=== matrix_multiplication_flat ===
$ cat src/rtl/matrix_multiplication_if.sv
// Operand/result bus and start/done handshake for the 3x3 matrix multiplier.
// Handshake: start is sampled on a rising edge in IDLE or DONE; done stays high with C_flat valid until the next accepted start.
interface matrix_multiplication_if #(
  parameter int N          = 3,
  parameter int DATA_WIDTH = 8
);
  logic                        start;
  logic [N*N*DATA_WIDTH-1:0]   A_flat;
  logic [N*N*DATA_WIDTH-1:0]   B_flat;
  logic [N*N*DATA_WIDTH-1:0]   C_flat;
  logic                        done;

  modport master (output start, output A_flat, output B_flat, input C_flat, input done);
  modport slave  (input start, input A_flat, input B_flat, output C_flat, output done);
endinterface

$ cat src/rtl/matrix_multiplication.sv
// Sequential NxN unsigned matrix multiplier, one multiply-accumulate per clock.
// Operands are latched on start; C is built element by element and valid while done=1.
module matrix_multiplication #(
  parameter int N          = 3,
  parameter int DATA_WIDTH = 8,
  parameter int ACC_WIDTH  = 18
) (
  input  logic                      clk,
  input  logic                      reset,
  matrix_multiplication_if.slave    bus,
  output logic [1:0]                fsm_state
);
  localparam int CW = $clog2(N + 1);
  localparam logic [CW-1:0] LAST    = CW'(N - 1);
  localparam logic [CW-1:0] ROW_END = CW'(N);

  typedef enum logic [1:0] {
    IDLE    = 2'd0,
    COMPUTE = 2'd1,
    DONE    = 2'd2
  } state_t;

  state_t state, state_next;

  logic [DATA_WIDTH-1:0]   a_op  [N][N];
  logic [DATA_WIDTH-1:0]   b_op  [N][N];
  logic [DATA_WIDTH-1:0]   c_reg [N][N];
  logic [CW-1:0]           i, j, k;
  logic [CW-1:0]           i_sel;
  logic [ACC_WIDTH-1:0]    acc;
  logic [2*DATA_WIDTH-1:0] prod;
  logic [ACC_WIDTH-1:0]    sum;
  logic                    load;

  assign load      = bus.start && (state == IDLE || state == DONE);
  assign i_sel     = (i == ROW_END) ? '0 : i;
  assign prod      = a_op[i_sel][k] * b_op[k][j];
  assign sum       = acc + ACC_WIDTH'(prod);
  assign bus.done  = (state == DONE);
  assign fsm_state = state;

  always_ff @(posedge clk or negedge reset) begin
    if (!reset) state <= IDLE;
    else        state <= state_next;
  end

  // Row index reaching N marks a one-cycle drain after C[N-1][N-1] is written.
  always_comb begin
    state_next = state;
    case (state)
      IDLE:    if (bus.start) state_next = COMPUTE;
      COMPUTE: if (i == ROW_END) state_next = DONE;
      DONE:    if (bus.start) state_next = COMPUTE;
      default: state_next = IDLE;
    endcase
  end

  always_ff @(posedge clk or negedge reset) begin
    if (!reset) begin
      i   <= '0;
      j   <= '0;
      k   <= '0;
      acc <= '0;
      for (int r = 0; r < N; r++) begin
        for (int c = 0; c < N; c++) begin
          a_op[r][c]  <= '0;
          b_op[r][c]  <= '0;
          c_reg[r][c] <= '0;
        end
      end
    end else if (load) begin
      i   <= '0;
      j   <= '0;
      k   <= '0;
      acc <= '0;
      for (int r = 0; r < N; r++) begin
        for (int c = 0; c < N; c++) begin
          a_op[r][c]  <= bus.A_flat[(N*N-1-(N*r+c))*DATA_WIDTH +: DATA_WIDTH];
          b_op[r][c]  <= bus.B_flat[(N*N-1-(N*r+c))*DATA_WIDTH +: DATA_WIDTH];
          c_reg[r][c] <= '0;
        end
      end
    end else if (state == COMPUTE && i != ROW_END) begin
      if (k != LAST) begin
        acc <= sum;
        k   <= k + CW'(1);
      end else begin
        c_reg[i_sel][j] <= sum[DATA_WIDTH-1:0];
        acc <= '0;
        k   <= '0;
        if (j == LAST) begin
          j <= '0;
          i <= i + CW'(1);
        end else begin
          j <= j + CW'(1);
        end
      end
    end
  end

  always_comb begin
    bus.C_flat = '0;
    for (int r = 0; r < N; r++) begin
      for (int c = 0; c < N; c++) begin
        bus.C_flat[(N*N-1-(N*r+c))*DATA_WIDTH +: DATA_WIDTH] = c_reg[r][c];
      end
    end
  end
endmodule

$ cat src/flat_wrapper.sv
// flat-port wrapper written by rule: the top's interface ports become plain ports
module matrix_multiplication_flat 
#(
  parameter int N          = 3,
  parameter int DATA_WIDTH = 8,
  parameter int ACC_WIDTH  = 18
)
  (clk, reset, fsm_state, bus_start, bus_A_flat, bus_B_flat, bus_C_flat, bus_done);
  matrix_multiplication_if #(.N(N), .DATA_WIDTH(DATA_WIDTH)) bus_i ();
  input  logic clk;
  input  logic reset;
  output logic [1:0] fsm_state;
  input wire logic [$bits(bus_i.start)-1:0] bus_start;
  input wire logic [$bits(bus_i.A_flat)-1:0] bus_A_flat;
  input wire logic [$bits(bus_i.B_flat)-1:0] bus_B_flat;
  output wire logic [$bits(bus_i.C_flat)-1:0] bus_C_flat;
  output wire logic [$bits(bus_i.done)-1:0] bus_done;
  assign bus_i.start = bus_start;
  assign bus_i.A_flat = bus_A_flat;
  assign bus_i.B_flat = bus_B_flat;
  assign bus_C_flat = bus_i.C_flat;
  assign bus_done = bus_i.done;
  matrix_multiplication #(.N(N), .DATA_WIDTH(DATA_WIDTH), .ACC_WIDTH(ACC_WIDTH)) u_core (.clk(clk), .reset(reset), .bus(bus_i), .fsm_state(fsm_state));
endmodule
$ cat config.mk
export PLATFORM = sky130hd
export DESIGN_NAME = matrix_multiplication_flat
export DESIGN_NICKNAME = d
export VERILOG_FILES = /design/src/rtl/matrix_multiplication_if.sv /design/src/rtl/matrix_multiplication.sv /design/src/flat_wrapper.sv
export SDC_FILE = /design/constraint.sdc
export NUM_CORES = 1
export LEC_CHECK = 0
export CELL_PAD_IN_SITES_DETAIL_PLACEMENT = 0
export CELL_PAD_IN_SITES_GLOBAL_PLACEMENT = 1
export CORE_ASPECT_RATIO = 1.4
export CORE_MARGIN = 10
export CORE_UTILIZATION = 43
export CTS_BUF_LIST = sky130_fd_sc_hd__clkbuf_2
export DETAILED_ROUTE_END_ITERATION = 10
export GPL_ROUTABILITY_DRIVEN = 0
export PLACE_DENSITY_LB_ADDON = 0.25
export SLEW_MARGIN = 25
export SYNTH_ARGS = -nofsm -noshare
export SYNTH_HDL_FRONTEND = slang
export SYNTH_SLANG_ARGS = --single-unit
$ cat constraint.sdc
create_clock -name clk -period 10.9 [get_ports clk]
set_input_delay 2.725 -clock clk [delete_from_list [all_inputs] [get_ports clk]]
set_output_delay 2.725 -clock clk [all_outputs]
set_load 0.02 [all_outputs]
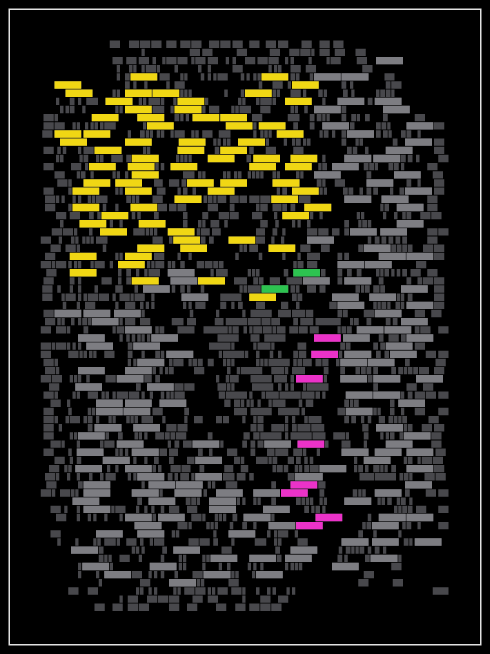
Fig. 1. Where the registers sit (matrix_multiplication_flat).
(3 px per um) Other sequential cells in the stronger grey, the rest of the logic in the fainter grey.
colour	name in the netlist	sequential cells
magenta	u_core.acc	8
yellow	u_core.b_op	72
green	u_core.i	2
register share of the cell area: 41.02%
Power Sequential: 1.49 mW
Storage cell area: 0.005807 sq mm
fin util: 54.60%

==> flow_summary_export.csv <==
group,metric,value,unit
sta,whs,0.4786,ns
drt,drt_wl_total,32460,um
layout,layout.area.comb,0.004947,sq mm
cts,clkSinkCount,232,
yosys,synth-xor-area-share,1.502,%
flow_run,warnings,31,
yosys,top_cells_by_count,"nand2_1, dfrtp_1, o21ai_0",
yosys,topCombFamilyByArea,"simple AND/OR/NAND/NOR gates",
worst_setup_path,path_class,"flop to flop",
layout,n_sequential_cell,232,
sta,hold_violations,0,
floorplan,fp_util,43.37,%
flow_run,maxCapViolations,0,
yosys,syn-cell-area,0.01124,sq mm
power_and_ir_drop,peakVddDrop,0.4897,mV
sta,period_needed,6.667,ns
yosys,async_flop_share,100.0,%
global_route,grt_pass1_wl,51560,um
power_and_ir_drop,comb-power,3.28,mW
floorplan,core-area,0.02592,sq mm
yosys,adder_share,5.541,%
drt,drt-initial-drc-count,628,
drt,drc,0,
layout,nets,1668,
yosys,ys_sh_simple,23.11,%
sta,max_freq,150.0,MHz
drt,highest_layer,"met5",
sta,fin_crit_sh,61.16,%
worst_setup_path,cpMaxStageDelayCell,"o32ai_1",
cts,htree_levels,2,
worst_setup_path,end_kind,"flop",
global_route,grt_util_met3,5.158,%
power_and_ir_drop,pwr-share-comb,61.8,%
layout,layout-drive-gt1-share,9.121,%
layout,syn_to_final_growth,25.88,%
floorplan,n_tap_cell,324,
cts,cts_buffers,56,
yosys,syn_nets,1454,
worst_setup_path,cp_top_family,"adder cells",
cts,cts.path.max_buffers,3,
yosys,ys.flops,232,
layout,final_cell_mix,"nand2_1, dfrtp_1, clkdlybuf4s50_1",
drt,wl_per_cell,17.56,um
sta,setup_viol,0,
global_route,grt_max_degree,107,
sta,setup_tns,0,ns
floorplan,chipArea,0.03311,sq mm
power_and_ir_drop,power_frac_seq,28.0,%
status,status,"finished clean",
worst_setup_path,path_max_fanout,24,
drt,wl_met1,13460,um
[sequential cells by signal (all words and copies together) (netlist names)]
name / flops
u_core.bus.C_flat: 72
u_core.a_op: 72
u_core.i: 2
u_core.k: 2
u_core.j: 2
u_core.b_op: 72
u_core.fsm_state: 2
u_core.acc: 8
[stage by stage]
step                      instances  cell area, sq um  utilization (%)  setup slack [ns]  total power, mW
after global routing           1849             14150            54.60             3.856            5.827
after CTS                      1847             14130            54.50             4.183            5.376
after floorplan                1268             11240                -             5.370            3.698
final                          1849             14150            54.60             4.233            5.314
after global placement         1747             13650            52.64             4.462            4.720
after detailed placement       1747             13650            52.64             4.213            4.801
[worst paths after layout]
| path | slack (ns) | end | depth (start not counted) |
|---|---|---|---|
| worst max-delay path | 4.23 | u_core.bus.C_flat[63] | 21 |
| worst min-delay path | 0.48 | u_core.b_op[6] | 2 |
| worst max register to register | 4.23 | u_core.bus.C_flat[63] | 21 |
| worst min register to register | 0.48 | u_core.b_op[6] | 2 |
| max in group asynchronous | 7.49 | u_core.a_op[38] | 2 |
| min in group asynchronous | 1.90 | u_core.bus.C_flat[25] | 1 |

=== alu_mult_seq ===
Fig. 2: alu_mult_seq, cells coloured by class
(1.5 px per um)
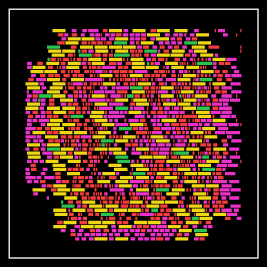
Fig. 3: alu_mult_seq, where the registers sit
(3 px per um) Other sequential cells in the stronger grey, the rest of the logic in the fainter grey.
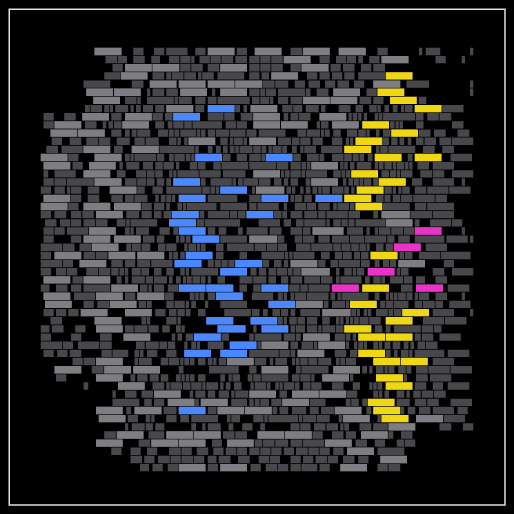
### config.mk
export PLATFORM = sky130hd
export DESIGN_NAME = alu_mult_seq
export DESIGN_NICKNAME = d
export VERILOG_FILES = /design/src/rtl/alu_mult_seq.sv
export SDC_FILE = /design/constraint.sdc
export NUM_CORES = 1
export LEC_CHECK = 0
export CORE_MARGIN = 10
export CORE_UTILIZATION = 47
export DETAILED_ROUTE_END_ITERATION = 8
export HOLD_SLACK_MARGIN = 0.15
export PLACE_DENSITY = 0.77
export SYNTH_ARGS = -nofsm -noshare
export SYNTH_HDL_FRONTEND = slang
export SYNTH_SLANG_ARGS = --single-unit
### constraint.sdc
create_clock -name clock -period 1.6 [get_ports clock]
set_input_delay 0.32 -clock clock [delete_from_list [all_inputs] [get_ports clock]]
set_output_delay 0.32 -clock clock [all_outputs]
set_load 0.03 [all_outputs]
### src/rtl/alu_mult_seq.sv
// ---------------------------------------------------------------------------
// alu_mult_seq
//
// Sequential signed 32x32 multiplier.  It owns no adder of its own.  Every
// addition and subtraction goes through a shared external ALU: this block
// drives the ALU operands and opcode, and the ALU returns a combinational
// result in the same cycle.
//
// Operation:
//   1. NEG_A / NEG_B take the magnitudes of the operands (0 - x when x < 0).
//   2. ITER runs 32 shift-add steps on a 64-bit {hi,lo} accumulator.  lo
//      starts as |B|, and each step adds |A| to hi when lo[0] is set.
//   3. FIX re-applies the sign to the low word (0 +/- lo) and derives the
//      signed-32-bit overflow flag.
//   4. DONE pulses done for one cycle, then the block returns to IDLE.
//
// Handshake: start is sampled only on a rising edge where ready=1.  That edge
// drops ready, and start seen at any other time is ignored.  done is a
// one-cycle pulse.  data_result and overflow are registered and hold their
// values until the next completed multiply.
//
// Ports:
//   clock, reset_n            clock, async active-low reset
//   start                     request a multiply (sampled when ready=1)
//   data_operandA/B   [31:0]  two's complement operands
//   ready                     high only while idle
//   done                      one-cycle completion pulse
//   data_result       [31:0]  low 32 bits of the signed product
//   overflow                  product does not fit in signed 32 bits
//   alu_operandA/B    [31:0]  operands driven to the shared ALU
//   alu_opcode        [4:0]   5'd0 = ADD, 5'd1 = SUB
//   alu_shiftamt      [4:0]   always zero
//   alu_result        [31:0]  combinational ALU result for the current drive
// ---------------------------------------------------------------------------
module alu_mult_seq (
    input  logic        clock,
    input  logic        reset_n,
    input  logic        start,
    input  logic [31:0] data_operandA,
    input  logic [31:0] data_operandB,
    output logic        ready,
    output logic        done,
    output logic [31:0] data_result,
    output logic        overflow,
    output logic [31:0] alu_operandA,
    output logic [31:0] alu_operandB,
    output logic [4:0]  alu_opcode,
    output logic [4:0]  alu_shiftamt,
    input  logic [31:0] alu_result
);

    localparam logic [4:0] OP_ADD = 5'd0;
    localparam logic [4:0] OP_SUB = 5'd1;

    typedef enum logic [2:0] {
        S_IDLE  = 3'd0,
        S_NEG_A = 3'd1,
        S_NEG_B = 3'd2,
        S_ITER  = 3'd3,
        S_FIX   = 3'd4,
        S_DONE  = 3'd5
    } state_t;

    state_t      r_state;
    logic [31:0] r_a_cap;
    logic [31:0] r_b_cap;
    logic        r_sign;
    logic [31:0] r_mag_a;
    logic [31:0] r_hi;
    logic [31:0] r_lo;
    logic [4:0]  r_count;
    logic [31:0] r_result;
    logic        r_overflow;
    logic        r_ready;
    logic        r_done;

    logic        w_sign_eff;
    logic        w_fix_ovf;
    logic [63:0] w_iter_next;

    // A zero product is never negated, so -0 cannot come out as a negative sign.
    assign w_sign_eff = r_sign & ({r_hi, r_lo} != 64'd0);

    // A negative result may reach magnitude 2^31, because -2^31 still fits.
    // A positive result must stay below 2^31.
    assign w_fix_ovf = (r_hi != 32'd0) |
                       (w_sign_eff ? (r_lo > 32'h8000_0000) : r_lo[31]);

    // The hi-word sum never carries out (hi < 2^31 and |A| <= 2^31).  A plain
    // 64-bit logical shift of {sum, lo} is therefore a complete step.
    assign w_iter_next = {alu_result, r_lo} >> 1;

    // ALU drive is combinational from state so alu_result is usable this cycle.
    always_comb begin
        alu_operandA = 32'd0;
        alu_operandB = 32'd0;
        alu_opcode   = OP_ADD;
        case (r_state)
            S_NEG_A: begin
                alu_operandB = r_a_cap;
                alu_opcode   = OP_SUB;
            end
            S_NEG_B: begin
                alu_operandB = r_b_cap;
                alu_opcode   = OP_SUB;
            end
            S_ITER: begin
                alu_operandA = r_hi;
                alu_operandB = r_lo[0] ? r_mag_a : 32'd0;
                alu_opcode   = OP_ADD;
            end
            S_FIX: begin
                alu_operandB = r_lo;
                alu_opcode   = w_sign_eff ? OP_SUB : OP_ADD;
            end
            default: begin
                alu_operandA = 32'd0;
                alu_operandB = 32'd0;
                alu_opcode   = OP_ADD;
            end
        endcase
    end

    always_ff @(posedge clock or negedge reset_n) begin
        if (!reset_n) begin
            r_state    <= S_IDLE;
            r_a_cap    <= 32'd0;
            r_b_cap    <= 32'd0;
            r_sign     <= 1'b0;
            r_mag_a    <= 32'd0;
            r_hi       <= 32'd0;
            r_lo       <= 32'd0;
            r_count    <= 5'd0;
            r_result   <= 32'd0;
            r_overflow <= 1'b0;
            r_ready    <= 1'b1;
            r_done     <= 1'b0;
        end else begin
            case (r_state)
                S_IDLE: begin
                    if (start) begin
                        r_a_cap <= data_operandA;
                        r_b_cap <= data_operandB;
                        r_sign  <= data_operandA[31] ^ data_operandB[31];
                        r_ready <= 1'b0;
                        r_state <= S_NEG_A;
                    end
                end
                S_NEG_A: begin
                    // 0 - 0x80000000 wraps to 0x80000000, which is |-2^31| as unsigned.
                    r_mag_a <= r_a_cap[31] ? alu_result : r_a_cap;
                    r_state <= S_NEG_B;
                end
                S_NEG_B: begin
                    r_lo    <= r_b_cap[31] ? alu_result : r_b_cap;
                    r_hi    <= 32'd0;
                    r_count <= 5'd0;
                    r_state <= S_ITER;
                end
                S_ITER: begin
                    r_hi    <= w_iter_next[63:32];
                    r_lo    <= w_iter_next[31:0];
                    r_count <= r_count + 5'd1;
                    if (r_count == 5'd31) begin
                        r_state <= S_FIX;
                    end
                end
                S_FIX: begin
                    r_result   <= alu_result;
                    r_overflow <= w_fix_ovf;
                    r_done     <= 1'b1;
                    r_state    <= S_DONE;
                end
                S_DONE: begin
                    r_done  <= 1'b0;
                    r_ready <= 1'b1;
                    r_state <= S_IDLE;
                end
                default: begin
                    r_done  <= 1'b0;
                    r_ready <= 1'b1;
                    r_state <= S_IDLE;
                end
            endcase
        end
    end

    assign ready        = r_ready;
    assign done         = r_done;
    assign data_result  = r_result;
    assign overflow     = r_overflow;
    assign alu_shiftamt = 5'd0;

endmodule
==> flow_summary_export.csv <==
group,metric,value,unit
global_route,grt_pass1_wl,52070,um
power_and_ir_drop,power_density,2112,mW/mm^2
global_route,grt.busiest_layer,"met2",
layout,layout.area.comb,0.004853,sq mm
floorplan,fp_util,48.22,%
place,place_ws,-0.4156,ns
power_and_ir_drop,clock_power_share,15.9,%
layout,layout.cells.non_filler,1543,
worst_setup_path,crit_end,"alu_operandB[30]",
floorplan,n_tap_cell,270,
worst_setup_path,path_depth,6,
sta,setup_ws,-0.7120,ns
cts,path_clk_slew,0.06,ns
power_and_ir_drop,p_sw,13.05,mW
worst_setup_path,cpMaxStageDelayCell,"dfrtp_4",
worst_setup_path,rr_startpoint,"r_state[2]",
layout,inv_count,2,
status,status,"complete, but fails checks",
yosys,ys.flop_type,"dfrtp_1",
place,place.gp.congestion,0.8443,
worst_setup_path,slowest_delay,0.53,ns
status,violations,"negative setup slack",
drt,wl_per_cell,23.38,um
worst_setup_path,end_kind,"output pin",
layout,fillers,1301,
cts,cts_tree,"yes",
drt,wl_met2,17560,um
worst_setup_path,timing.critical_path.mode_cell,"buf_12",
drt,dr.pass1.iters,5,
drt,drt-vias-per-instance,5.816,
layout,mostFrequentLayoutCell,"dfrtp_1",
yosys,ys.flops,203,
cts,insertion_delay,0.50,ns
power_and_ir_drop,top_power_group,"combinational cells",
drt,drc,0,
cts,cts_buffers,22,
power_and_ir_drop,swShare,40.00,%
sta,setup_viol,163,
yosys,ys_cells,937,
yosys,ys_sh_simple,11.16,%
yosys,ys_seq_share,51.57,%
layout,n_all_buffers,379,
sta,max_freq,432.5,MHz
worst_setup_path,cp_top_family,"flip-flops",
## Picture notes: Fig. 2
colour	class	cells
yellow	flops	203
red	all other logic	653
green	clock drivers and dummy loads	37
magenta	other buffers and delay cells	379
row cnt: 52
register share of the cell area: 32.96%
fin util: 75.61%

## Picture notes: Fig. 3
colour	name in the netlist	sequential cells
yellow	r_hi	31
blue	r_lo	32
magenta	r_count	5
not coloured	135
Power Sequential: 9.09 mW
Storage cell area: 0.005091 sq mm

## synth_stat cells, drive strengths merged, types with 2 or more instances
| master | n | share of area (%) |
|---|---|---|
| nand2b | 4 | 0.33 |
| o21ai | 99 | 5.0 |
| dfrtp | 202 | 51 |
| clkbuf | 30 | 1.2 |
| inv | 2 | 0.076 |
| nand2 | 105 | 4.0 |
| nor2 | 68 | 2.6 |
| nor2b | 3 | 0.19 |
| a22o | 2 | 0.18 |
| a22oi | 64 | 5.0 |
| a21oi | 64 | 3.3 |
| nor3 | 5 | 0.30 |
| and3 | 33 | 2.1 |
| nand3 | 4 | 0.20 |
| buf | 60 | 4.2 |
| nor4 | 14 | 0.89 |
| mux2 | 97 | 11 |
| xor2 | 2 | 0.18 |
| mux2i | 63 | 6.4 |
| ha | 2 | 0.25 |
| nand4 | 4 | 0.25 |
## what timing repair did
item	4_1_cts	5_1_grt
hold buffers	1	0
endpoints found under the setup margin	196	215
gates cloned	15	7
gates resized	109	55
hold endpoints to repair	202	0
buffers inserted	18	14
pin swaps	18	28
## flip-flops by register name, indices dropped and copies added, names as in the netlist, 3 cells and up
register     flops
r_a_cap         32
r_count          5
r_state          3
data_result     32
r_b_cap         32
r_lo            32
r_hi            31
r_mag_a         32

=== control_sequencer_flat ===
Fig. 4: control_sequencer_flat, metal layers overlaid
(4 px per um) Only two layers are drawn.
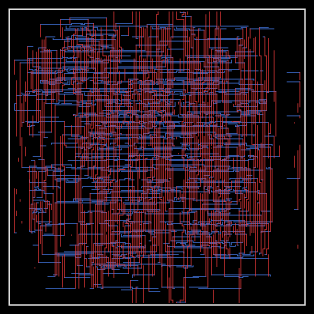
Fig. 5: control_sequencer_flat, cells coloured by class
(4 px per um)
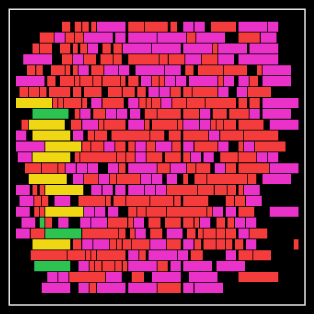
[config.mk]
export PLATFORM = sky130hd
export DESIGN_NAME = control_sequencer_flat
export DESIGN_NICKNAME = d
export VERILOG_FILES = /design/src/rtl/mini_src_pkg.sv /design/src/rtl/control_sequencer_if.sv /design/src/rtl/control_sequencer_decode.sv /design/src/rtl/control_sequencer.sv /design/src/flat_wrapper.sv
export SDC_FILE = /design/constraint.sdc
export NUM_CORES = 1
export LEC_CHECK = 0
export ABC_CLOCK_PERIOD_IN_PS = 2600
export CAP_MARGIN = 20
export CORE_UTILIZATION = 35
export CTS_BUF_LIST = sky130_fd_sc_hd__clkbuf_16
export DETAILED_ROUTE_END_ITERATION = 8
export MAX_ROUTING_LAYER = met4
export PLACE_DENSITY = 0.71
export SYNTH_ARGS = -nofsm -noshare
export SYNTH_HDL_FRONTEND = slang
export SYNTH_SLANG_ARGS = --single-unit
[constraint.sdc]
create_clock -name clock -period 2.6 [get_ports clock]
set_input_delay 0.52 -clock clock [delete_from_list [all_inputs] [get_ports clock]]
set_output_delay 0.52 -clock clock [all_outputs]
set_load 0.1 [all_outputs]
[src/rtl/mini_src_pkg.sv]
// mini_src_pkg: opcodes, ALU codes, control-strobe bit map and sequencer states for the Mini SRC control unit.
package mini_src_pkg;
  localparam int OPC_W = 5;
  localparam int ALU_OP_W = 5;
  localparam int CTRL_W = 28;
  localparam logic [OPC_W-1:0] OP_LD = 5'd0, OP_LDI = 5'd1, OP_ST = 5'd2, OP_ADD = 5'd3, OP_SUB = 5'd4,
    OP_AND = 5'd5, OP_OR = 5'd6, OP_ROR = 5'd7, OP_ROL = 5'd8, OP_SHR = 5'd9, OP_SHRA = 5'd10,
    OP_SHL = 5'd11, OP_ADDI = 5'd12, OP_ANDI = 5'd13, OP_ORI = 5'd14, OP_DIV = 5'd15, OP_MUL = 5'd16,
    OP_NEG = 5'd17, OP_NOT = 5'd18, OP_BR = 5'd19, OP_JR = 5'd20, OP_JAL = 5'd21, OP_IN = 5'd22,
    OP_OUT = 5'd23, OP_MFHI = 5'd24, OP_MFLO = 5'd25, OP_NOP = 5'd26, OP_HALT = 5'd27;
  localparam logic [ALU_OP_W-1:0] ALU_NOP = 5'd0, ALU_ADD = 5'd1, ALU_SUB = 5'd2, ALU_AND = 5'd3,
    ALU_OR = 5'd4, ALU_ROR = 5'd5, ALU_ROL = 5'd6, ALU_SHR = 5'd7, ALU_SHRA = 5'd8, ALU_SHL = 5'd9,
    ALU_MUL = 5'd10, ALU_DIV = 5'd11, ALU_NEG = 5'd12, ALU_NOT = 5'd13;
  localparam int C_GRA = 0, C_GRB = 1, C_GRC = 2, C_RIN = 3, C_ROUT = 4, C_BAOUT = 5, C_COUT = 6,
    C_PCOUT = 7, C_MARIN = 8, C_INCPC = 9, C_ZIN = 10, C_ZLOWOUT = 11, C_ZHIGHOUT = 12, C_PCIN = 13,
    C_READ = 14, C_WRITE = 15, C_MDRIN = 16, C_MDROUT = 17, C_IRIN = 18, C_YIN = 19, C_CONIN = 20,
    C_LOIN = 21, C_HIIN = 22, C_LOOUT = 23, C_HIOUT = 24, C_LINKRIN = 25, C_INPORTOUT = 26,
    C_OUTPORTIN = 27;
  typedef enum logic [3:0] {RST, F0, F1, F2, T3, T4, T5, T6, T7, HALT} state_t;
  function automatic logic [CTRL_W-1:0] cb(input int i);
    return CTRL_W'(1) << i;
  endfunction
  localparam logic [CTRL_W-1:0] BUS_SRC = cb(C_ROUT) | cb(C_BAOUT) | cb(C_COUT) | cb(C_PCOUT) |
    cb(C_ZLOWOUT) | cb(C_ZHIGHOUT) | cb(C_MDROUT) | cb(C_LOOUT) | cb(C_HIOUT) | cb(C_INPORTOUT);
  // Final execute state of each instruction; undefined opcodes get a single T3.
  function automatic state_t last_t(input logic [OPC_W-1:0] op);
    return (op == OP_LD || op == OP_ST) ? T7
         : (op <= OP_ORI) ? T5
         : (op == OP_DIV || op == OP_MUL || op == OP_BR) ? T6
         : (op == OP_NEG || op == OP_NOT || op == OP_JAL) ? T4
         : T3;
  endfunction
  function automatic logic [ALU_OP_W-1:0] alu_of(input logic [OPC_W-1:0] op);
    case (op)
      OP_SUB: return ALU_SUB;
      OP_AND, OP_ANDI: return ALU_AND;
      OP_OR, OP_ORI: return ALU_OR;
      OP_ROR: return ALU_ROR;
      OP_ROL: return ALU_ROL;
      OP_SHR: return ALU_SHR;
      OP_SHRA: return ALU_SHRA;
      OP_SHL: return ALU_SHL;
      OP_MUL: return ALU_MUL;
      OP_DIV: return ALU_DIV;
      OP_NEG: return ALU_NEG;
      OP_NOT: return ALU_NOT;
      default: return ALU_ADD;
    endcase
  endfunction
endpackage

[src/rtl/control_sequencer_if.sv]
// control_sequencer_if: IR/condition/memory inputs and control outputs of the Mini SRC sequencer.
interface control_sequencer_if;
  import mini_src_pkg::*;
  logic [31:0] ir;
  logic con_ff;
  logic mem_ack;
  logic [CTRL_W-1:0] ctrl;
  logic [ALU_OP_W-1:0] alu_op;
  logic run;
  logic illegal_op;
  modport master(input ir, con_ff, mem_ack, output ctrl, alu_op, run, illegal_op);
  modport slave(output ir, con_ff, mem_ack, input ctrl, alu_op, run, illegal_op);
endinterface

[src/rtl/control_sequencer_decode.sv]
// control_decode: Moore output decode of sequencer state and latched opcode into control strobes.
module control_decode
  import mini_src_pkg::*;
(
  input  state_t st,
  input  logic [OPC_W-1:0] op,
  input  logic con_ff,
  output logic [CTRL_W-1:0] ctrl,
  output logic [ALU_OP_W-1:0] alu_op,
  output logic run,
  output logic illegal_op
);
  localparam logic [CTRL_W-1:0] GRA_IN = cb(C_GRA) | cb(C_RIN);
  localparam logic [CTRL_W-1:0] GRA_OUT = cb(C_GRA) | cb(C_ROUT);
  localparam logic [CTRL_W-1:0] GRB_OUT = cb(C_GRB) | cb(C_ROUT);
  localparam logic [CTRL_W-1:0] GRC_OUT = cb(C_GRC) | cb(C_ROUT);
  logic alu_r, alu_i, mem, md, un;
  assign alu_r = op >= OP_ADD && op <= OP_SHL;
  assign alu_i = op >= OP_ADDI && op <= OP_ORI;
  assign mem = op <= OP_ST;
  assign md = op == OP_DIV || op == OP_MUL;
  assign un = op == OP_NEG || op == OP_NOT;
  assign run = st != RST && st != HALT;
  assign illegal_op = st == T3 && op > OP_HALT;
  // F0 loads Z through IncPC, so only execute-phase Zin cycles carry an ALU opcode.
  assign alu_op = ctrl[C_ZIN] && st != F0 ? alu_of(op) : ALU_NOP;
  always_comb begin
    ctrl = '0;
    case (st)
      F0: ctrl = cb(C_PCOUT) | cb(C_MARIN) | cb(C_INCPC) | cb(C_ZIN);
      F1: ctrl = cb(C_ZLOWOUT) | cb(C_PCIN) | cb(C_READ) | cb(C_MDRIN);
      F2: ctrl = cb(C_MDROUT) | cb(C_IRIN);
      T3: ctrl = alu_r || alu_i ? GRB_OUT | cb(C_YIN)
               : mem ? cb(C_GRB) | cb(C_BAOUT) | cb(C_YIN)
               : md ? GRA_OUT | cb(C_YIN)
               : un ? GRB_OUT | cb(C_ZIN)
               : op == OP_BR ? GRA_OUT | cb(C_CONIN)
               : op == OP_JR ? GRA_OUT | cb(C_PCIN)
               : op == OP_JAL ? cb(C_PCOUT) | cb(C_LINKRIN)
               : op == OP_IN ? cb(C_INPORTOUT) | GRA_IN
               : op == OP_OUT ? GRA_OUT | cb(C_OUTPORTIN)
               : op == OP_MFHI ? cb(C_HIOUT) | GRA_IN
               : op == OP_MFLO ? cb(C_LOOUT) | GRA_IN
               : '0;
      T4: ctrl = alu_r ? GRC_OUT | cb(C_ZIN)
               : alu_i || mem ? cb(C_COUT) | cb(C_ZIN)
               : md ? GRB_OUT | cb(C_ZIN)
               : un ? cb(C_ZLOWOUT) | GRA_IN
               : op == OP_BR ? cb(C_PCOUT) | cb(C_YIN)
               : op == OP_JAL ? GRA_OUT | cb(C_PCIN)
               : '0;
      T5: ctrl = alu_r || alu_i || op == OP_LDI ? cb(C_ZLOWOUT) | GRA_IN
               : op == OP_LD || op == OP_ST ? cb(C_ZLOWOUT) | cb(C_MARIN)
               : md ? cb(C_ZLOWOUT) | cb(C_LOIN)
               : op == OP_BR ? cb(C_COUT) | cb(C_ZIN)
               : '0;
      T6: ctrl = op == OP_LD ? cb(C_READ) | cb(C_MDRIN)
               : op == OP_ST ? GRA_OUT | cb(C_MDRIN)
               : md ? cb(C_ZHIGHOUT) | cb(C_HIIN)
               : op == OP_BR && con_ff ? cb(C_ZLOWOUT) | cb(C_PCIN)
               : '0;
      T7: ctrl = op == OP_LD ? cb(C_MDROUT) | GRA_IN
               : op == OP_ST ? cb(C_WRITE)
               : '0;
      default: ctrl = '0;
    endcase
  end
endmodule

[src/rtl/control_sequencer.sv]
// control_sequencer: hardwired Moore T-state sequencer for the Mini SRC datapath.
// MEM_HANDSHAKE_EN makes F1, ld-T6 and st-T7 wait for mem_ack; otherwise memory is one cycle.
module control_sequencer
  import mini_src_pkg::*;
(
  input logic clock,
  input logic reset,
  control_sequencer_if.master bus
);
  state_t st, nxt;
  logic [OPC_W-1:0] op;
  logic hold;
`ifdef MEM_HANDSHAKE_EN
  assign hold = !bus.mem_ack && (st == F1 || (st == T6 && op == OP_LD) || (st == T7 && op == OP_ST));
`else
  assign hold = 1'b0;
`endif
  // The opcode is captured alongside IRin so execute decode depends only on registers.
  always_ff @(posedge clock or posedge reset)
    if (reset) begin
      st <= RST;
      op <= OP_NOP;
    end else begin
      st <= nxt;
      if (st == F2) op <= bus.ir[31:27];
    end
  always_comb begin
    nxt = st;
    if (!hold)
      nxt = st == RST ? F0
          : st == HALT ? HALT
          : st == F2 ? (bus.ir[31:27] == OP_HALT ? HALT : T3)
          : (st == F0 || st == F1 || st != last_t(op)) ? state_t'(st + 4'd1)
          : F0;
  end
  control_decode u_dec (
    .st(st),
    .op(op),
    .con_ff(bus.con_ff),
    .ctrl(bus.ctrl),
    .alu_op(bus.alu_op),
    .run(bus.run),
    .illegal_op(bus.illegal_op)
  );
  a_one_src: assert property (@(posedge clock) disable iff (reset) $onehot0(bus.ctrl & BUS_SRC));
endmodule

[src/flat_wrapper.sv]
// flat-port wrapper written by rule: the top's interface ports become plain ports
module control_sequencer_flat import mini_src_pkg::*;
  (clock, reset, bus_ir, bus_con_ff, bus_mem_ack, bus_ctrl, bus_alu_op, bus_run, bus_illegal_op);
  control_sequencer_if bus_i ();
  input logic clock;
  input logic reset;
  input wire logic [$bits(bus_i.ir)-1:0] bus_ir;
  input wire logic [$bits(bus_i.con_ff)-1:0] bus_con_ff;
  input wire logic [$bits(bus_i.mem_ack)-1:0] bus_mem_ack;
  output wire logic [$bits(bus_i.ctrl)-1:0] bus_ctrl;
  output wire logic [$bits(bus_i.alu_op)-1:0] bus_alu_op;
  output wire logic [$bits(bus_i.run)-1:0] bus_run;
  output wire logic [$bits(bus_i.illegal_op)-1:0] bus_illegal_op;
  assign bus_i.ir = bus_ir;
  assign bus_i.con_ff = bus_con_ff;
  assign bus_i.mem_ack = bus_mem_ack;
  assign bus_ctrl = bus_i.ctrl;
  assign bus_alu_op = bus_i.alu_op;
  assign bus_run = bus_i.run;
  assign bus_illegal_op = bus_i.illegal_op;
  control_sequencer u_core (.clock(clock), .reset(reset), .bus(bus_i));
endmodule
==> flow_summary_export.csv <==
group,metric,value,unit
yosys,synth-edff-count,0,
power_and_ir_drop,p_sw,0.07725,mW
sta,tightest_slew,0.6536,ns
yosys,yosysWarningCount,0,
worst_setup_path,cp_top_family,"AND-OR/OR-AND gates",
sta,setup_ws,-0.3098,ns
worst_setup_path,r2r-end,"u_core.st[0]",
power_and_ir_drop,peakVddDrop,0.3764,mV
place,place.port_buffers,41,
cts,clkSinkCount,9,
yosys,synthAoiAreaFrac,32.12,%
global_route,grt.overflow.total,0,
drt,ant_nets,0,
yosys,ys.flops,9,
sta,slew_violations,0,
floorplan,chipArea,0.005410,sq mm
yosys,async_flop_share,100.0,%
status,violations,"negative setup slack",
layout,layout-drive-gt1-share,63.51,%
flow_run,warnings,65,
yosys,area_leaders,"dfrtp_1, ha_1, o21ai_0",
yosys,synth_top_area_share,8.380,%
global_route,grt_pass1_vias,2419,
yosys,top_cells_by_count,"nand2_1, nor2_1, o21ai_0",
sta,clock_skew,0.0007329,ns
power_and_ir_drop,pwr-share-comb,5.0,%
yosys,synth-xor-area-share,0.9777,%
worst_hold_path,min_path_type,"input pin to async pin",
yosys,syn_nets,293,
status,status,"complete, but fails checks",
cts,cts.path.max_buffers,2,
place,dp_hpwl,5070,um
power_and_ir_drop,comb-power,0.0214,mW
layout,diodes,0,
yosys,yosysTopAreaCell,"dfrtp_1",
worst_setup_path,critPathRequiredTime,2.08,ns
worst_setup_path,startpoint,"u_core.op[4]",
layout,nets,417,
sta,max_freq,343.7,MHz
worst_setup_path,end_kind,"output pin",
sta,setup_viol,21,
cts,cts-root-buf,"clkbuf_16",
global_route,antenna_found_initial,0,
cts,path_clk_slew,0.04,ns
floorplan,fp_util,37.19,%
Notes on Fig. 4 above:
colour	layer	wire length
blue	met1	3400 um
red	met2	4880 um
total track usage: 29.16%
final WL: 9414 um
routed wire length per instance: 21.54 um
vias: 2732

Notes on Fig. 5 above:
colour	class	cells
red	all other logic	215
yellow	flops	9
green	clock drivers and dummy loads	4
magenta	other buffers and delay cells	142
row cnt: 25
fin util: 82.42%

[routing by layer]
layer	up-vias	share of wire, %	track usage, %
met1	1311	36	33.17
met5	-	0	-
met4	0	5.3	12.82
li1	1164	-	-
met2	197	52	50.76
met3	60	6.8	3.978
[flip-flops by register name (all words and copies together) (netlist names)]
signal	cells
u_core.st	4
u_core.op	5
[what timing repair did]
item	CTS	global route
gates resized	38	46
pin swaps	20	28
endpoints found under the setup margin	21	25
setup buffers	16	24
hold buffers	0	0
[through the flow]
step,cell area (sq um),TNS (ns),setup WS [ns]
finish,3970,-4.125,-0.3098
detailed placement,3253,-0.2119,-0.08942
floorplan,2143,-4.059,-0.6779
global route,3970,-5.297,-0.3942
global placement,3253,-0.09624,-0.05542
CTS,3610,-2.728,-0.2466
[cell type report]
| class | instances | area [sq um] |
|---|---|---|
| clock buffer | 3 | 75.07 |
| clock inverter | 1 | 3.754 |
| fill | 250 | 847.1 |
| inverter | 12 | 52.55 |
| multi-input combinational | 203 | 1908 |
| sequential | 9 | 232.7 |
| tap | 67 | 83.83 |
| timing repair buffer | 142 | 1614 |

=== pc_phase_seq ===
`src/rtl/pc_phase_seq_pkg.sv`:
```
// Shared constants for the instruction phase sequencer: phase encodings,
// halt opcode pattern and the default PC width.
package pc_phase_seq_pkg;

   localparam int unsigned PC_W_DEF = 12;

   localparam logic [4:0] PH_IDLE = 5'b00000;
   localparam logic [4:0] P1      = 5'b00001;
   localparam logic [4:0] P2      = 5'b00010;
   localparam logic [4:0] P3      = 5'b00100;
   localparam logic [4:0] P4      = 5'b01000;
   localparam logic [4:0] P5      = 5'b10000;

   localparam logic [1:0] OP_HLT_HI = 2'b11;
   localparam logic [3:0] OP_HLT_FN = 4'b1111;

   typedef enum logic {
      ST_IDLE,
      ST_RUN
   } run_state_e;

   function automatic logic is_halt(input logic [15:0] instr);
      return (instr[15:14] == OP_HLT_HI) && (instr[7:4] == OP_HLT_FN);
   endfunction

endpackage

```
`src/rtl/pc_phase_seq_phase_ring.sv`:
```
// Five-bit one-hot phase ring: clear wins over hold, hold wins over advance.
// Advancing from the all-zero idle value enters P1; P5 wraps back to P1.
module pc_phase_seq_phase_ring
   import pc_phase_seq_pkg::*;
(
   input  logic       clk,
   input  logic       rst_n,
   input  logic       adv_i,
   input  logic       hold_i,
   input  logic       clr_i,
   output logic [4:0] phase_o
);

   logic [4:0] phase_q, phase_d;

   always_comb begin
      phase_d = phase_q;
      if (clr_i) begin
         phase_d = PH_IDLE;
      end else if (adv_i && !hold_i) begin
         phase_d = (phase_q == PH_IDLE) ? P1 : {phase_q[3:0], phase_q[4]};
      end
   end

   always_ff @(posedge clk or negedge rst_n) begin
      if (!rst_n) begin
         phase_q <= PH_IDLE;
      end else begin
         phase_q <= phase_d;
      end
   end

   assign phase_o = phase_q;

endmodule

```
`src/rtl/pc_phase_seq.sv`:
```
// Multi-cycle instruction sequencer: owns PC, IR and SZCV, steps each
// instruction through five one-hot phases and handles run/stop/halt.
module pc_phase_seq
   import pc_phase_seq_pkg::*;
#(
   parameter int unsigned     PC_W     = PC_W_DEF,
   parameter logic [PC_W-1:0] RESET_PC = '0
) (
   input  logic            clk,
   input  logic            rst_n,
   input  logic            exec,
   input  logic [15:0]     imem_data,
   input  logic            mem_wait,
   input  logic [3:0]      szcv_in,
   input  logic            szcv_we,
   input  logic            jflag,
   input  logic [PC_W-1:0] jdest,
   output logic [PC_W-1:0] pc,
   output logic [15:0]     ir,
   output logic [3:0]      szcv,
   output logic [4:0]      phase,
   output logic            running,
   output logic            halted
);

   run_state_e      state_q, state_d;
   logic            stop_pend_q, stop_pend_d;
   logic            halted_q, halted_d;
   logic [PC_W-1:0] pc_q, pc_d;
   logic [15:0]     ir_q, ir_d;
   logic [3:0]      szcv_q, szcv_d;

   logic [4:0] phase_w;
   logic       in_run, start, hold, stop_now, adv;

   assign in_run   = (state_q == ST_RUN);
   assign start    = (state_q == ST_IDLE) && exec;
   assign hold     = in_run && (phase_w == P4) && mem_wait;
   assign stop_now = in_run && (phase_w == P5) && (is_halt(ir_q) || stop_pend_q);
   assign adv      = start || (in_run && !stop_now);

   pc_phase_seq_phase_ring u_phase_ring (
      .clk    (clk),
      .rst_n  (rst_n),
      .adv_i  (adv),
      .hold_i (hold),
      .clr_i  (stop_now),
      .phase_o(phase_w)
   );

   always_comb begin
      state_d     = state_q;
      stop_pend_d = stop_pend_q;
      halted_d    = halted_q;
      pc_d        = pc_q;
      ir_d        = ir_q;
      szcv_d      = szcv_q;
      if (start) begin
         state_d  = ST_RUN;
         halted_d = 1'b0;
      end else if (in_run) begin
         // Ending P5 clears any pending stop, so an exec arriving then is dropped.
         if (stop_now) begin
            state_d     = ST_IDLE;
            stop_pend_d = 1'b0;
            halted_d    = is_halt(ir_q);
         end else if (exec) begin
            stop_pend_d = 1'b1;
         end
         if (phase_w == P1) ir_d = imem_data;
         if ((phase_w == P3) && szcv_we) szcv_d = szcv_in;
         if (phase_w == P5) begin
            pc_d = (jflag && !is_halt(ir_q)) ? jdest : pc_q + PC_W'(1);
         end
      end
   end

   always_ff @(posedge clk or negedge rst_n) begin
      if (!rst_n) begin
         state_q     <= ST_IDLE;
         stop_pend_q <= 1'b0;
         halted_q    <= 1'b0;
         pc_q        <= RESET_PC;
         ir_q        <= '0;
         szcv_q      <= '0;
      end else begin
         state_q     <= state_d;
         stop_pend_q <= stop_pend_d;
         halted_q    <= halted_d;
         pc_q        <= pc_d;
         ir_q        <= ir_d;
         szcv_q      <= szcv_d;
      end
   end

   assign pc      = pc_q;
   assign ir      = ir_q;
   assign szcv    = szcv_q;
   assign phase   = phase_w;
   assign running = in_run;
   assign halted  = halted_q;

endmodule
```
`config.mk`:
```
export PLATFORM = sky130hd
export DESIGN_NAME = pc_phase_seq
export DESIGN_NICKNAME = d
export VERILOG_FILES = /design/src/rtl/pc_phase_seq_pkg.sv /design/src/rtl/pc_phase_seq_phase_ring.sv /design/src/rtl/pc_phase_seq.sv
export SDC_FILE = /design/constraint.sdc
export NUM_CORES = 1
export LEC_CHECK = 0
export CAP_MARGIN = 20
export CORE_MARGIN = 2
export CORE_UTILIZATION = 45
export CTS_CLUSTER_SIZE = 14
export DETAILED_ROUTE_END_ITERATION = 16
export GPL_ROUTABILITY_DRIVEN = 0
export PLACE_DENSITY_LB_ADDON = 0.2
export RECOVER_POWER = 25
export SLEW_MARGIN = 10
export SYNTH_ARGS = -nofsm -noshare
export SYNTH_HDL_FRONTEND = slang
export SYNTH_HIERARCHICAL = 1
export SYNTH_SLANG_ARGS = --single-unit
```
`constraint.sdc`:
```
create_clock -name clk -period 5.6 [get_ports clk]
set_input_delay 1.4 -clock clk [delete_from_list [all_inputs] [get_ports clk]]
set_output_delay 1.4 -clock clk [all_outputs]
set_load 0.005 [all_outputs]
```
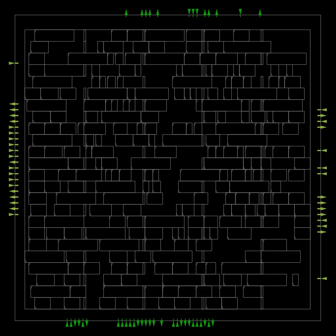
Fig. 6. Cell outlines without signal wires (pc_phase_seq).
register share of the cell area: 34.12%
Filler cells: 339
row cnt: 24

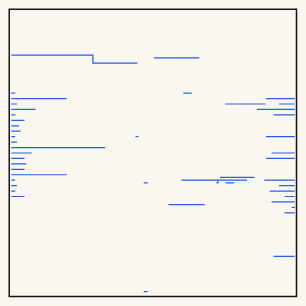
Fig. 7. Signal wires on met3 (pc_phase_seq).
(4 px per um)
main direction	horizontal
nets with wire on the layer	42
wire length on this layer	257 um
longest straight run	23.2 um
share of all routed wire	5.6%
vias: 1668
final WL: 4586 um
met3 Track Usage GR: 4.501%

==> flow_summary_export.csv <==
group,metric,value,unit
status,status,"complete, but fails checks",
status,violations,"max-capacitance violations, max-slew violations",
cts,htree_levels,2,
place,place.port_buffers,76,
power_and_ir_drop,power_density,522.0,mW/mm^2
cts,insertion_delay,0.29,ns
worst_setup_path,arrival,2.92,ns
floorplan,core-area,0.004354,sq mm
worst_setup_path,crit_path_cell_trace,"clkbuf_1",
sta,tightest_slew,2.133,ns
power_and_ir_drop,power_frac_seq,38.1,%
flow_run,maxCapViolations,1,
yosys,yosys_area,0.002047,sq mm
sta,hold_violations,0,
sta,setup_viol,0,
sta,fin_crit_sh,52.58,%
sta,max_freq,339.6,MHz
floorplan,chipArea,0.005104,sq mm
power_and_ir_drop,pwr-share-comb,45.5,%
place,dp.cells,303,
cts,clkSinkCount,40,
worst_setup_path,path_max_fanout,40,
worst_setup_path,end_kind,"async pin",
layout,layout.cells.non_filler,311,
global_route,grt.busiest_layer,"met2",
yosys,syn_nets,220,
cts,ctsHoldBuffers,0,
place,place_ws,2.678,ns
global_route,antenna_found_initial,0,
yosys,yosysTopAreaCell,"dfrtp_1",
layout,fin_area,0.002934,sq mm
worst_setup_path,path_class,"input pin to async pin",
global_route,grt_usage,18.82,%
sta,setup_tns,0,ns
worst_hold_path,min_from,"szcv[2]",
drt,drt-initial-drc-count,109,
sta,setup_ws,2.656,ns
place,placed_area,0.002814,sq mm
layout,nets,297,
worst_setup_path,critPathRequiredTime,5.57,ns
power_and_ir_drop,clock_power_share,16.4,%
worst_setup_path,cpMaxStageDelayCell,"clkbuf_1",
sta,relSlewSlack,-42.22,%
layout,mostFrequentLayoutCell,"clkdlybuf4s50_1",
worst_setup_path,regToRegSetupSlack,3.20,ns
sta,clock_skew,0.008052,ns
yosys,yosysUniqueCellTypes,41,
power_and_ir_drop,p_total,1.532,mW
yosys,ys.flops,40,
drt,drc,0,
global_route,grt.overflow.total,0,
drt,drt-vias-per-instance,5.363,
worst_setup_path,rr_startpoint,"u_phase_ring/phase_o[0]",
global_route,grt_max_degree,41,
yosys,syn-cell-area,0.002047,sq mm
worst_setup_path,cp_top_family,"buffers and inverters",
sta,slew_violations,41,
worst_setup_path,reg2reg_depth,7,
worst_setup_path,r2r-end,"u_phase_ring/phase_o[0]",
power_and_ir_drop,p_clk,0.251,mW
flow_run,warnings,26,
drt,wl_met2,2324,um
floorplan,fp_util,47.01,%
power_and_ir_drop,comb-power,0.697,mW
## state kept, by name, indices dropped and copies added (netlist names)
register,cells
halted,1
ir,16
pc,12
running,1
stop_pend_q,1
szcv,4
u_phase_ring/phase_o,5
## synthesized netlist by cell type (all sizes together), types with 5 or more instances
cell / n
nand3: 7
mux2i: 9
buf: 5
inv: 6
nor3: 7
nor2: 10
dfrtp: 40
o21ai: 7
mux2: 20
nand2: 20
a21oi: 12
## layout make-up
cell class	instances	area, sq um
sequential	40	1001
fill	339	1420
timing repair buffer	76	754.5
multi-input combinational	129	969.7
inverter	6	22.52
clock inverter	2	38.79
tap	52	65.06
clock buffer	6	82.58
## cells by family after synthesis
kind of cell    share of synthesized area, %
compound gates                         12.23
fa+ha+maj                             0.6111
buf+inv                                3.728
flops                                  48.90
mux                                    15.40
simple gates                           19.13
## how the worst max path moves through the flow
| stage | start | cells past startpoint | to |
|---|---|---|---|
| after global placement | jflag | 5 | pc[8] |
| after floorplan | jflag | 4 | pc[10] |
| after global routing | rst_n | 1 | pc[11] |
| final | rst_n | 1 | pc[8] |
| after CTS | u_phase_ring/phase_o[3] | 1 | phase[3] |
| after detailed placement | jflag | 5 | pc[10] |

=== mem_port_arbiter ===
**src/rtl/y86_mem_pkg.sv**
```systemverilog
// Shared types for the Y86 unified memory port arbiter.
package y86_mem_pkg;

  // Arbiter FSM states.
  typedef enum logic [1:0] {
    IDLE    = 2'd0,
    BUSY_I  = 2'd1,
    BUSY_D  = 2'd2,
    RELEASE = 2'd3
  } arb_state_t;

  // Requesting side of the memory port.
  typedef enum logic {
    SIDE_I = 1'b0,
    SIDE_D = 1'b1
  } mem_side_t;

  // Default cycle budget for a memory acknowledge.
  localparam int DEFAULT_TIMEOUT = 255;

endpackage

```
**src/rtl/mem_timeout_ctr.sv**
```systemverilog
// Saturating cycle counter that flags when an access has waited its full
// budget. expired is high during the TIMEOUT-th enabled cycle after a clear.
module mem_timeout_ctr #(
  parameter int TIMEOUT = 255
) (
  input  logic clk,
  input  logic reset,
  input  logic clear,
  input  logic enable,
  output logic expired
);

  localparam int CW = $clog2(TIMEOUT + 1);
  localparam logic [CW-1:0] LAST = CW'(TIMEOUT - 1);
  localparam logic [CW-1:0] MAX  = CW'(TIMEOUT);

  logic [CW-1:0] count;

  // Count enabled cycles; clear wins, and the count holds at MAX instead of wrapping.
  always_ff @(posedge clk or posedge reset) begin
    if (reset) begin
      count <= '0;
    end else if (clear) begin
      count <= '0;
    end else if (enable && (count != MAX)) begin
      count <= count + 1'b1;
    end
  end

  assign expired = (count == LAST);

endmodule

```
**src/rtl/mem_port_arbiter.sv**
```systemverilog
// Shares the single memory port between instruction fetch and data access.
// Round-robin on ties, one outstanding access, sticky timeout error.
//
// Handshake: a requester raises x_req with stable address/data and holds it
// until its xMemReady pulse; the port raises mem_req for the whole access and
// the memory answers with a single-cycle mem_ack carrying mem_rdata. One
// RELEASE cycle follows every access so a requester can drop x_req before
// the next arbitration.
module mem_port_arbiter
  import y86_mem_pkg::*;
#(
  parameter int ADDR_W  = 16,
  parameter int DATA_W  = 64,
  parameter int TIMEOUT = DEFAULT_TIMEOUT
) (
  input  logic              clk,
  input  logic              reset,
  input  logic              i_req,
  input  logic [ADDR_W-1:0] i_addr,
  output logic [DATA_W-1:0] i_rdata,
  output logic              IMemReady,
  input  logic              d_req,
  input  logic              d_we,
  input  logic [ADDR_W-1:0] d_addr,
  input  logic [DATA_W-1:0] d_wdata,
  output logic [DATA_W-1:0] d_rdata,
  output logic              DMemReady,
  output logic              mem_req,
  output logic              mem_we,
  output logic [ADDR_W-1:0] mem_addr,
  output logic [DATA_W-1:0] mem_wdata,
  input  logic [DATA_W-1:0] mem_rdata,
  input  logic              mem_ack,
  output logic              mem_err,
  output arb_state_t        dbgState,
  output mem_side_t         dbgLastGrant
);

  arb_state_t state;
  arb_state_t nextState;
  mem_side_t  lastGrant;

  logic startAccess;
  logic grantD;
  logic finish;
  logic timedOut;
  logic ctrClear;
  logic ctrEnable;
  logic expired;

  mem_timeout_ctr #(
    .TIMEOUT(TIMEOUT)
  ) uTimeout (
    .clk    (clk),
    .reset  (reset),
    .clear  (ctrClear),
    .enable (ctrEnable),
    .expired(expired)
  );

  // Next-state and control decode: arbitration in IDLE, ack/timeout in BUSY.
  always_comb begin
    nextState   = state;
    startAccess = 1'b0;
    grantD      = 1'b0;
    finish      = 1'b0;
    timedOut    = 1'b0;
    ctrClear    = 1'b1;
    ctrEnable   = 1'b0;
    unique case (state)
      IDLE: begin
        if (i_req || d_req) begin
          startAccess = 1'b1;
          // D wins when alone, or on a tie when I was granted last.
          grantD      = d_req && (!i_req || (lastGrant == SIDE_I));
          nextState   = grantD ? BUSY_D : BUSY_I;
        end
      end
      BUSY_I, BUSY_D: begin
        ctrClear  = 1'b0;
        ctrEnable = 1'b1;
        // An ack in the expiry cycle still counts as a normal completion.
        if (mem_ack) begin
          finish = 1'b1;
        end else if (expired) begin
          finish   = 1'b1;
          timedOut = 1'b1;
        end
        if (finish) begin
          nextState = RELEASE;
        end
      end
      RELEASE: begin
        nextState = IDLE;
      end
      default: begin
        nextState = IDLE;
      end
    endcase
  end

  // State register.
  always_ff @(posedge clk or posedge reset) begin
    if (reset) begin
      state <= IDLE;
    end else begin
      state <= nextState;
    end
  end

  // Memory-side request registers, requester responses and grant history.
  always_ff @(posedge clk or posedge reset) begin
    if (reset) begin
      mem_req   <= 1'b0;
      mem_we    <= 1'b0;
      mem_addr  <= '0;
      mem_wdata <= '0;
      i_rdata   <= '0;
      d_rdata   <= '0;
      IMemReady <= 1'b0;
      DMemReady <= 1'b0;
      mem_err   <= 1'b0;
      lastGrant <= SIDE_I;
    end else begin
      IMemReady <= 1'b0;
      DMemReady <= 1'b0;
      if (startAccess) begin
        mem_req <= 1'b1;
        if (grantD) begin
          mem_we    <= d_we;
          mem_addr  <= d_addr;
          mem_wdata <= d_wdata;
          lastGrant <= SIDE_D;
        end else begin
          mem_we    <= 1'b0;
          mem_addr  <= i_addr;
          mem_wdata <= '0;
          lastGrant <= SIDE_I;
        end
      end
      if (finish) begin
        mem_req <= 1'b0;
        if (timedOut) begin
          mem_err <= 1'b1;
        end
        if (state == BUSY_I) begin
          IMemReady <= 1'b1;
          i_rdata   <= timedOut ? '0 : mem_rdata;
        end else begin
          DMemReady <= 1'b1;
          // A completed write leaves the last read word in place.
          if (timedOut) begin
            d_rdata <= '0;
          end else if (!mem_we) begin
            d_rdata <= mem_rdata;
          end
        end
      end
    end
  end

  assign dbgState     = state;
  assign dbgLastGrant = lastGrant;

endmodule

```
**config.mk**
```make
export PLATFORM = sky130hd
export DESIGN_NAME = mem_port_arbiter
export DESIGN_NICKNAME = d
export VERILOG_FILES = /design/src/rtl/y86_mem_pkg.sv /design/src/rtl/mem_timeout_ctr.sv /design/src/rtl/mem_port_arbiter.sv
export SDC_FILE = /design/constraint.sdc
export NUM_CORES = 1
export LEC_CHECK = 0
export ABC_AREA = 0
export CAP_MARGIN = 10
export CORE_AREA = 2 2 149 151
export DETAILED_ROUTE_END_ITERATION = 10
export DIE_AREA = 0 0 151 153
export HOLD_SLACK_MARGIN = 0.1
export PLACE_DENSITY = 0.75
export REMOVE_ABC_BUFFERS = 1
export SYNTH_ARGS = -nofsm -noshare
export SYNTH_HDL_FRONTEND = slang
export SYNTH_SLANG_ARGS = --single-unit
export TNS_END_PERCENT = 10
```
**constraint.sdc**
```tcl
create_clock -name clk -period 18.05 [get_ports clk]
set_clock_uncertainty 0.05 [all_clocks]
set_input_delay 3.61 -clock clk [delete_from_list [all_inputs] [get_ports clk]]
set_output_delay 3.61 -clock clk [all_outputs]
set_load 0.05 [all_outputs]
```
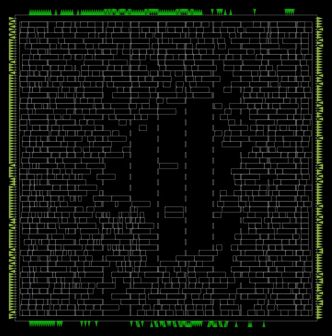
Fig. 8. Cell outlines without signal wires (mem_port_arbiter).
register share of the cell area: 43.11%
Post-Layout Cell Count: 1239
fin util: 60.51%

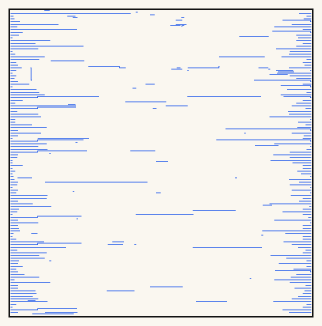
Fig. 9. Signal wires on met3 (mem_port_arbiter).
(2 px per um)
longest straight run	59.8 um
nets with wire on the layer	247
main direction	horizontal
wire length on this layer	2710 um
share of all routed wire	11%
met3 Track Usage GR: 7.463%
vias: 6550
final WL: 25610 um

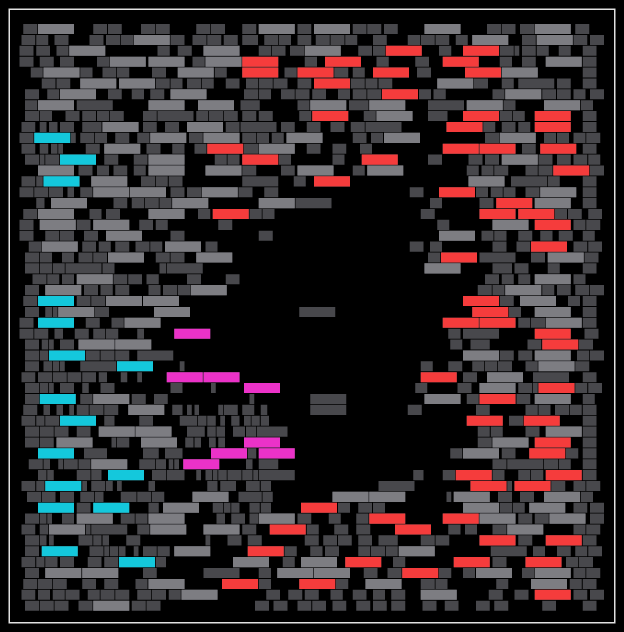
Fig. 10. Where the registers sit (mem_port_arbiter).
(4 px per um) Other sequential cells in the stronger grey, the rest of the logic in the fainter grey.
colour	name in the netlist	sequential cells
magenta	uTimeout.count	8
red	d_rdata	64
cyan	mem_addr	16
not coloured	136
Power Sequential: 0.864 mW
Storage cell area: 0.005605 sq mm

==> flow_summary_export.csv <==
group,metric,value,unit
layout,mostFrequentLayoutCell,"clkdlybuf4s50_1",
layout,fillers,1670,
worst_setup_path,path_max_fanout,77,
yosys,yosys_area,0.008230,sq mm
yosys,most_common_cell,"dfrtp_1",
yosys,syn-cell-area,0.008230,sq mm
sta,setup_ws,12.40,ns
worst_setup_path,end_kind,"flop",
place,place_ws,11.91,ns
worst_setup_path,r2r-end,"d_rdata[26]",
drt,drc,0,
worst_hold_path,min_from,"mem_err",
yosys,synthAoiAreaFrac,24.38,%
worst_setup_path,critPathRequiredTime,18.42,ns
floorplan,fp_util,38.31,%
drt,dr.pass1.iters,4,
yosys,syn_avg_cell_area,14.29,sq um
place,dp.cells,1196,
cts,post-cts-setup-buffers,0,
sta,period_needed,5.650,ns
yosys,muxShareOfSynthArea,0.3953,%
yosys,synth-xor-area-share,0.2128,%
cts,cts_resized,0,
cts,cts_buffers,24,
drt,drt-initial-drc-count,254,
place,place.port_buffers,381,
power_and_ir_drop,power_density,240.0,mW/mm^2
status,status,"finished clean",
yosys,ys.flop_type,"dfrtp_1",
yosys,ys_seq_share,68.11,%
cts,cts.path.max_buffers,3,
yosys,yosysUniqueCellTypes,38,
yosys,async_flop_share,100.0,%
worst_setup_path,rr_startpoint,"dbgState[0]",
yosys,yosysWarningCount,0,
worst_hold_path,min_path_type,"flop to flop",
worst_setup_path,path_class,"input pin to flop",
worst_setup_path,crit_path_cell_trace,"clkdlybuf4s50_1 -> a21bo_1 -> nor2_4 -> buf_4 -> o22ai_1 -> o21ai_0",
[worst max-delay path, delay by kind of cell]
family / cells / cell delay [ns]
simple gates: 1 / 0.28
buf+inv: 2 / 1.21
compound gates: 3 / 0.84
[flip-flops by register name, indices dropped and copies added, names as in the netlist, 2 cells and up]
register and count:
d_rdata 64, i_rdata 64, mem_addr 16, dbgState 2, uTimeout.count 8, mem_wdata 64
[cell type report]
cell class / count / area, sq um / share of cell area [%]
Multi-Input combinational cell: 296 / 2359 / 18.14
Inverter: 8 / 37.54 / 0.2887
Clock inverter: 5 / 28.78 / 0.2213
Sequential cell: 224 / 5605 / 43.11
Tap cell: 280 / 350.3 / 2.695
Timing Repair Buffer: 388 / 3866 / 29.74
Clock buffer: 38 / 754.5 / 5.803
[metal layers]
metal  global-route usage [%]  part of all wire [%]  vias up
li1                         -                     -     2935
met1                    26.52                    39     3261
met2                    35.54                    47      306
met3                    7.463                    11       48
met4                    6.720                   2.9        0
met5                        0                     0        -
[power breakdown]
| part | total [mW] | internal (mW) | switching [mW] |
|---|---|---|---|
| clock | 0.480 | 0.285 | 0.194 |
| combinational | 1.78 | 0.617 | 1.16 |
| sequential | 0.864 | 0.732 | 0.132 |
| total | 3.12 | 1.64 | 1.48 |

=== integral_window_buffer ===
### src/rtl/integral_window_pkg.sv
// rtl/integral_window_pkg.sv - shared types and sizing helpers for the integral window buffer
package integral_window_pkg;

    typedef enum logic {
        ST_IDLE   = 1'b0,
        ST_ACTIVE = 1'b1
    } state_t;

    // Column counter width for a given frame width
    function automatic int col_w(input int frame_w);
        return $clog2(frame_w);
    endfunction

    // Row counter width for a given frame height
    function automatic int row_w(input int frame_h);
        return $clog2(frame_h);
    endfunction

    // LSB of window element (c, r) in the flattened window bus; r=0 is the top row
    function automatic int win_lsb(input int c, input int r, input int win_w, input int integ_w);
        return (c + win_w * r) * integ_w;
    endfunction

endpackage

### src/rtl/integral_line_buffer.sv
// rtl/integral_line_buffer.sv - one integral row of storage, read-before-write at a shared address
module integral_line_buffer #(
    parameter int DEPTH = 10,
    parameter int WIDTH = 20
) (
    input  logic                     clk_i,
    input  logic                     we_i,
    input  logic [$clog2(DEPTH)-1:0] addr_i,
    input  logic [WIDTH-1:0]         wdata_i,
    output logic [WIDTH-1:0]         rdata_o
);

    logic [WIDTH-1:0] mem_q [DEPTH];

    // Combinational read returns the old entry, so a cascaded buffer receives it on the same edge
    assign rdata_o = mem_q[addr_i];

    // Write the new value at the same address on accepted pixels
    always_ff @(posedge clk_i) begin
        if (we_i) begin
            mem_q[addr_i] <= wdata_i;
        end
    end

endmodule

### src/rtl/integral_window_buffer.sv
// rtl/integral_window_buffer.sv - streaming integral image with WIN_W x WIN_H sliding window output
module integral_window_buffer
    import integral_window_pkg::*;
#(
    parameter int PIXEL_WIDTH = 8,
    parameter int INTEG_WIDTH = 20,
    parameter int FRAME_W     = 10,
    parameter int FRAME_H     = 10,
    parameter int WIN_W       = 3,
    parameter int WIN_H       = 3
) (
    input  logic                                 clk_os,
    input  logic                                 reset_os,
    input  logic [PIXEL_WIDTH-1:0]               i_pixel,
    input  logic                                 i_pixel_valid,
    input  logic                                 i_sof,
    output logic [WIN_W*WIN_H*INTEG_WIDTH-1:0]   o_window,
    output logic                                 o_window_valid,
    output logic [$clog2(FRAME_W)-1:0]           o_window_x,
    output logic [$clog2(FRAME_H)-1:0]           o_window_y,
    output logic                                 o_frame_done,
    output logic                                 o_sof_error
);

    localparam int COL_W = col_w(FRAME_W);
    localparam int ROW_W = row_w(FRAME_H);
    localparam int NLB   = WIN_H - 1;
    localparam int IW    = INTEG_WIDTH;

    state_t                              state_q;
    logic [COL_W-1:0]                    col_q;
    logic [ROW_W-1:0]                    row_q;
    logic [IW-1:0]                       rowsum_q;
    logic [WIN_H-1:0][WIN_W-1:0][IW-1:0] win_q;
    logic                                valid_q;
    logic [COL_W-1:0]                    x_q;
    logic [ROW_W-1:0]                    y_q;
    logic                                done_q;
    logic                                err_q;

    logic                                proc;
    logic [COL_W-1:0]                    cur_col;
    logic [ROW_W-1:0]                    cur_row;
    logic                                last_col;
    logic                                last_pix;
    logic                                emit;
    logic [IW-1:0]                       rowsum_d;
    logic [IW-1:0]                       integ;
    logic [NLB-1:0][IW-1:0]              lb_rd;
    logic [NLB-1:0][IW-1:0]              lb_wr;
    logic [WIN_H-1:0][IW-1:0]            feed;

    // A pixel is processed when a frame is running or when it starts one; i_sof always restarts at (0,0)
    always_comb begin
        proc     = i_pixel_valid && ((state_q == ST_ACTIVE) || i_sof);
        cur_col  = i_sof ? '0 : col_q;
        cur_row  = i_sof ? '0 : row_q;
        last_col = (cur_col == COL_W'(FRAME_W - 1));
        last_pix = last_col && (cur_row == ROW_W'(FRAME_H - 1));
        emit     = proc && (cur_col >= COL_W'(WIN_W - 1)) && (cur_row >= ROW_W'(WIN_H - 1));
        rowsum_d = ((cur_col == '0) ? '0 : rowsum_q) + IW'(i_pixel);
        integ    = rowsum_d + ((cur_row == '0) ? '0 : lb_rd[0]);
    end

    // Buffer 0 holds row-1 and receives the fresh integral; deeper buffers take the previous buffer's old entry
    for (genvar k = 0; k < NLB; k++) begin : g_lb
        if (k == 0) begin : g_first
            assign lb_wr[k] = integ;
        end else begin : g_cascade
            assign lb_wr[k] = lb_rd[k-1];
        end
        integral_line_buffer #(
            .DEPTH (FRAME_W),
            .WIDTH (IW)
        ) u_lb (
            .clk_i   (clk_os),
            .we_i    (proc),
            .addr_i  (cur_col),
            .wdata_i (lb_wr[k]),
            .rdata_o (lb_rd[k])
        );
    end

    // Bottom window row takes the current integral, row r above it takes the value WIN_H-1-r rows back
    for (genvar r = 0; r < WIN_H; r++) begin : g_feed
        if (r == WIN_H - 1) begin : g_bottom
            assign feed[r] = integ;
        end else begin : g_upper
            assign feed[r] = lb_rd[WIN_H-2-r];
        end
    end

    // Frame FSM, position counters, running row sum and registered pulse outputs
    always_ff @(posedge clk_os) begin
        if (reset_os) begin
            state_q  <= ST_IDLE;
            col_q    <= '0;
            row_q    <= '0;
            rowsum_q <= '0;
            valid_q  <= 1'b0;
            x_q      <= '0;
            y_q      <= '0;
            done_q   <= 1'b0;
            err_q    <= 1'b0;
        end else begin
            valid_q <= emit;
            done_q  <= proc && last_pix;
            err_q   <= i_pixel_valid && i_sof && (state_q == ST_ACTIVE);
            if (emit) begin
                x_q <= cur_col - COL_W'(WIN_W - 1);
                y_q <= cur_row - ROW_W'(WIN_H - 1);
            end
            if (proc) begin
                rowsum_q <= rowsum_d;
                if (last_pix) begin
                    state_q <= ST_IDLE;
                    col_q   <= '0;
                    row_q   <= '0;
                end else begin
                    state_q <= ST_ACTIVE;
                    if (last_col) begin
                        col_q <= '0;
                        row_q <= cur_row + ROW_W'(1);
                    end else begin
                        col_q <= cur_col + COL_W'(1);
                        row_q <= cur_row;
                    end
                end
            end
        end
    end

    // Window shift registers: newest column enters at c=WIN_W-1, only on processed pixels
    always_ff @(posedge clk_os) begin
        if (reset_os) begin
            win_q <= '0;
        end else if (proc) begin
            for (int r = 0; r < WIN_H; r++) begin
                win_q[r] <= {feed[r], win_q[r][WIN_W-1:1]};
            end
        end
    end

    for (genvar r = 0; r < WIN_H; r++) begin : g_out_r
        for (genvar c = 0; c < WIN_W; c++) begin : g_out_c
            assign o_window[win_lsb(c, r, WIN_W, IW) +: IW] = win_q[r][c];
        end
    end

    assign o_window_valid = valid_q;
    assign o_window_x     = x_q;
    assign o_window_y     = y_q;
    assign o_frame_done   = done_q;
    assign o_sof_error    = err_q;

endmodule

### config.mk
export PLATFORM = sky130hd
export DESIGN_NAME = integral_window_buffer
export DESIGN_NICKNAME = d
export VERILOG_FILES = /design/src/rtl/integral_window_pkg.sv /design/src/rtl/integral_line_buffer.sv /design/src/rtl/integral_window_buffer.sv
export SDC_FILE = /design/constraint.sdc
export NUM_CORES = 1
export LEC_CHECK = 0
export CORE_UTILIZATION = 32
export CTS_CLUSTER_SIZE = 16
export DETAILED_ROUTE_END_ITERATION = 8
export GPL_ROUTABILITY_DRIVEN = 0
export PLACE_DENSITY = 0.57
export SLEW_MARGIN = 20
export SYNTH_ARGS = -nofsm -noshare
export SYNTH_HDL_FRONTEND = slang
export SYNTH_SLANG_ARGS = --single-unit
### constraint.sdc
create_clock -name clk_os -period 8.9 [get_ports clk_os]
set_clock_uncertainty 0.05 [all_clocks]
set_input_delay 1.78 -clock clk_os [delete_from_list [all_inputs] [get_ports clk_os]]
set_output_delay 1.78 -clock clk_os [all_outputs]
set_load 0.005 [all_outputs]
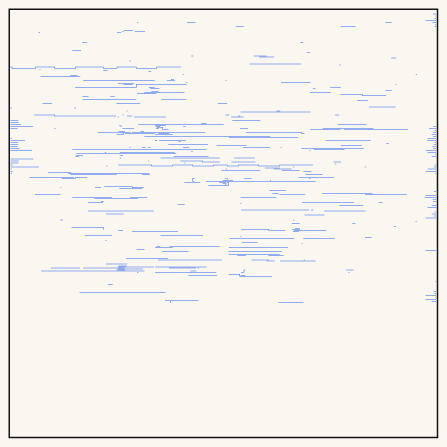
Fig. 11. Signal wires on met3 (integral_window_buffer).
(1.5 px per um)
main direction	horizontal
nets with wire on the layer	190
wire length on this layer	4050 um
longest straight run	89.2 um
vias: 17642
met3 Track Usage GR: 2.560%
final WL: 73180 um

==> flow_summary_export.csv <==
group,metric,value,unit
yosys,synth_top_area_share,47.01,%
drt,drt-vias-per-instance,5.180,
power_and_ir_drop,swShare,22.99,%
sta,relSlewSlack,6.905,%
yosys,async_flop_share,0,%
cts,clkSinkCount,620,
global_route,grt_usage,17.58,%
cts,post-cts-setup-buffers,0,
worst_setup_path,cpMaxStageDelayCell,"nor4_2",
sta,setup_viol,0,
worst_setup_path,reg2reg_depth,19,
worst_setup_path,r2r-end,"g_lb[0].u_lb.mem_q[2][19]",
flow_run,maxCapViolations,0,
sta,setup_tns,0,ns
worst_setup_path,critical_path_buf_inv_count,1,
yosys,yosysTopAreaCell,"edfxtp_1",
yosys,syn_avg_cell_area,11.94,sq um
drt,drc,0,
floorplan,chipArea,0.08098,sq mm
power_and_ir_drop,power_frac_seq,50.7,%
worst_setup_path,startpoint,"col_q[0]",
layout,regMostFlops,"g_lb.u_lb.mem_q",
yosys,syn-cell-area,0.02555,sq mm
sta,slew_violations,0,
cts,cts-root-buf,"clkbuf_16",
power_and_ir_drop,comb-power,0.436,mW
layout,dominant-cell-class,"sequential cells",
power_and_ir_drop,pwr-share-comb,7.0,%
floorplan,core-area,0.07900,sq mm
sta,max_freq,156.0,MHz
yosys,ys_seq_share,64.25,%
floorplan,n_tap_cell,1050,
global_route,antenna_found_initial,4,
yosys,adder_share,1.871,%
layout,comb_cells,1313,
worst_setup_path,rr_startpoint,"col_q[0]",
place,dp.cells,3294,
layout,n_all_buffers,256,
cts,htree_levels,2,
drt,dr.pass1.iters,5,
power_and_ir_drop,peakVddDrop,0.1870,mV
yosys,yosys_area,0.02555,sq mm
worst_setup_path,crit_end,"g_lb[0].u_lb.mem_q[2][19]",
drt,drt-initial-drc-count,1628,
yosys,syn_nets,2189,
power_and_ir_drop,p_sw,1.432,mW
cts,insertion_delay,0.63,ns
yosys,area_leaders,"edfxtp_1, dfxtp_1, nand2_1",
power_and_ir_drop,top_power_group,"registers",
cts,ctsHoldBuffers,0,
layout,mostFrequentLayoutCell,"edfxtp_1",
flow_run,warnings,33,
worst_setup_path,worstSetupStartpointType,"flop",
layout,fillers,7480,
global_route,grt.overflow.total,0,
yosys,ys_cells,2140,
layout,inv_count,55,
sta,tightest_slew,1.396,ns
yosys,synth-xor-area-share,1.234,%
drt,wl_per_cell,21.49,um
layout,nets,2355,
power_and_ir_drop,clock_power_share,42.3,%
yosys,ys_sh_simple,10.84,%
status,status,"finished clean",
cts,path_clk_slew,0.06,ns
floorplan,die_x,284.6,um
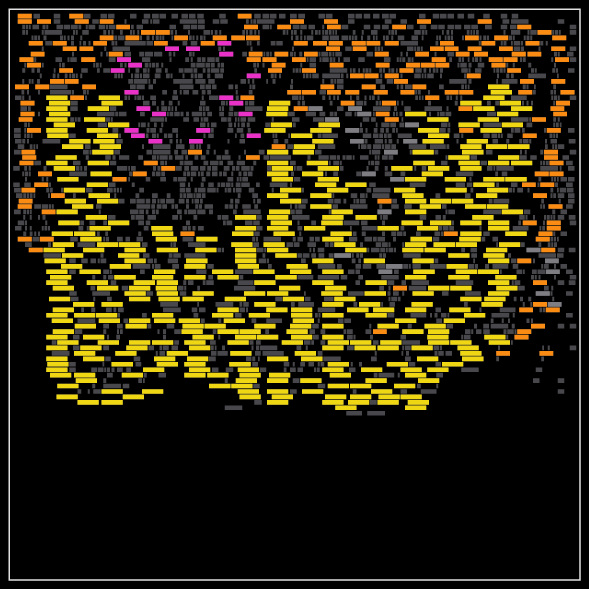
Fig. 12. Where the registers sit (integral_window_buffer).
(2 px per um) Other sequential cells in the stronger grey, the rest of the logic in the fainter grey.
colour	name in the netlist	sequential cells
orange	o_window	180
yellow	g_lb.u_lb.mem_q	400
magenta	rowsum_q	20
fin util: 39.06%
register share of the cell area: 53.23%
Power Sequential: 3.16 mW
Storage cell area: 0.01642 sq mm

-- Yosys cell counts, types with 9 or more instances --
master,number
o22a_1,38
clkbuf_1,100
dfxtp_1,220
o21ai_0,75
a311oi_1,12
a21oi_1,196
a221oi_1,37
xnor2_1,26
ha_1,35
nor2b_1,9
mux2i_1,82
nor3_1,28
o22ai_1,21
o221ai_1,21
mux2_2,20
nand3_1,21
and2_1,30
nand2b_1,9
xor2_1,10
mux4_2,21
o2111ai_1,10
inv_1,55
nor2_1,149
or2_2,23
a211oi_1,14
nand2_1,308
buf_2,41
edfxtp_1,400
nand4_1,9
-- tightest hold or removal path, delay by kind of cell (launching register included) --
kind               cells  cell delay [ns]
DFF                    1             0.31
and+or+nand+nor        1             0.05
AOI/OAI and AO/OA      1             0.05
-- routing by layer --
metal | global-route usage (%) | wire length (um)
met5 | 0 | 13
met3 | 2.560 | 4052
met4 | 5.511 | 2178
met2 | 28.57 | 34290
met1 | 24.10 | 32650
-- per-stage QoR --
stage	util (%)	setup WS [ns]	hold slack, ns
global placement	36.44	2.186	0.3926
finish	39.06	2.490	0.4031
detailed placement	36.45	1.981	0.3941
global route	39.06	2.123	0.4236
floorplan	-	1.611	0.3817
CTS	39.03	2.640	0.4034

=== otter_line_fill ===
Fig. 13: otter_line_fill, cell outlines without signal wires
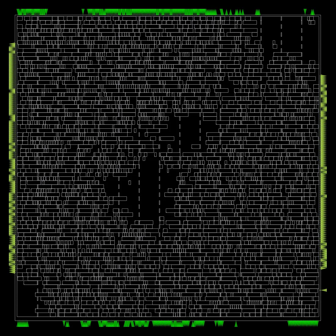
Fig. 14: otter_line_fill, where the registers sit
(3 px per um) Other sequential cells in the stronger grey, the rest of the logic in the fainter grey.
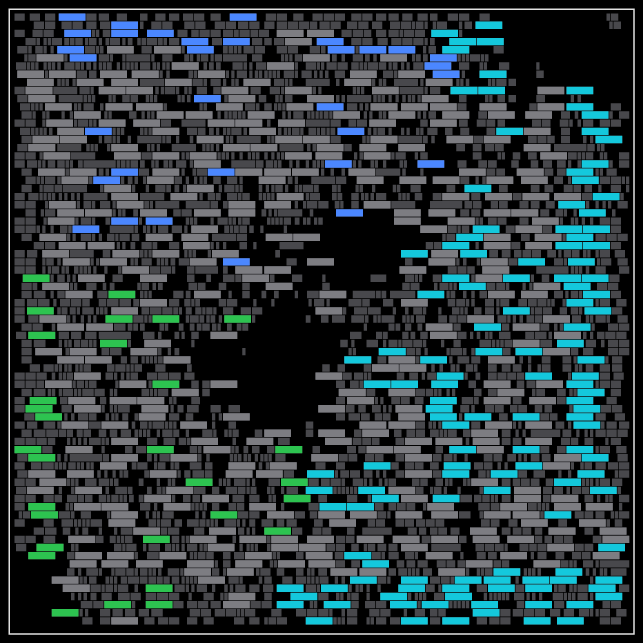
--- src/rtl/otter_mem_pkg.sv ---
// Shared types and helpers for the OTTER memory-side blocks: line-fill FSM
// states, default line geometry and the line-alignment function.
package otter_mem_pkg;

    typedef enum logic [2:0] {
        ST_IDLE  = 3'd0,
        ST_WB    = 3'd1,
        ST_RD    = 3'd2,
        ST_FILL  = 3'd3,
        ST_ERROR = 3'd4
    } line_fill_state_t;

    localparam int unsigned WORDS_PER_LINE_DEFAULT = 4;
    localparam int unsigned LINE_OFFSET_BITS       = $clog2(4 * WORDS_PER_LINE_DEFAULT);

    // Clears the byte-offset bits of a line address.
    function automatic logic [31:0] line_align(input logic [31:0] addr,
                                               input int unsigned offset_bits);
        logic [31:0] mask;
        mask = (32'd1 << offset_bits) - 32'd1;
        return addr & ~mask;
    endfunction

endpackage

--- src/rtl/line_fill_watchdog.sv ---
// Beat watchdog for otter_line_fill: counts cycles a burst beat waits for its
// ack and flags expiry on the edge the count would reach TIMEOUT.
module line_fill_watchdog #(
    parameter int unsigned TIMEOUT = 256
) (
    input  logic clk,
    input  logic rst_n,
    input  logic active_i,
    input  logic ack_i,
    output logic expired_o
);

    localparam int unsigned CNT_W = $clog2(TIMEOUT + 1);

    logic [CNT_W-1:0] cnt_q;
    logic [CNT_W-1:0] cnt_d;

    assign expired_o = active_i && !ack_i && (cnt_q == CNT_W'(TIMEOUT - 1));

    always_comb begin
        cnt_d = cnt_q;
        if (!active_i || ack_i) begin
            cnt_d = '0;
        end else if (!expired_o) begin
            cnt_d = cnt_q + CNT_W'(1);
        end
    end

    always_ff @(posedge clk or negedge rst_n) begin
        if (!rst_n) begin
            cnt_q <= '0;
        end else begin
            cnt_q <= cnt_d;
        end
    end

endmodule

--- src/rtl/otter_line_fill.sv ---
// Cache-line refill/writeback engine: optional victim burst, line read burst,
// single-cycle fill pulse. Macro LINE_FILL_WATCHDOG_EN adds the beat watchdog.
module otter_line_fill
    import otter_mem_pkg::*;
#(
    parameter int unsigned WORDS_PER_LINE = WORDS_PER_LINE_DEFAULT,
    parameter int unsigned TIMEOUT        = 256
) (
    input  logic                          MEM_CLK,
    input  logic                          MEM_RST_N,
    input  logic                          REQ_VALID,
    output logic                          REQ_READY,
    input  logic [31:0]                   REQ_ADDR,
    input  logic                          REQ_WB,
    input  logic [31:0]                   REQ_WB_ADDR,
    input  logic [32*WORDS_PER_LINE-1:0]  REQ_WB_LINE,
    output logic                          FILL_VALID,
    output logic [31:0]                   FILL_ADDR,
    output logic [32*WORDS_PER_LINE-1:0]  FILL_LINE,
    output logic [31:0]                   MM_ADDR,
    output logic                          MM_RDEN,
    output logic                          MM_WE,
    output logic [31:0]                   MM_DOUT,
    input  logic [31:0]                   MM_DIN,
    input  logic                          MM_ACK,
    output logic                          ERR
);

    localparam int unsigned BEAT_W      = $clog2(WORDS_PER_LINE);
    localparam int unsigned LINE_W      = 32 * WORDS_PER_LINE;
    localparam int unsigned OFFSET_BITS = $clog2(4 * WORDS_PER_LINE);

    if (WORDS_PER_LINE < 2 || (WORDS_PER_LINE & (WORDS_PER_LINE - 1)) != 0 || TIMEOUT < 1)
    begin : g_bad_cfg
        $error("otter_line_fill: WORDS_PER_LINE must be a power of two >= 2, TIMEOUT >= 1");
    end

    line_fill_state_t    state_q, state_d;
    logic [BEAT_W-1:0]   beat_q, beat_d;
    logic [31:0]         base_q, base_d;
    logic [31:0]         wb_base_q, wb_base_d;
    logic [LINE_W-1:0]   victim_q, victim_d;
    logic [LINE_W-1:0]   line_q, line_d;
    logic                ready_q, ready_d;
    logic                fill_valid_q, fill_valid_d;
    logic [31:0]         fill_addr_q, fill_addr_d;
    logic [LINE_W-1:0]   fill_line_q, fill_line_d;
    logic [31:0]         mm_addr_q, mm_addr_d;
    logic                mm_rden_q, mm_rden_d;
    logic                mm_we_q, mm_we_d;
    logic [31:0]         mm_dout_q, mm_dout_d;
    logic                err_q, err_d;

    logic [BEAT_W-1:0]   beat_inc;
    logic                last_beat;
    logic                wd_expired;

    assign beat_inc  = beat_q + BEAT_W'(1);
    assign last_beat = (beat_q == BEAT_W'(WORDS_PER_LINE - 1));

`ifdef LINE_FILL_WATCHDOG_EN
    logic in_burst;
    assign in_burst = (state_q == ST_WB) || (state_q == ST_RD);

    line_fill_watchdog #(
        .TIMEOUT   (TIMEOUT)
    ) u_watchdog (
        .clk       (MEM_CLK),
        .rst_n     (MEM_RST_N),
        .active_i  (in_burst),
        .ack_i     (MM_ACK),
        .expired_o (wd_expired)
    );
`else
    assign wd_expired = 1'b0;
`endif

    // NOTE: every _d gets a default before the case so no path leaves a
    // variable unassigned; that is what keeps this block from inferring latches.
    always_comb begin
        state_d      = state_q;
        beat_d       = beat_q;
        base_d       = base_q;
        wb_base_d    = wb_base_q;
        victim_d     = victim_q;
        line_d       = line_q;
        fill_valid_d = 1'b0;
        fill_addr_d  = fill_addr_q;
        fill_line_d  = fill_line_q;
        mm_addr_d    = mm_addr_q;
        mm_rden_d    = 1'b0;
        mm_we_d      = 1'b0;
        mm_dout_d    = mm_dout_q;
        err_d        = err_q;

        case (state_q)
            ST_IDLE: begin
                if (REQ_VALID && ready_q) begin
                    base_d    = line_align(REQ_ADDR, OFFSET_BITS);
                    wb_base_d = line_align(REQ_WB_ADDR, OFFSET_BITS);
                    victim_d  = REQ_WB_LINE;
                    beat_d    = '0;
                    if (REQ_WB) begin
                        state_d   = ST_WB;
                        mm_we_d   = 1'b1;
                        mm_addr_d = line_align(REQ_WB_ADDR, OFFSET_BITS);
                        mm_dout_d = REQ_WB_LINE[31:0];
                    end else begin
                        state_d   = ST_RD;
                        mm_rden_d = 1'b1;
                        mm_addr_d = line_align(REQ_ADDR, OFFSET_BITS);
                    end
                end
            end
            ST_WB: begin
                mm_we_d = 1'b1;
                if (MM_ACK) begin
                    beat_d = beat_inc;
                    if (last_beat) begin
                        state_d   = ST_RD;
                        mm_we_d   = 1'b0;
                        mm_rden_d = 1'b1;
                        mm_addr_d = base_q;
                    end else begin
                        mm_addr_d = wb_base_q + (32'(beat_inc) << 2);
                        mm_dout_d = victim_q[beat_inc*32 +: 32];
                    end
                end else if (wd_expired) begin
                    state_d = ST_ERROR;
                    mm_we_d = 1'b0;
                    err_d   = 1'b1;
                end
            end
            ST_RD: begin
                mm_rden_d = 1'b1;
                if (MM_ACK) begin
                    line_d[beat_q*32 +: 32] = MM_DIN;
                    beat_d = beat_inc;
                    if (last_beat) begin
                        state_d      = ST_FILL;
                        mm_rden_d    = 1'b0;
                        fill_valid_d = 1'b1;
                        fill_addr_d  = base_q;
                        fill_line_d  = line_d;
                    end else begin
                        mm_addr_d = base_q + (32'(beat_inc) << 2);
                    end
                end else if (wd_expired) begin
                    state_d   = ST_ERROR;
                    mm_rden_d = 1'b0;
                    err_d     = 1'b1;
                end
            end
            ST_FILL: begin
                state_d = ST_IDLE;
            end
            ST_ERROR: begin
                state_d = ST_ERROR;
            end
            default: begin
                state_d = ST_IDLE;
            end
        endcase

        ready_d = (state_d == ST_IDLE);
    end

    // NOTE: the victim and line buffers are reset along with the control state
    // so a burst aborted by reset can never leak partial data into a later fill.
    always_ff @(posedge MEM_CLK or negedge MEM_RST_N) begin
        if (!MEM_RST_N) begin
            state_q      <= ST_IDLE;
            beat_q       <= '0;
            base_q       <= '0;
            wb_base_q    <= '0;
            victim_q     <= '0;
            line_q       <= '0;
            ready_q      <= 1'b0;
            fill_valid_q <= 1'b0;
            fill_addr_q  <= '0;
            fill_line_q  <= '0;
            mm_addr_q    <= '0;
            mm_rden_q    <= 1'b0;
            mm_we_q      <= 1'b0;
            mm_dout_q    <= '0;
            err_q        <= 1'b0;
        end else begin
            // NOTE: non-blocking updates so every register samples pre-edge values.
            state_q      <= state_d;
            beat_q       <= beat_d;
            base_q       <= base_d;
            wb_base_q    <= wb_base_d;
            victim_q     <= victim_d;
            line_q       <= line_d;
            ready_q      <= ready_d;
            fill_valid_q <= fill_valid_d;
            fill_addr_q  <= fill_addr_d;
            fill_line_q  <= fill_line_d;
            mm_addr_q    <= mm_addr_d;
            mm_rden_q    <= mm_rden_d;
            mm_we_q      <= mm_we_d;
            mm_dout_q    <= mm_dout_d;
            err_q        <= err_d;
        end
    end

    assign REQ_READY  = ready_q;
    assign FILL_VALID = fill_valid_q;
    assign FILL_ADDR  = fill_addr_q;
    assign FILL_LINE  = fill_line_q;
    assign MM_ADDR    = mm_addr_q;
    assign MM_RDEN    = mm_rden_q;
    assign MM_WE      = mm_we_q;
    assign MM_DOUT    = mm_dout_q;
    assign ERR        = err_q;

endmodule

--- config.mk ---
export PLATFORM = sky130hd
export DESIGN_NAME = otter_line_fill
export DESIGN_NICKNAME = d
export VERILOG_FILES = /design/src/rtl/otter_mem_pkg.sv /design/src/rtl/line_fill_watchdog.sv /design/src/rtl/otter_line_fill.sv
export SDC_FILE = /design/constraint.sdc
export NUM_CORES = 1
export LEC_CHECK = 0
export CORE_MARGIN = 1
export CORE_UTILIZATION = 55
export CTS_BUF_LIST = sky130_fd_sc_hd__clkbuf_4
export DETAILED_ROUTE_END_ITERATION = 7
export GPL_TIMING_DRIVEN = 0
export MAX_ROUTING_LAYER = met4
export PLACE_DENSITY = 0.81
export SYNTH_ARGS = -nofsm -noshare
export SYNTH_HDL_FRONTEND = slang
export SYNTH_SLANG_ARGS = --single-unit
--- constraint.sdc ---
create_clock -name MEM_CLK -period 5.5 [get_ports MEM_CLK]
set_clock_uncertainty 0.2 [all_clocks]
set_input_delay 1.1 -clock MEM_CLK [delete_from_list [all_inputs] [get_ports MEM_CLK]]
set_output_delay 1.1 -clock MEM_CLK [all_outputs]
set_load 0.05 [all_outputs]
==> flow_summary_export.csv <==
group,metric,value,unit
global_route,grt_max_degree,124,
sta,tightest_slew,1.154,ns
layout,mostFrequentLayoutCell,"nand2_1",
global_route,grt_pass1_wl,114100,um
flow_run,warnings,51,
drt,ant_nets,0,
place,place.port_buffers,409,
yosys,syn_avg_cell_area,10.43,sq um
cts,cts_tree,"yes",
worst_setup_path,critical_path_buf_inv_count,1,
power_and_ir_drop,p_clk,3.72,mW
layout,layout.cells.non_filler,3440,
drt,vias,20092,
drt,drt-initial-drc-count,1668,
worst_setup_path,r2r-end,"line_q[66]",
flow_run,maxCapViolations,0,
layout,utilization,71.90,%
place,place.gp.congestion,0.9135,
yosys,adder_share,0.3225,%
place,place_ws,1.931,ns
yosys,yosysTopAreaCell,"dfrtp_1",
cts,ctsHoldBuffers,1,
yosys,synth-xor-area-share,0,%
yosys,most_common_cell,"nand2_1",
cts,clkSinkCount,539,
drt,highest_layer,"met4",
global_route,grt_util_met3,10.27,%
status,status,"finished clean",
Notes on Fig. 13 above:
Tap Count: 539
Flops: 539
core footprint: 0.04185 sq mm
row cnt: 75
register share of the cell area: 44.82%

Notes on Fig. 14 above:
colour	name in the netlist	sequential cells
blue	MM_DOUT	32
green	MM_ADDR	30
cyan	FILL_LINE	128
not coloured	349
Power Sequential: 6.89 mW
Storage cell area: 0.01349 sq mm

worst max-delay path by stage:
stage               cells after the start          start       endpoint  slack (ns)
floorplan                               5         REQ_WB    MM_ADDR[22]        2.90
global placement                        1      MEM_RST_N  victim_q[106]      -19.84
detailed placement                      7      REQ_VALID   victim_q[94]        1.93
CTS                                     1    MM_DOUT[19]    MM_DOUT[19]        1.88
global route                            9      beat_q[0]     line_q[73]        1.81
finish                                  1  FILL_ADDR[31]  FILL_ADDR[31]        1.98
cell families (layout without fill, tap and decap cells):
kind of cell / Yosys count / count (layout)
multiplexers: 152 / 152
buffers and inverters: 221 / 873
AND/OR/NAND/NOR: 959 / 959
adder cells (fa/ha/maj): 6 / 6
AND-OR/OR-AND: 354 / 354
flip-flops: 539 / 539
other: 1 / 18
area by class of cell:
cell class / instances / area, sq um / area share (%)
antenna: 11 / 27.53 / 0.09148
buffer: 211 / 1104 / 3.667
clock buffer: 217 / 1629 / 5.414
clock inverter: 21 / 241.5 / 0.8025
inverter: 10 / 37.54 / 0.1247
multi-input combinational: 1478 / 8671 / 28.81
sequential: 539 / 13490 / 44.82
tap: 539 / 674.4 / 2.241
timing repair buffer: 414 / 4219 / 14.02

=== neuron_cmd_master_flat ===
<file path="config.mk">
export PLATFORM = sky130hd
export DESIGN_NAME = neuron_cmd_master_flat
export DESIGN_NICKNAME = d
export VERILOG_FILES = /design/src/rtl/neuron_cmd_master_if.sv /design/src/rtl/neuron_cmd_master.sv /design/src/flat_wrapper.sv
export SDC_FILE = /design/constraint.sdc
export NUM_CORES = 1
export LEC_CHECK = 0
export ABC_CLOCK_PERIOD_IN_PS = 3100
export CAP_MARGIN = 20
export CORE_MARGIN = 3
export CORE_UTILIZATION = 47
export CTS_CLUSTER_DIAMETER = 200
export DETAILED_ROUTE_END_ITERATION = 7
export PLACE_DENSITY = 0.71
export SETUP_SLACK_MARGIN = 0.05
export SLEW_MARGIN = 40
export SYNTH_ARGS = -nofsm -noshare
export SYNTH_HDL_FRONTEND = slang
export SYNTH_SLANG_ARGS = --single-unit
export TNS_END_PERCENT = 100
</file>
<file path="constraint.sdc">
create_clock -name clk -period 3.1 [get_ports clk]
set_clock_uncertainty 0.05 [all_clocks]
set_input_delay 0.62 -clock clk [delete_from_list [all_inputs] [get_ports clk]]
set_output_delay 0.62 -clock clk [all_outputs]
set_load 0.01 [all_outputs]
</file>
<file path="src/rtl/neuron_cmd_master_if.sv">
// Host request port and neuron bus of the neuron command master.
// Handshake: a request transfers on a rising clk edge when req_valid && req_ready; req_ready never depends on req_valid.
interface neuron_cmd_master_if #(
    parameter int ADDR_WIDTH = 8,
    parameter int CMD_WIDTH  = 8,
    parameter int INT_WIDTH  = 8
);
    logic                   req_valid;
    logic                   req_ready;
    logic [ADDR_WIDTH-1:0]  req_addr;
    logic [CMD_WIDTH-1:0]   req_cmd;
    logic [2*INT_WIDTH-1:0] req_arg;

    logic [ADDR_WIDTH-1:0]  addr;
    logic [CMD_WIDTH-1:0]   cmd;
    logic [2*INT_WIDTH-1:0] cmd_arg;

    modport master (
        input  req_valid, req_addr, req_cmd, req_arg,
        output req_ready, addr, cmd, cmd_arg
    );

    modport slave (
        output req_valid, req_addr, req_cmd, req_arg,
        input  req_ready, addr, cmd, cmd_arg
    );
endinterface

</file>
<file path="src/rtl/neuron_cmd_master.sv">
// Neuron bus master: buffers host config writes in a FIFO, drives run ticks,
// and parks the bus on a no-op otherwise. Config writes take priority over ticks.
module neuron_cmd_master #(
    parameter int ADDR_WIDTH = 8,
    parameter int CMD_WIDTH  = 8,
    parameter int INT_WIDTH  = 8,
    parameter int FIFO_DEPTH = 4,
    parameter int HOLD_ADDR  = (1 << ADDR_WIDTH) - 1,
    parameter int HOLD_CMD   = 3,
    parameter int TICK_WIDTH = 16
) (
    input  logic                         clk,
    input  logic                         rst,
    neuron_cmd_master_if.master          bus,
    input  logic                         run_start,
    input  logic [TICK_WIDTH-1:0]        run_ticks,
    output logic                         run_busy,
    output logic                         run_done,
    output logic [TICK_WIDTH-1:0]        ticks_left,
    output logic [$clog2(FIFO_DEPTH):0]  fifo_level,
    output logic                         err_zero_cmd,
    output logic                         state_dbg
);
    localparam int PTR_W   = $clog2(FIFO_DEPTH);
    localparam int LVL_W   = PTR_W + 1;
    localparam int ARG_W   = 2 * INT_WIDTH;
    localparam int ENTRY_W = ADDR_WIDTH + CMD_WIDTH + ARG_W;

    localparam logic [ADDR_WIDTH-1:0] HOLD_ADDR_V = ADDR_WIDTH'(HOLD_ADDR);
    localparam logic [CMD_WIDTH-1:0]  HOLD_CMD_V  = CMD_WIDTH'(HOLD_CMD);
    localparam logic [LVL_W-1:0]      DEPTH_V     = LVL_W'(FIFO_DEPTH);
    localparam logic [LVL_W-1:0]      LVL_ONE     = LVL_W'(1);
    localparam logic [PTR_W-1:0]      PTR_ONE     = PTR_W'(1);
    localparam logic [TICK_WIDTH-1:0] TICK_ONE    = TICK_WIDTH'(1);

    typedef enum logic {IDLE = 1'b0, RUN = 1'b1} state_t;

    state_t                  state_q, state_d;
    logic [TICK_WIDTH-1:0]   ticks_q, ticks_d;
    logic                    done_q, done_d;
    logic [LVL_W-1:0]        level_q, level_d;
    logic [PTR_W-1:0]        wr_ptr_q, rd_ptr_q;
    logic                    err_q;
    logic [ENTRY_W-1:0]      mem [FIFO_DEPTH];

    logic                    ready;
    logic                    accept;
    logic                    enq;
    logic                    pop;
    logic [ENTRY_W-1:0]      head;
    logic [ADDR_WIDTH-1:0]   addr_d;
    logic [CMD_WIDTH-1:0]    cmd_d;
    logic [ARG_W-1:0]        arg_d;

    // Ready comes only from the registered level, so a pop cannot reopen a full FIFO in the same cycle.
    assign ready  = (level_q != DEPTH_V);
    assign accept = bus.req_valid && ready;
    assign enq    = accept && (bus.req_cmd != '0);
    assign pop    = (level_q != '0);
    assign head   = mem[rd_ptr_q];

    always_comb begin
        state_d = state_q;
        ticks_d = ticks_q;
        done_d  = 1'b0;
        addr_d  = HOLD_ADDR_V;
        cmd_d   = HOLD_CMD_V;
        arg_d   = '0;

        if (pop) begin
            addr_d = head[ENTRY_W-1 -: ADDR_WIDTH];
            cmd_d  = head[ARG_W +: CMD_WIDTH];
            arg_d  = head[ARG_W-1:0];
        end else if (state_q == RUN) begin
            addr_d  = '0;
            cmd_d   = '0;
            ticks_d = ticks_q - TICK_ONE;
            if (ticks_q == TICK_ONE) begin
                state_d = IDLE;
                done_d  = 1'b1;
            end
        end

        // In RUN a new start request is ignored; a zero-length run only pulses done.
        if (state_q == IDLE && run_start) begin
            if (run_ticks != '0) begin
                state_d = RUN;
                ticks_d = run_ticks;
            end else begin
                done_d = 1'b1;
            end
        end
    end

    always_comb begin
        level_d = level_q;
        case ({enq, pop})
            2'b10:   level_d = level_q + LVL_ONE;
            2'b01:   level_d = level_q - LVL_ONE;
            default: level_d = level_q;
        endcase
    end

    always_ff @(posedge clk or negedge rst) begin
        if (!rst) begin
            state_q     <= IDLE;
            ticks_q     <= '0;
            done_q      <= 1'b0;
            level_q     <= '0;
            wr_ptr_q    <= '0;
            rd_ptr_q    <= '0;
            err_q       <= 1'b0;
            bus.addr    <= HOLD_ADDR_V;
            bus.cmd     <= HOLD_CMD_V;
            bus.cmd_arg <= '0;
        end else begin
            state_q     <= state_d;
            ticks_q     <= ticks_d;
            done_q      <= done_d;
            level_q     <= level_d;
            bus.addr    <= addr_d;
            bus.cmd     <= cmd_d;
            bus.cmd_arg <= arg_d;
            if (enq) begin
                wr_ptr_q <= wr_ptr_q + PTR_ONE;
            end
            if (pop) begin
                rd_ptr_q <= rd_ptr_q + PTR_ONE;
            end
            if (accept && (bus.req_cmd == '0)) begin
                err_q <= 1'b1;
            end
        end
    end

    // Storage needs no reset: the pointers and level define which entries are valid.
    always_ff @(posedge clk) begin
        if (enq) begin
            mem[wr_ptr_q] <= {bus.req_addr, bus.req_cmd, bus.req_arg};
        end
    end

    assign bus.req_ready  = ready;
    assign run_busy       = (state_q == RUN);
    assign run_done       = done_q;
    assign ticks_left     = ticks_q;
    assign fifo_level     = level_q;
    assign err_zero_cmd   = err_q;
    assign state_dbg      = state_q;
endmodule

</file>
<file path="src/flat_wrapper.sv">
// flat-port wrapper written by rule: the top's interface ports become plain ports
module neuron_cmd_master_flat 
#(
    parameter int ADDR_WIDTH = 8,
    parameter int CMD_WIDTH  = 8,
    parameter int INT_WIDTH  = 8,
    parameter int FIFO_DEPTH = 4,
    parameter int HOLD_ADDR  = (1 << ADDR_WIDTH) - 1,
    parameter int HOLD_CMD   = 3,
    parameter int TICK_WIDTH = 16
)
  (clk, rst, run_start, run_ticks, run_busy, run_done, ticks_left, fifo_level, err_zero_cmd, state_dbg, bus_req_valid, bus_req_addr, bus_req_cmd, bus_req_arg, bus_req_ready, bus_addr, bus_cmd, bus_cmd_arg);
  neuron_cmd_master_if #(.ADDR_WIDTH(ADDR_WIDTH), .CMD_WIDTH(CMD_WIDTH), .INT_WIDTH(INT_WIDTH)) bus_i ();
  input  logic clk;
  input  logic rst;
  input  logic run_start;
  input  logic [TICK_WIDTH-1:0] run_ticks;
  output logic run_busy;
  output logic run_done;
  output logic [TICK_WIDTH-1:0] ticks_left;
  output logic [$clog2(FIFO_DEPTH):0] fifo_level;
  output logic err_zero_cmd;
  output logic state_dbg;
  input wire logic [$bits(bus_i.req_valid)-1:0] bus_req_valid;
  input wire logic [$bits(bus_i.req_addr)-1:0] bus_req_addr;
  input wire logic [$bits(bus_i.req_cmd)-1:0] bus_req_cmd;
  input wire logic [$bits(bus_i.req_arg)-1:0] bus_req_arg;
  output wire logic [$bits(bus_i.req_ready)-1:0] bus_req_ready;
  output wire logic [$bits(bus_i.addr)-1:0] bus_addr;
  output wire logic [$bits(bus_i.cmd)-1:0] bus_cmd;
  output wire logic [$bits(bus_i.cmd_arg)-1:0] bus_cmd_arg;
  assign bus_i.req_valid = bus_req_valid;
  assign bus_i.req_addr = bus_req_addr;
  assign bus_i.req_cmd = bus_req_cmd;
  assign bus_i.req_arg = bus_req_arg;
  assign bus_req_ready = bus_i.req_ready;
  assign bus_addr = bus_i.addr;
  assign bus_cmd = bus_i.cmd;
  assign bus_cmd_arg = bus_i.cmd_arg;
  neuron_cmd_master #(.ADDR_WIDTH(ADDR_WIDTH), .CMD_WIDTH(CMD_WIDTH), .INT_WIDTH(INT_WIDTH), .FIFO_DEPTH(FIFO_DEPTH), .HOLD_ADDR(HOLD_ADDR), .HOLD_CMD(HOLD_CMD), .TICK_WIDTH(TICK_WIDTH)) u_core (.clk(clk), .rst(rst), .bus(bus_i), .run_start(run_start), .run_ticks(run_ticks), .run_busy(run_busy), .run_done(run_done), .ticks_left(ticks_left), .fifo_level(fifo_level), .err_zero_cmd(err_zero_cmd), .state_dbg(state_dbg));
endmodule
</file>
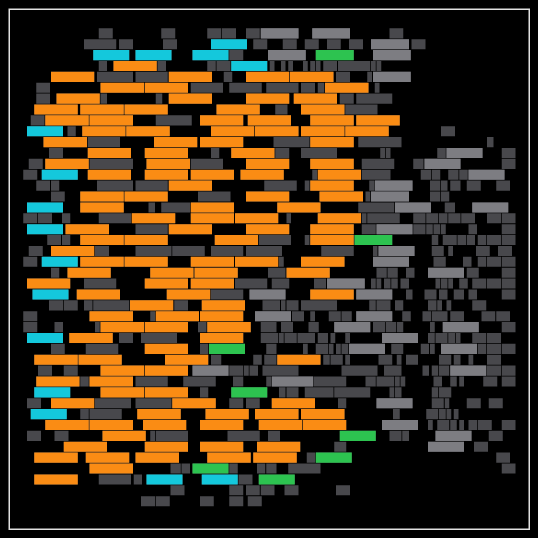
Fig. 15. Where the registers sit (neuron_cmd_master_flat).
(4 px per um) Other sequential cells in the stronger grey, the rest of the logic in the fainter grey.
colour	name in the netlist	sequential cells
green	u_core.bus.cmd	8
orange	u_core.mem	128
cyan	u_core.bus.cmd_arg	16
not coloured	34
Storage cell area: 0.005313 sq mm
Power Sequential: 3.83 mW
register share of the cell area: 58.38%
fin util: 61.68%

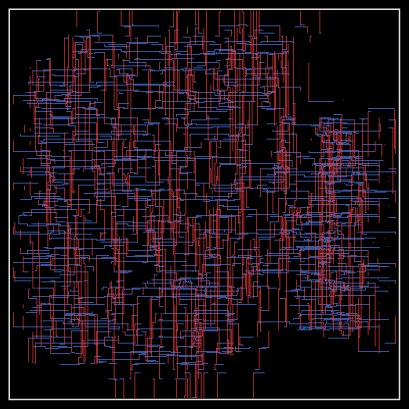
Fig. 16. Metal layers overlaid (neuron_cmd_master_flat).
(3 px per um) Only two layers are drawn.
colour	layer	wire length
blue	met1	6150 um
red	met2	7230 um
vias: 3956
total track usage: 18.18%
final WL: 14290 um

==> flow_summary_export.csv <==
group,metric,value,unit
worst_setup_path,regToRegSetupSlack,0.70,ns
drt,wl_per_cell,19.60,um
layout,layout-drive-gt1-share,17.06,%
yosys,syn_nets,470,
cts,cts_resized,0,
sta,fin_crit_sh,84.50,%
layout,layout.cells.non_filler,729,
power_and_ir_drop,top_power_group,"registers",
floorplan,row_count,44,
power_and_ir_drop,power_density,918.6,mW/mm^2
layout,mostFrequentLayoutCell,"edfxtp_1",
global_route,grt_pass1_wl,22830,um
power_and_ir_drop,power_frac_seq,45.8,%
layout,comb_area_share,19.51,%
power_and_ir_drop,swShare,28.53,%
global_route,grt.overflow.total,0,
yosys,muxShareOfSynthArea,10.20,%
cts,insertion_delay,0.42,ns
yosys,ys_seq_share,73.93,%
worst_setup_path,cpMaxStageDelayCell,"clkdlybuf4s50_1",
yosys,synth-edff-count,128,
worst_setup_path,crit_path_cell_trace,"clkdlybuf4s50_1 -> nor4_1 -> buf_4 -> nand2_1 -> and3_1 -> inv_1 -> ha_1 -> inv_1 -> fa_1 -> xor2_1 -> nor2_1 -> xor2_1",
cts,cts_buffers,17,
yosys,synthAoiAreaFrac,2.910,%
sta,relSlewSlack,53.29,%
place,dp.cells,697,
floorplan,n_tap_cell,184,
power_and_ir_drop,clock_power_share,24.5,%
drt,drt-vias-per-instance,5.427,
yosys,netlist_instances,410,
layout,final-clk-cell-share,6.146,%
sta,rsz0062_at_grt,"no",
cts,cts_tree,"yes",
yosys,synth-xor-area-share,1.708,%
worst_setup_path,critical_path_buf_inv_count,4,
cts,cts-root-buf,"clkbuf_16",
layout,inv_count,11,
drt,met3WireLength,812,um
yosys,synth_top_area_share,53.54,%
layout,fin_area,0.009100,sq mm
layout,nets,592,
global_route,grt_pass1_vias,4184,
cts,post-cts-setup-buffers,0,
layout,largest_reg_flops,128,
status,status,"finished clean",
flow_run,warnings,30,
layout,layout.area.comb,0.001775,sq mm
-- path summary, 6_finish.rpt --
check / startpoint / cells after the start / to
max: bus_req_cmd[5] / 12 / u_core.fifo_level[2]
min: rst / 1 / u_core.ticks_left[11]
max reg2reg: u_core.fifo_level[1] / 4 / u_core.ticks_left[10]
min reg2reg: u_core.err_zero_cmd / 1 / u_core.err_zero_cmd
max in group asynchronous: rst / 2 / u_core.bus.cmd[0]
min in group clk: u_core.err_zero_cmd / 1 / u_core.err_zero_cmd
-- Yosys cell counts, types with 2 or more instances --
cell type    n
nor2b_1      4
buf_1        3
nor3_1       5
o21ai_0     13
nor2_1       6
inv_1       11
nor4_1       9
nand2b_1     3
and2_1      27
xor2_1       5
nand3_1      4
mux4_2      32
o31ai_1      4
dfrtp_1     48
a2bb2oi_1    3
nor4b_1      2
ha_1         7
clkbuf_1    11
a31oi_1      4
edfxtp_1   128
nand4_1      2
or3_1        2
xnor2_1      9
a21oi_1      2
nand2_1     36
or4_1        4
a41oi_1      3
dfstp_2     10
-- per-layer routing --
metal	global-route usage [%]	vias to the layer above
met5	0	-
met4	5.318	0
met3	4.246	9
met2	30.51	122
met1	23.94	2023
li1	-	1802

=== serial_port ===
File: src/rtl/serial_port_pkg.sv
// Shared definitions for the serial_port UART peripheral.
// Register addresses, STATUS bit positions and engine state encoding.
// No logic of its own beyond a small divisor clamp helper.
package serial_port_pkg;

  localparam logic [1:0] ADDR_DATA   = 2'd0;
  localparam logic [1:0] ADDR_STATUS = 2'd1;
  localparam logic [1:0] ADDR_DIV    = 2'd2;

  localparam int ST_RX_AVAIL    = 0;
  localparam int ST_TX_NOT_FULL = 1;
  localparam int ST_RX_OVERRUN  = 2;
  localparam int ST_TX_IDLE     = 3;
  localparam int ST_FRAMING_ERR = 4;
  localparam int ST_TX_OVERFLOW = 5;

  typedef enum logic [1:0] {
    ENG_IDLE  = 2'd0,
    ENG_START = 2'd1,
    ENG_DATA  = 2'd2,
    ENG_STOP  = 2'd3
  } eng_state_t;

  // A divisor below 2 would make the half-bit RX count zero, so clamp it.
  function automatic logic [15:0] clamp_div(input logic [15:0] v);
    return (v < 16'd2) ? 16'd2 : v;
  endfunction

endpackage

File: src/rtl/serial_fifo.sv
// Small synchronous FIFO holding bytes for the UART TX and RX paths.
// Head is valid combinationally the cycle after a push; push/pop take effect at the edge.
// Push while full is dropped unless a pop happens in the same cycle; pop while empty is ignored.
module serial_fifo #(
  parameter int WIDTH = 8,
  parameter int DEPTH = 8
) (
  input  logic             clk,
  input  logic             rst,
  input  logic             push,
  input  logic             pop,
  input  logic [WIDTH-1:0] din,
  output logic             full,
  output logic             empty,
  output logic [WIDTH-1:0] head
);

  localparam int AW = $clog2(DEPTH);
  localparam logic [AW:0] FULL_CNT = (AW+1)'(DEPTH);

  logic [WIDTH-1:0] mem [DEPTH];
  logic [AW-1:0]    wr_ptr;
  logic [AW-1:0]    rd_ptr;
  logic [AW:0]      count;
  logic             do_push;
  logic             do_pop;

  assign empty   = (count == '0);
  assign full    = (count == FULL_CNT);
  assign do_pop  = pop && !empty;
  assign do_push = push && (!full || do_pop);
  assign head    = mem[rd_ptr];

  // Pointer and occupancy bookkeeping; simultaneous push and pop leave count unchanged.
  always_ff @(posedge clk or posedge rst) begin
    if (rst) begin
      wr_ptr <= '0;
      rd_ptr <= '0;
      count  <= '0;
    end else begin
      if (do_push) wr_ptr <= wr_ptr + 1'b1;
      if (do_pop)  rd_ptr <= rd_ptr + 1'b1;
      case ({do_push, do_pop})
        2'b10:   count <= count + 1'b1;
        2'b01:   count <= count - 1'b1;
        default: count <= count;
      endcase
    end
  end

  // Storage array; contents are don't-care while the slot is not occupied.
  always_ff @(posedge clk) begin
    if (do_push) mem[wr_ptr] <= din;
  end

endmodule

File: src/rtl/serial_port.sv
// Bus-attached 8N1 UART with TX/RX FIFOs, sticky status flags and a baud divisor.
// Register reads are combinational; writes and read side effects land on the ending clock edge.
// No bus stall: TX writes to a full FIFO are dropped (tx_overflow), RX bytes into a full FIFO are dropped (rx_overrun).
module serial_port
  import serial_port_pkg::*;
#(
  parameter int          FIFO_DEPTH = 8,
  parameter logic [15:0] DIV_RESET  = 16'd104
) (
  input  logic        clk,
  input  logic        reset,
  input  logic [15:0] bus_in,
  output logic [15:0] bus_out,
  output logic        bus_oe,
  input  logic        MI,
  input  logic        DI,
  input  logic        DO,
  output logic        txd,
  input  logic        rxd
);

  logic [1:0]  addr;
  logic [15:0] div;
  logic [15:0] status;
  logic        stat_rd;
  logic        rx_overrun, framing_err, tx_overflow;

  logic        tx_push, tx_pop, tx_full, tx_empty, tx_idle;
  logic [7:0]  tx_head;
  logic        rx_push, rx_pop, rx_full, rx_empty;
  logic [7:0]  rx_head;

  eng_state_t  tx_state, tx_nxt;
  logic [15:0] tx_cnt;
  logic [2:0]  tx_bit;
  logic [7:0]  tx_sh;
  logic        tx_load, tx_shift;

  eng_state_t  rx_state, rx_nxt;
  logic [15:0] rx_cnt;
  logic [2:0]  rx_bit;
  logic [7:0]  rx_sh;
  logic        rx_load, rx_load_half, rx_shift, fr_set;
  logic        rx_s1, rx_s2, rx_s3, rx_fall;

  assign bus_oe  = DO;
  assign stat_rd = DO && (addr == ADDR_STATUS);
  assign tx_push = DI && (addr == ADDR_DATA);
  assign rx_pop  = DO && (addr == ADDR_DATA);
  assign tx_idle = tx_empty && (tx_state == ENG_IDLE);
  assign rx_fall = rx_s3 && !rx_s2;

  serial_fifo #(.WIDTH(8), .DEPTH(FIFO_DEPTH)) u_tx_fifo (
    .clk(clk), .rst(reset), .push(tx_push), .pop(tx_pop), .din(bus_in[7:0]),
    .full(tx_full), .empty(tx_empty), .head(tx_head)
  );

  serial_fifo #(.WIDTH(8), .DEPTH(FIFO_DEPTH)) u_rx_fifo (
    .clk(clk), .rst(reset), .push(rx_push), .pop(rx_pop), .din(rx_sh),
    .full(rx_full), .empty(rx_empty), .head(rx_head)
  );

  // Address latch and divisor register; an access in the MI cycle still uses the old address.
  always_ff @(posedge clk or posedge reset) begin
    if (reset) begin
      addr <= ADDR_DATA;
      div  <= DIV_RESET;
    end else begin
      if (MI) addr <= bus_in[1:0];
      if (DI && (addr == ADDR_DIV)) div <= clamp_div(bus_in);
    end
  end

  // Sticky flags: a new event wins over a simultaneous STATUS read clear.
  always_ff @(posedge clk or posedge reset) begin
    if (reset) begin
      rx_overrun  <= 1'b0;
      framing_err <= 1'b0;
      tx_overflow <= 1'b0;
    end else begin
      if (rx_push && rx_full && !rx_pop)      rx_overrun <= 1'b1;
      else if (stat_rd)                       rx_overrun <= 1'b0;
      if (fr_set)                             framing_err <= 1'b1;
      else if (stat_rd)                       framing_err <= 1'b0;
      if (tx_push && tx_full && !tx_pop)      tx_overflow <= 1'b1;
      else if (stat_rd)                       tx_overflow <= 1'b0;
    end
  end

  // Status word and read mux; the bus is driven with zero whenever DO is low.
  always_comb begin
    status                 = '0;
    status[ST_RX_AVAIL]    = !rx_empty;
    status[ST_TX_NOT_FULL] = !tx_full;
    status[ST_RX_OVERRUN]  = rx_overrun;
    status[ST_TX_IDLE]     = tx_idle;
    status[ST_FRAMING_ERR] = framing_err;
    status[ST_TX_OVERFLOW] = tx_overflow;
    bus_out = '0;
    if (DO) begin
      case (addr)
        ADDR_DATA:   bus_out = rx_empty ? 16'h0000 : {8'h00, rx_head};
        ADDR_STATUS: bus_out = status;
        ADDR_DIV:    bus_out = div;
        default:     bus_out = '0;
      endcase
    end
  end

  // TX engine registers; each bit reloads from div so a divisor change applies from the next bit.
  always_ff @(posedge clk or posedge reset) begin
    if (reset) begin
      tx_state <= ENG_IDLE;
      tx_cnt   <= '0;
      tx_bit   <= '0;
      tx_sh    <= 8'hFF;
    end else begin
      tx_state <= tx_nxt;
      if (tx_load)            tx_cnt <= div - 16'd1;
      else if (tx_cnt != '0)  tx_cnt <= tx_cnt - 16'd1;
      if (tx_pop) begin
        tx_sh  <= tx_head;
        tx_bit <= '0;
      end else if (tx_shift) begin
        tx_sh  <= {1'b1, tx_sh[7:1]};
        tx_bit <= tx_bit + 3'd1;
      end
    end
  end

  // TX next state and line value; STOP chains straight into START when more data waits.
  always_comb begin
    tx_nxt   = tx_state;
    tx_pop   = 1'b0;
    tx_load  = 1'b0;
    tx_shift = 1'b0;
    txd      = 1'b1;
    case (tx_state)
      ENG_IDLE: begin
        if (!tx_empty) begin
          tx_nxt  = ENG_START;
          tx_pop  = 1'b1;
          tx_load = 1'b1;
        end
      end
      ENG_START: begin
        txd = 1'b0;
        if (tx_cnt == '0) begin
          tx_nxt  = ENG_DATA;
          tx_load = 1'b1;
        end
      end
      ENG_DATA: begin
        txd = tx_sh[0];
        if (tx_cnt == '0) begin
          tx_load  = 1'b1;
          tx_shift = 1'b1;
          if (tx_bit == 3'd7) tx_nxt = ENG_STOP;
        end
      end
      ENG_STOP: begin
        if (tx_cnt == '0) begin
          if (!tx_empty) begin
            tx_nxt  = ENG_START;
            tx_pop  = 1'b1;
            tx_load = 1'b1;
          end else begin
            tx_nxt = ENG_IDLE;
          end
        end
      end
      default: tx_nxt = ENG_IDLE;
    endcase
  end

  // Two-flop synchroniser for rxd plus one more stage for falling-edge detection.
  always_ff @(posedge clk or posedge reset) begin
    if (reset) begin
      rx_s1 <= 1'b1;
      rx_s2 <= 1'b1;
      rx_s3 <= 1'b1;
    end else begin
      rx_s1 <= rxd;
      rx_s2 <= rx_s1;
      rx_s3 <= rx_s2;
    end
  end

  // RX engine registers; the first reload is half a bit so later samples land mid-bit.
  always_ff @(posedge clk or posedge reset) begin
    if (reset) begin
      rx_state <= ENG_IDLE;
      rx_cnt   <= '0;
      rx_bit   <= '0;
      rx_sh    <= '0;
    end else begin
      rx_state <= rx_nxt;
      if (rx_load_half)       rx_cnt <= (div >> 1) - 16'd1;
      else if (rx_load)       rx_cnt <= div - 16'd1;
      else if (rx_cnt != '0)  rx_cnt <= rx_cnt - 16'd1;
      if (rx_load_half) begin
        rx_bit <= '0;
      end else if (rx_shift) begin
        rx_sh  <= {rx_s2, rx_sh[7:1]};
        rx_bit <= rx_bit + 3'd1;
      end
    end
  end

  // RX next state: glitch rejection at mid start bit, stop-bit check decides push or framing error.
  always_comb begin
    rx_nxt       = rx_state;
    rx_load      = 1'b0;
    rx_load_half = 1'b0;
    rx_shift     = 1'b0;
    rx_push      = 1'b0;
    fr_set       = 1'b0;
    case (rx_state)
      ENG_IDLE: begin
        if (rx_fall) begin
          rx_nxt       = ENG_START;
          rx_load_half = 1'b1;
        end
      end
      ENG_START: begin
        if (rx_cnt == '0) begin
          if (rx_s2) begin
            rx_nxt = ENG_IDLE;
          end else begin
            rx_nxt  = ENG_DATA;
            rx_load = 1'b1;
          end
        end
      end
      ENG_DATA: begin
        if (rx_cnt == '0) begin
          rx_shift = 1'b1;
          rx_load  = 1'b1;
          if (rx_bit == 3'd7) rx_nxt = ENG_STOP;
        end
      end
      ENG_STOP: begin
        if (rx_cnt == '0) begin
          rx_nxt = ENG_IDLE;
          if (rx_s2) rx_push = 1'b1;
          else       fr_set  = 1'b1;
        end
      end
      default: rx_nxt = ENG_IDLE;
    endcase
  end

endmodule

File: config.mk
export PLATFORM = sky130hd
export DESIGN_NAME = serial_port
export DESIGN_NICKNAME = d
export VERILOG_FILES = /design/src/rtl/serial_port_pkg.sv /design/src/rtl/serial_fifo.sv /design/src/rtl/serial_port.sv
export SDC_FILE = /design/constraint.sdc
export NUM_CORES = 1
export LEC_CHECK = 0
export ABC_CLOCK_PERIOD_IN_PS = 9270
export CAP_MARGIN = 20
export CORE_ASPECT_RATIO = 0.7
export CORE_MARGIN = 2
export CORE_UTILIZATION = 45
export CTS_BUF_LIST = sky130_fd_sc_hd__clkbuf_16
export CTS_CLUSTER_DIAMETER = 80
export DETAILED_ROUTE_END_ITERATION = 8
export GPL_ROUTABILITY_DRIVEN = 1
export GPL_TIMING_DRIVEN = 0
export HOLD_SLACK_MARGIN = 0.08
export PLACE_DENSITY = 0.6
export SLEW_MARGIN = 0
export SYNTH_ARGS = -nofsm -noshare
export SYNTH_HDL_FRONTEND = slang
export SYNTH_HIERARCHICAL = 1
export SYNTH_SLANG_ARGS = --single-unit
File: constraint.sdc
create_clock -name clk -period 9.27 [get_ports clk]
set_input_delay 1.3905 -clock clk [delete_from_list [all_inputs] [get_ports clk]]
set_output_delay 1.3905 -clock clk [all_outputs]
set_load 0.01 [all_outputs]
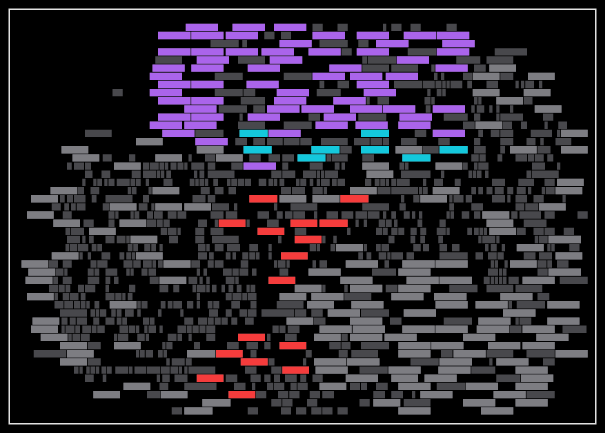
Fig. 17. Where the registers sit (serial_port).
(3 px per um) Other sequential cells in the stronger grey, the rest of the logic in the fainter grey.
colour	name in the netlist	sequential cells
red	div	16
cyan	tx_sh	8
purple	u_tx_fifo/mem	64
not coloured	142
register share of the cell area: 48.78%
Storage cell area: 0.006414 sq mm
fin util: 52.88%
Power Sequential: 1.38 mW

==> flow_summary_export.csv <==
group,metric,value,unit
drt,wl_per_cell,20.55,um
status,status,"finished clean",
worst_setup_path,worstSetupStartpointType,"input pin",
sta,setup_viol,0,
drt,drc,0,
yosys,syn-cell-area,0.01149,sq mm
global_route,grt_usage,19.81,%
floorplan,row_count,48,
worst_hold_path,min_to,"rx_s2",
cts,cts-root-buf,"clkbuf_16",
global_route,grt.busiest_layer,"met1",
worst_hold_path,hold_depth,0,
drt,dr.pass1.iters,5,
layout,diodes,0,
drt,drt_wl_total,26410,um
layout,syn_to_final_growth,14.42,%
yosys,synthAoiAreaFrac,6.696,%
yosys,yosysWarningCount,6,
yosys,yosysUniqueCellTypes,74,
yosys,ys_cells,874,
layout,fillers,2081,
worst_setup_path,crit_path_cell_trace,"clkdlybuf4s50_1 -> and2_1 -> nor2b_1 -> a22o_1 -> clkdlybuf4s50_1",
worst_setup_path,slowest_delay,0.72,ns
cts,htree_levels,1,
global_route,grt_pass1_wl,40430,um
yosys,yosys_area,0.01149,sq mm
worst_setup_path,reg2reg_depth,12,
drt,wl_met2,11020,um
global_route,antenna_found_initial,0,
yosys,syn_avg_cell_area,13.15,sq um
global_route,grt_max_degree,46,
yosys,ys_seq_share,55.81,%
==> stage by stage <==
step / hold slack [ns] / util, % / area (sq um)
floorplan: 0.3452 / - / 11490
global placement: 0.3462 / 49.43 / 12290
detailed placement: 0.3479 / 49.63 / 12340
CTS: 0.3572 / 52.88 / 13150
global route: 0.3579 / 52.88 / 13150
finish: 0.3550 / 52.88 / 13150
==> power by group <==
part           switching, mW  internal, mW
sequential             0.149          1.23
clock                  0.405         0.584
combinational          0.483         0.424
total                   1.04          2.24
==> cells by family after synthesis <==
logic type                 Yosys count
AOI/OAI and AO/OA                  109
xor gates and xnor gates            59
adders and majority gates           30
buffers and inverters               70
DFF                                230
muxes                              105
and+or+nand+nor                    271
==> cell type report <==
class / count / area [sq um] / area share (%)
Multi-Input combinational cell: 574 / 4753 / 36.15
Sequential cell: 230 / 6414 / 48.78
Timing Repair Buffer: 42 / 427.9 / 3.254
Tap cell: 325 / 406.6 / 3.093
Inverter: 27 / 103.9 / 0.7898
Clock inverter: 20 / 209.0 / 1.589
Buffer: 43 / 234.0 / 1.779
Clock buffer: 24 / 600.6 / 4.567
==> critical path: cells and delay by family <==
family          cells  cell delay, ns
simple gates        2            0.82
compound gates      1            0.18
buf+inv             2            1.26


==> notes/layouts.md <==
Pictures saved along the way, in no particular order.

Signal wires on met3.
panel A
(2 px per um)
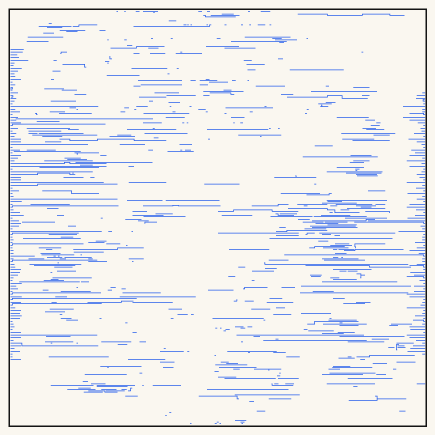
panel B
(4 px per um)
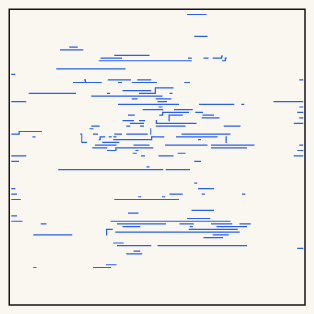
panel C
(2 px per um)
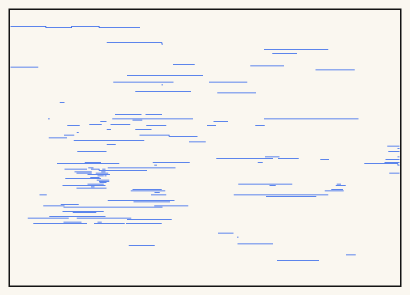
panel D
(2 px per um)
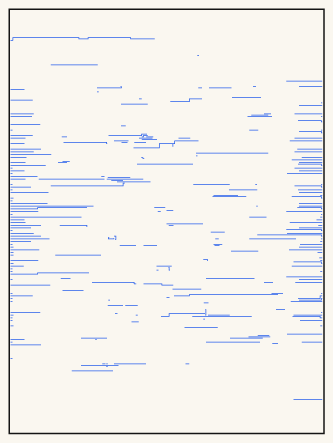
panel E
(2 px per um)
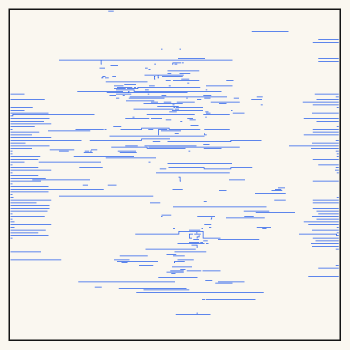
panel F
(3 px per um)
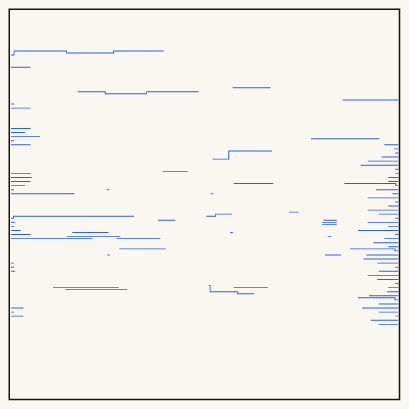
| picture | from |
|---|---|
| panel F | neuron_cmd_master_flat |
| panel E | alu_mult_seq |
| panel C | serial_port |
| panel D | matrix_multiplication_flat |
| panel B | control_sequencer_flat |
| panel A | otter_line_fill |


==> layout pictures side by side <==
Metal layers overlaid.
picture 1
(2 px per um) Only two layers are drawn.
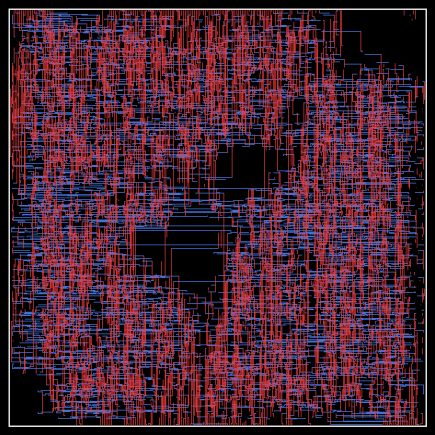
picture 2
(2 px per um) Only two layers are drawn.
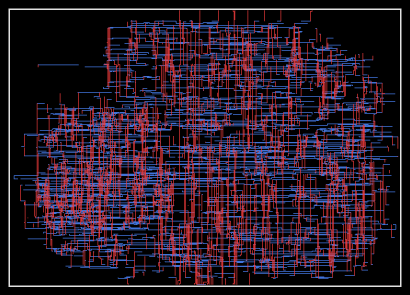
picture 3
(4 px per um) Only two layers are drawn.
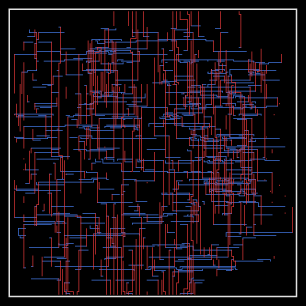
picture 4
(2 px per um) Only two layers are drawn.
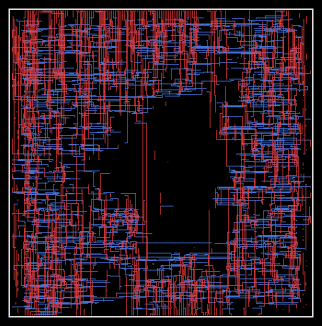
picture 5
(2 px per um) Only two layers are drawn.
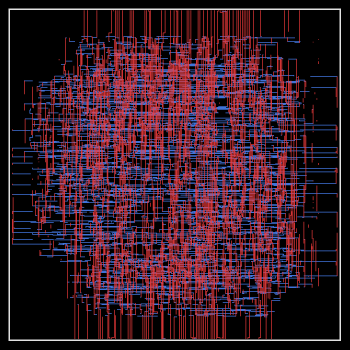
picture 6
(1.5 px per um) Only two layers are drawn.
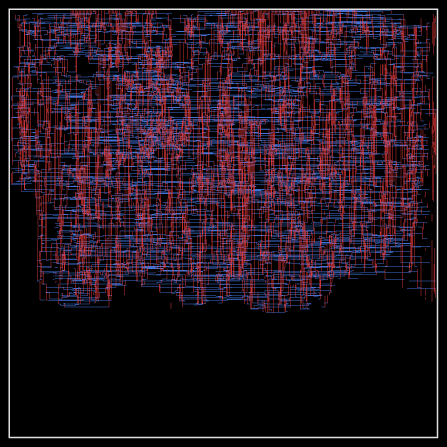
The one with the least wire is picture 3.
The one with the smallest die is picture 3.
- picture 1 = otter_line_fill
- picture 3 = pc_phase_seq
- picture 5 = alu_mult_seq
- picture 4 = mem_port_arbiter
- picture 2 = serial_port
- picture 6 = integral_window_buffer

Key to picture 1:
colour	layer	wire length
red	met2	34.4 mm
blue	met1	28.1 mm

Power and IR drop assume default switching activity.
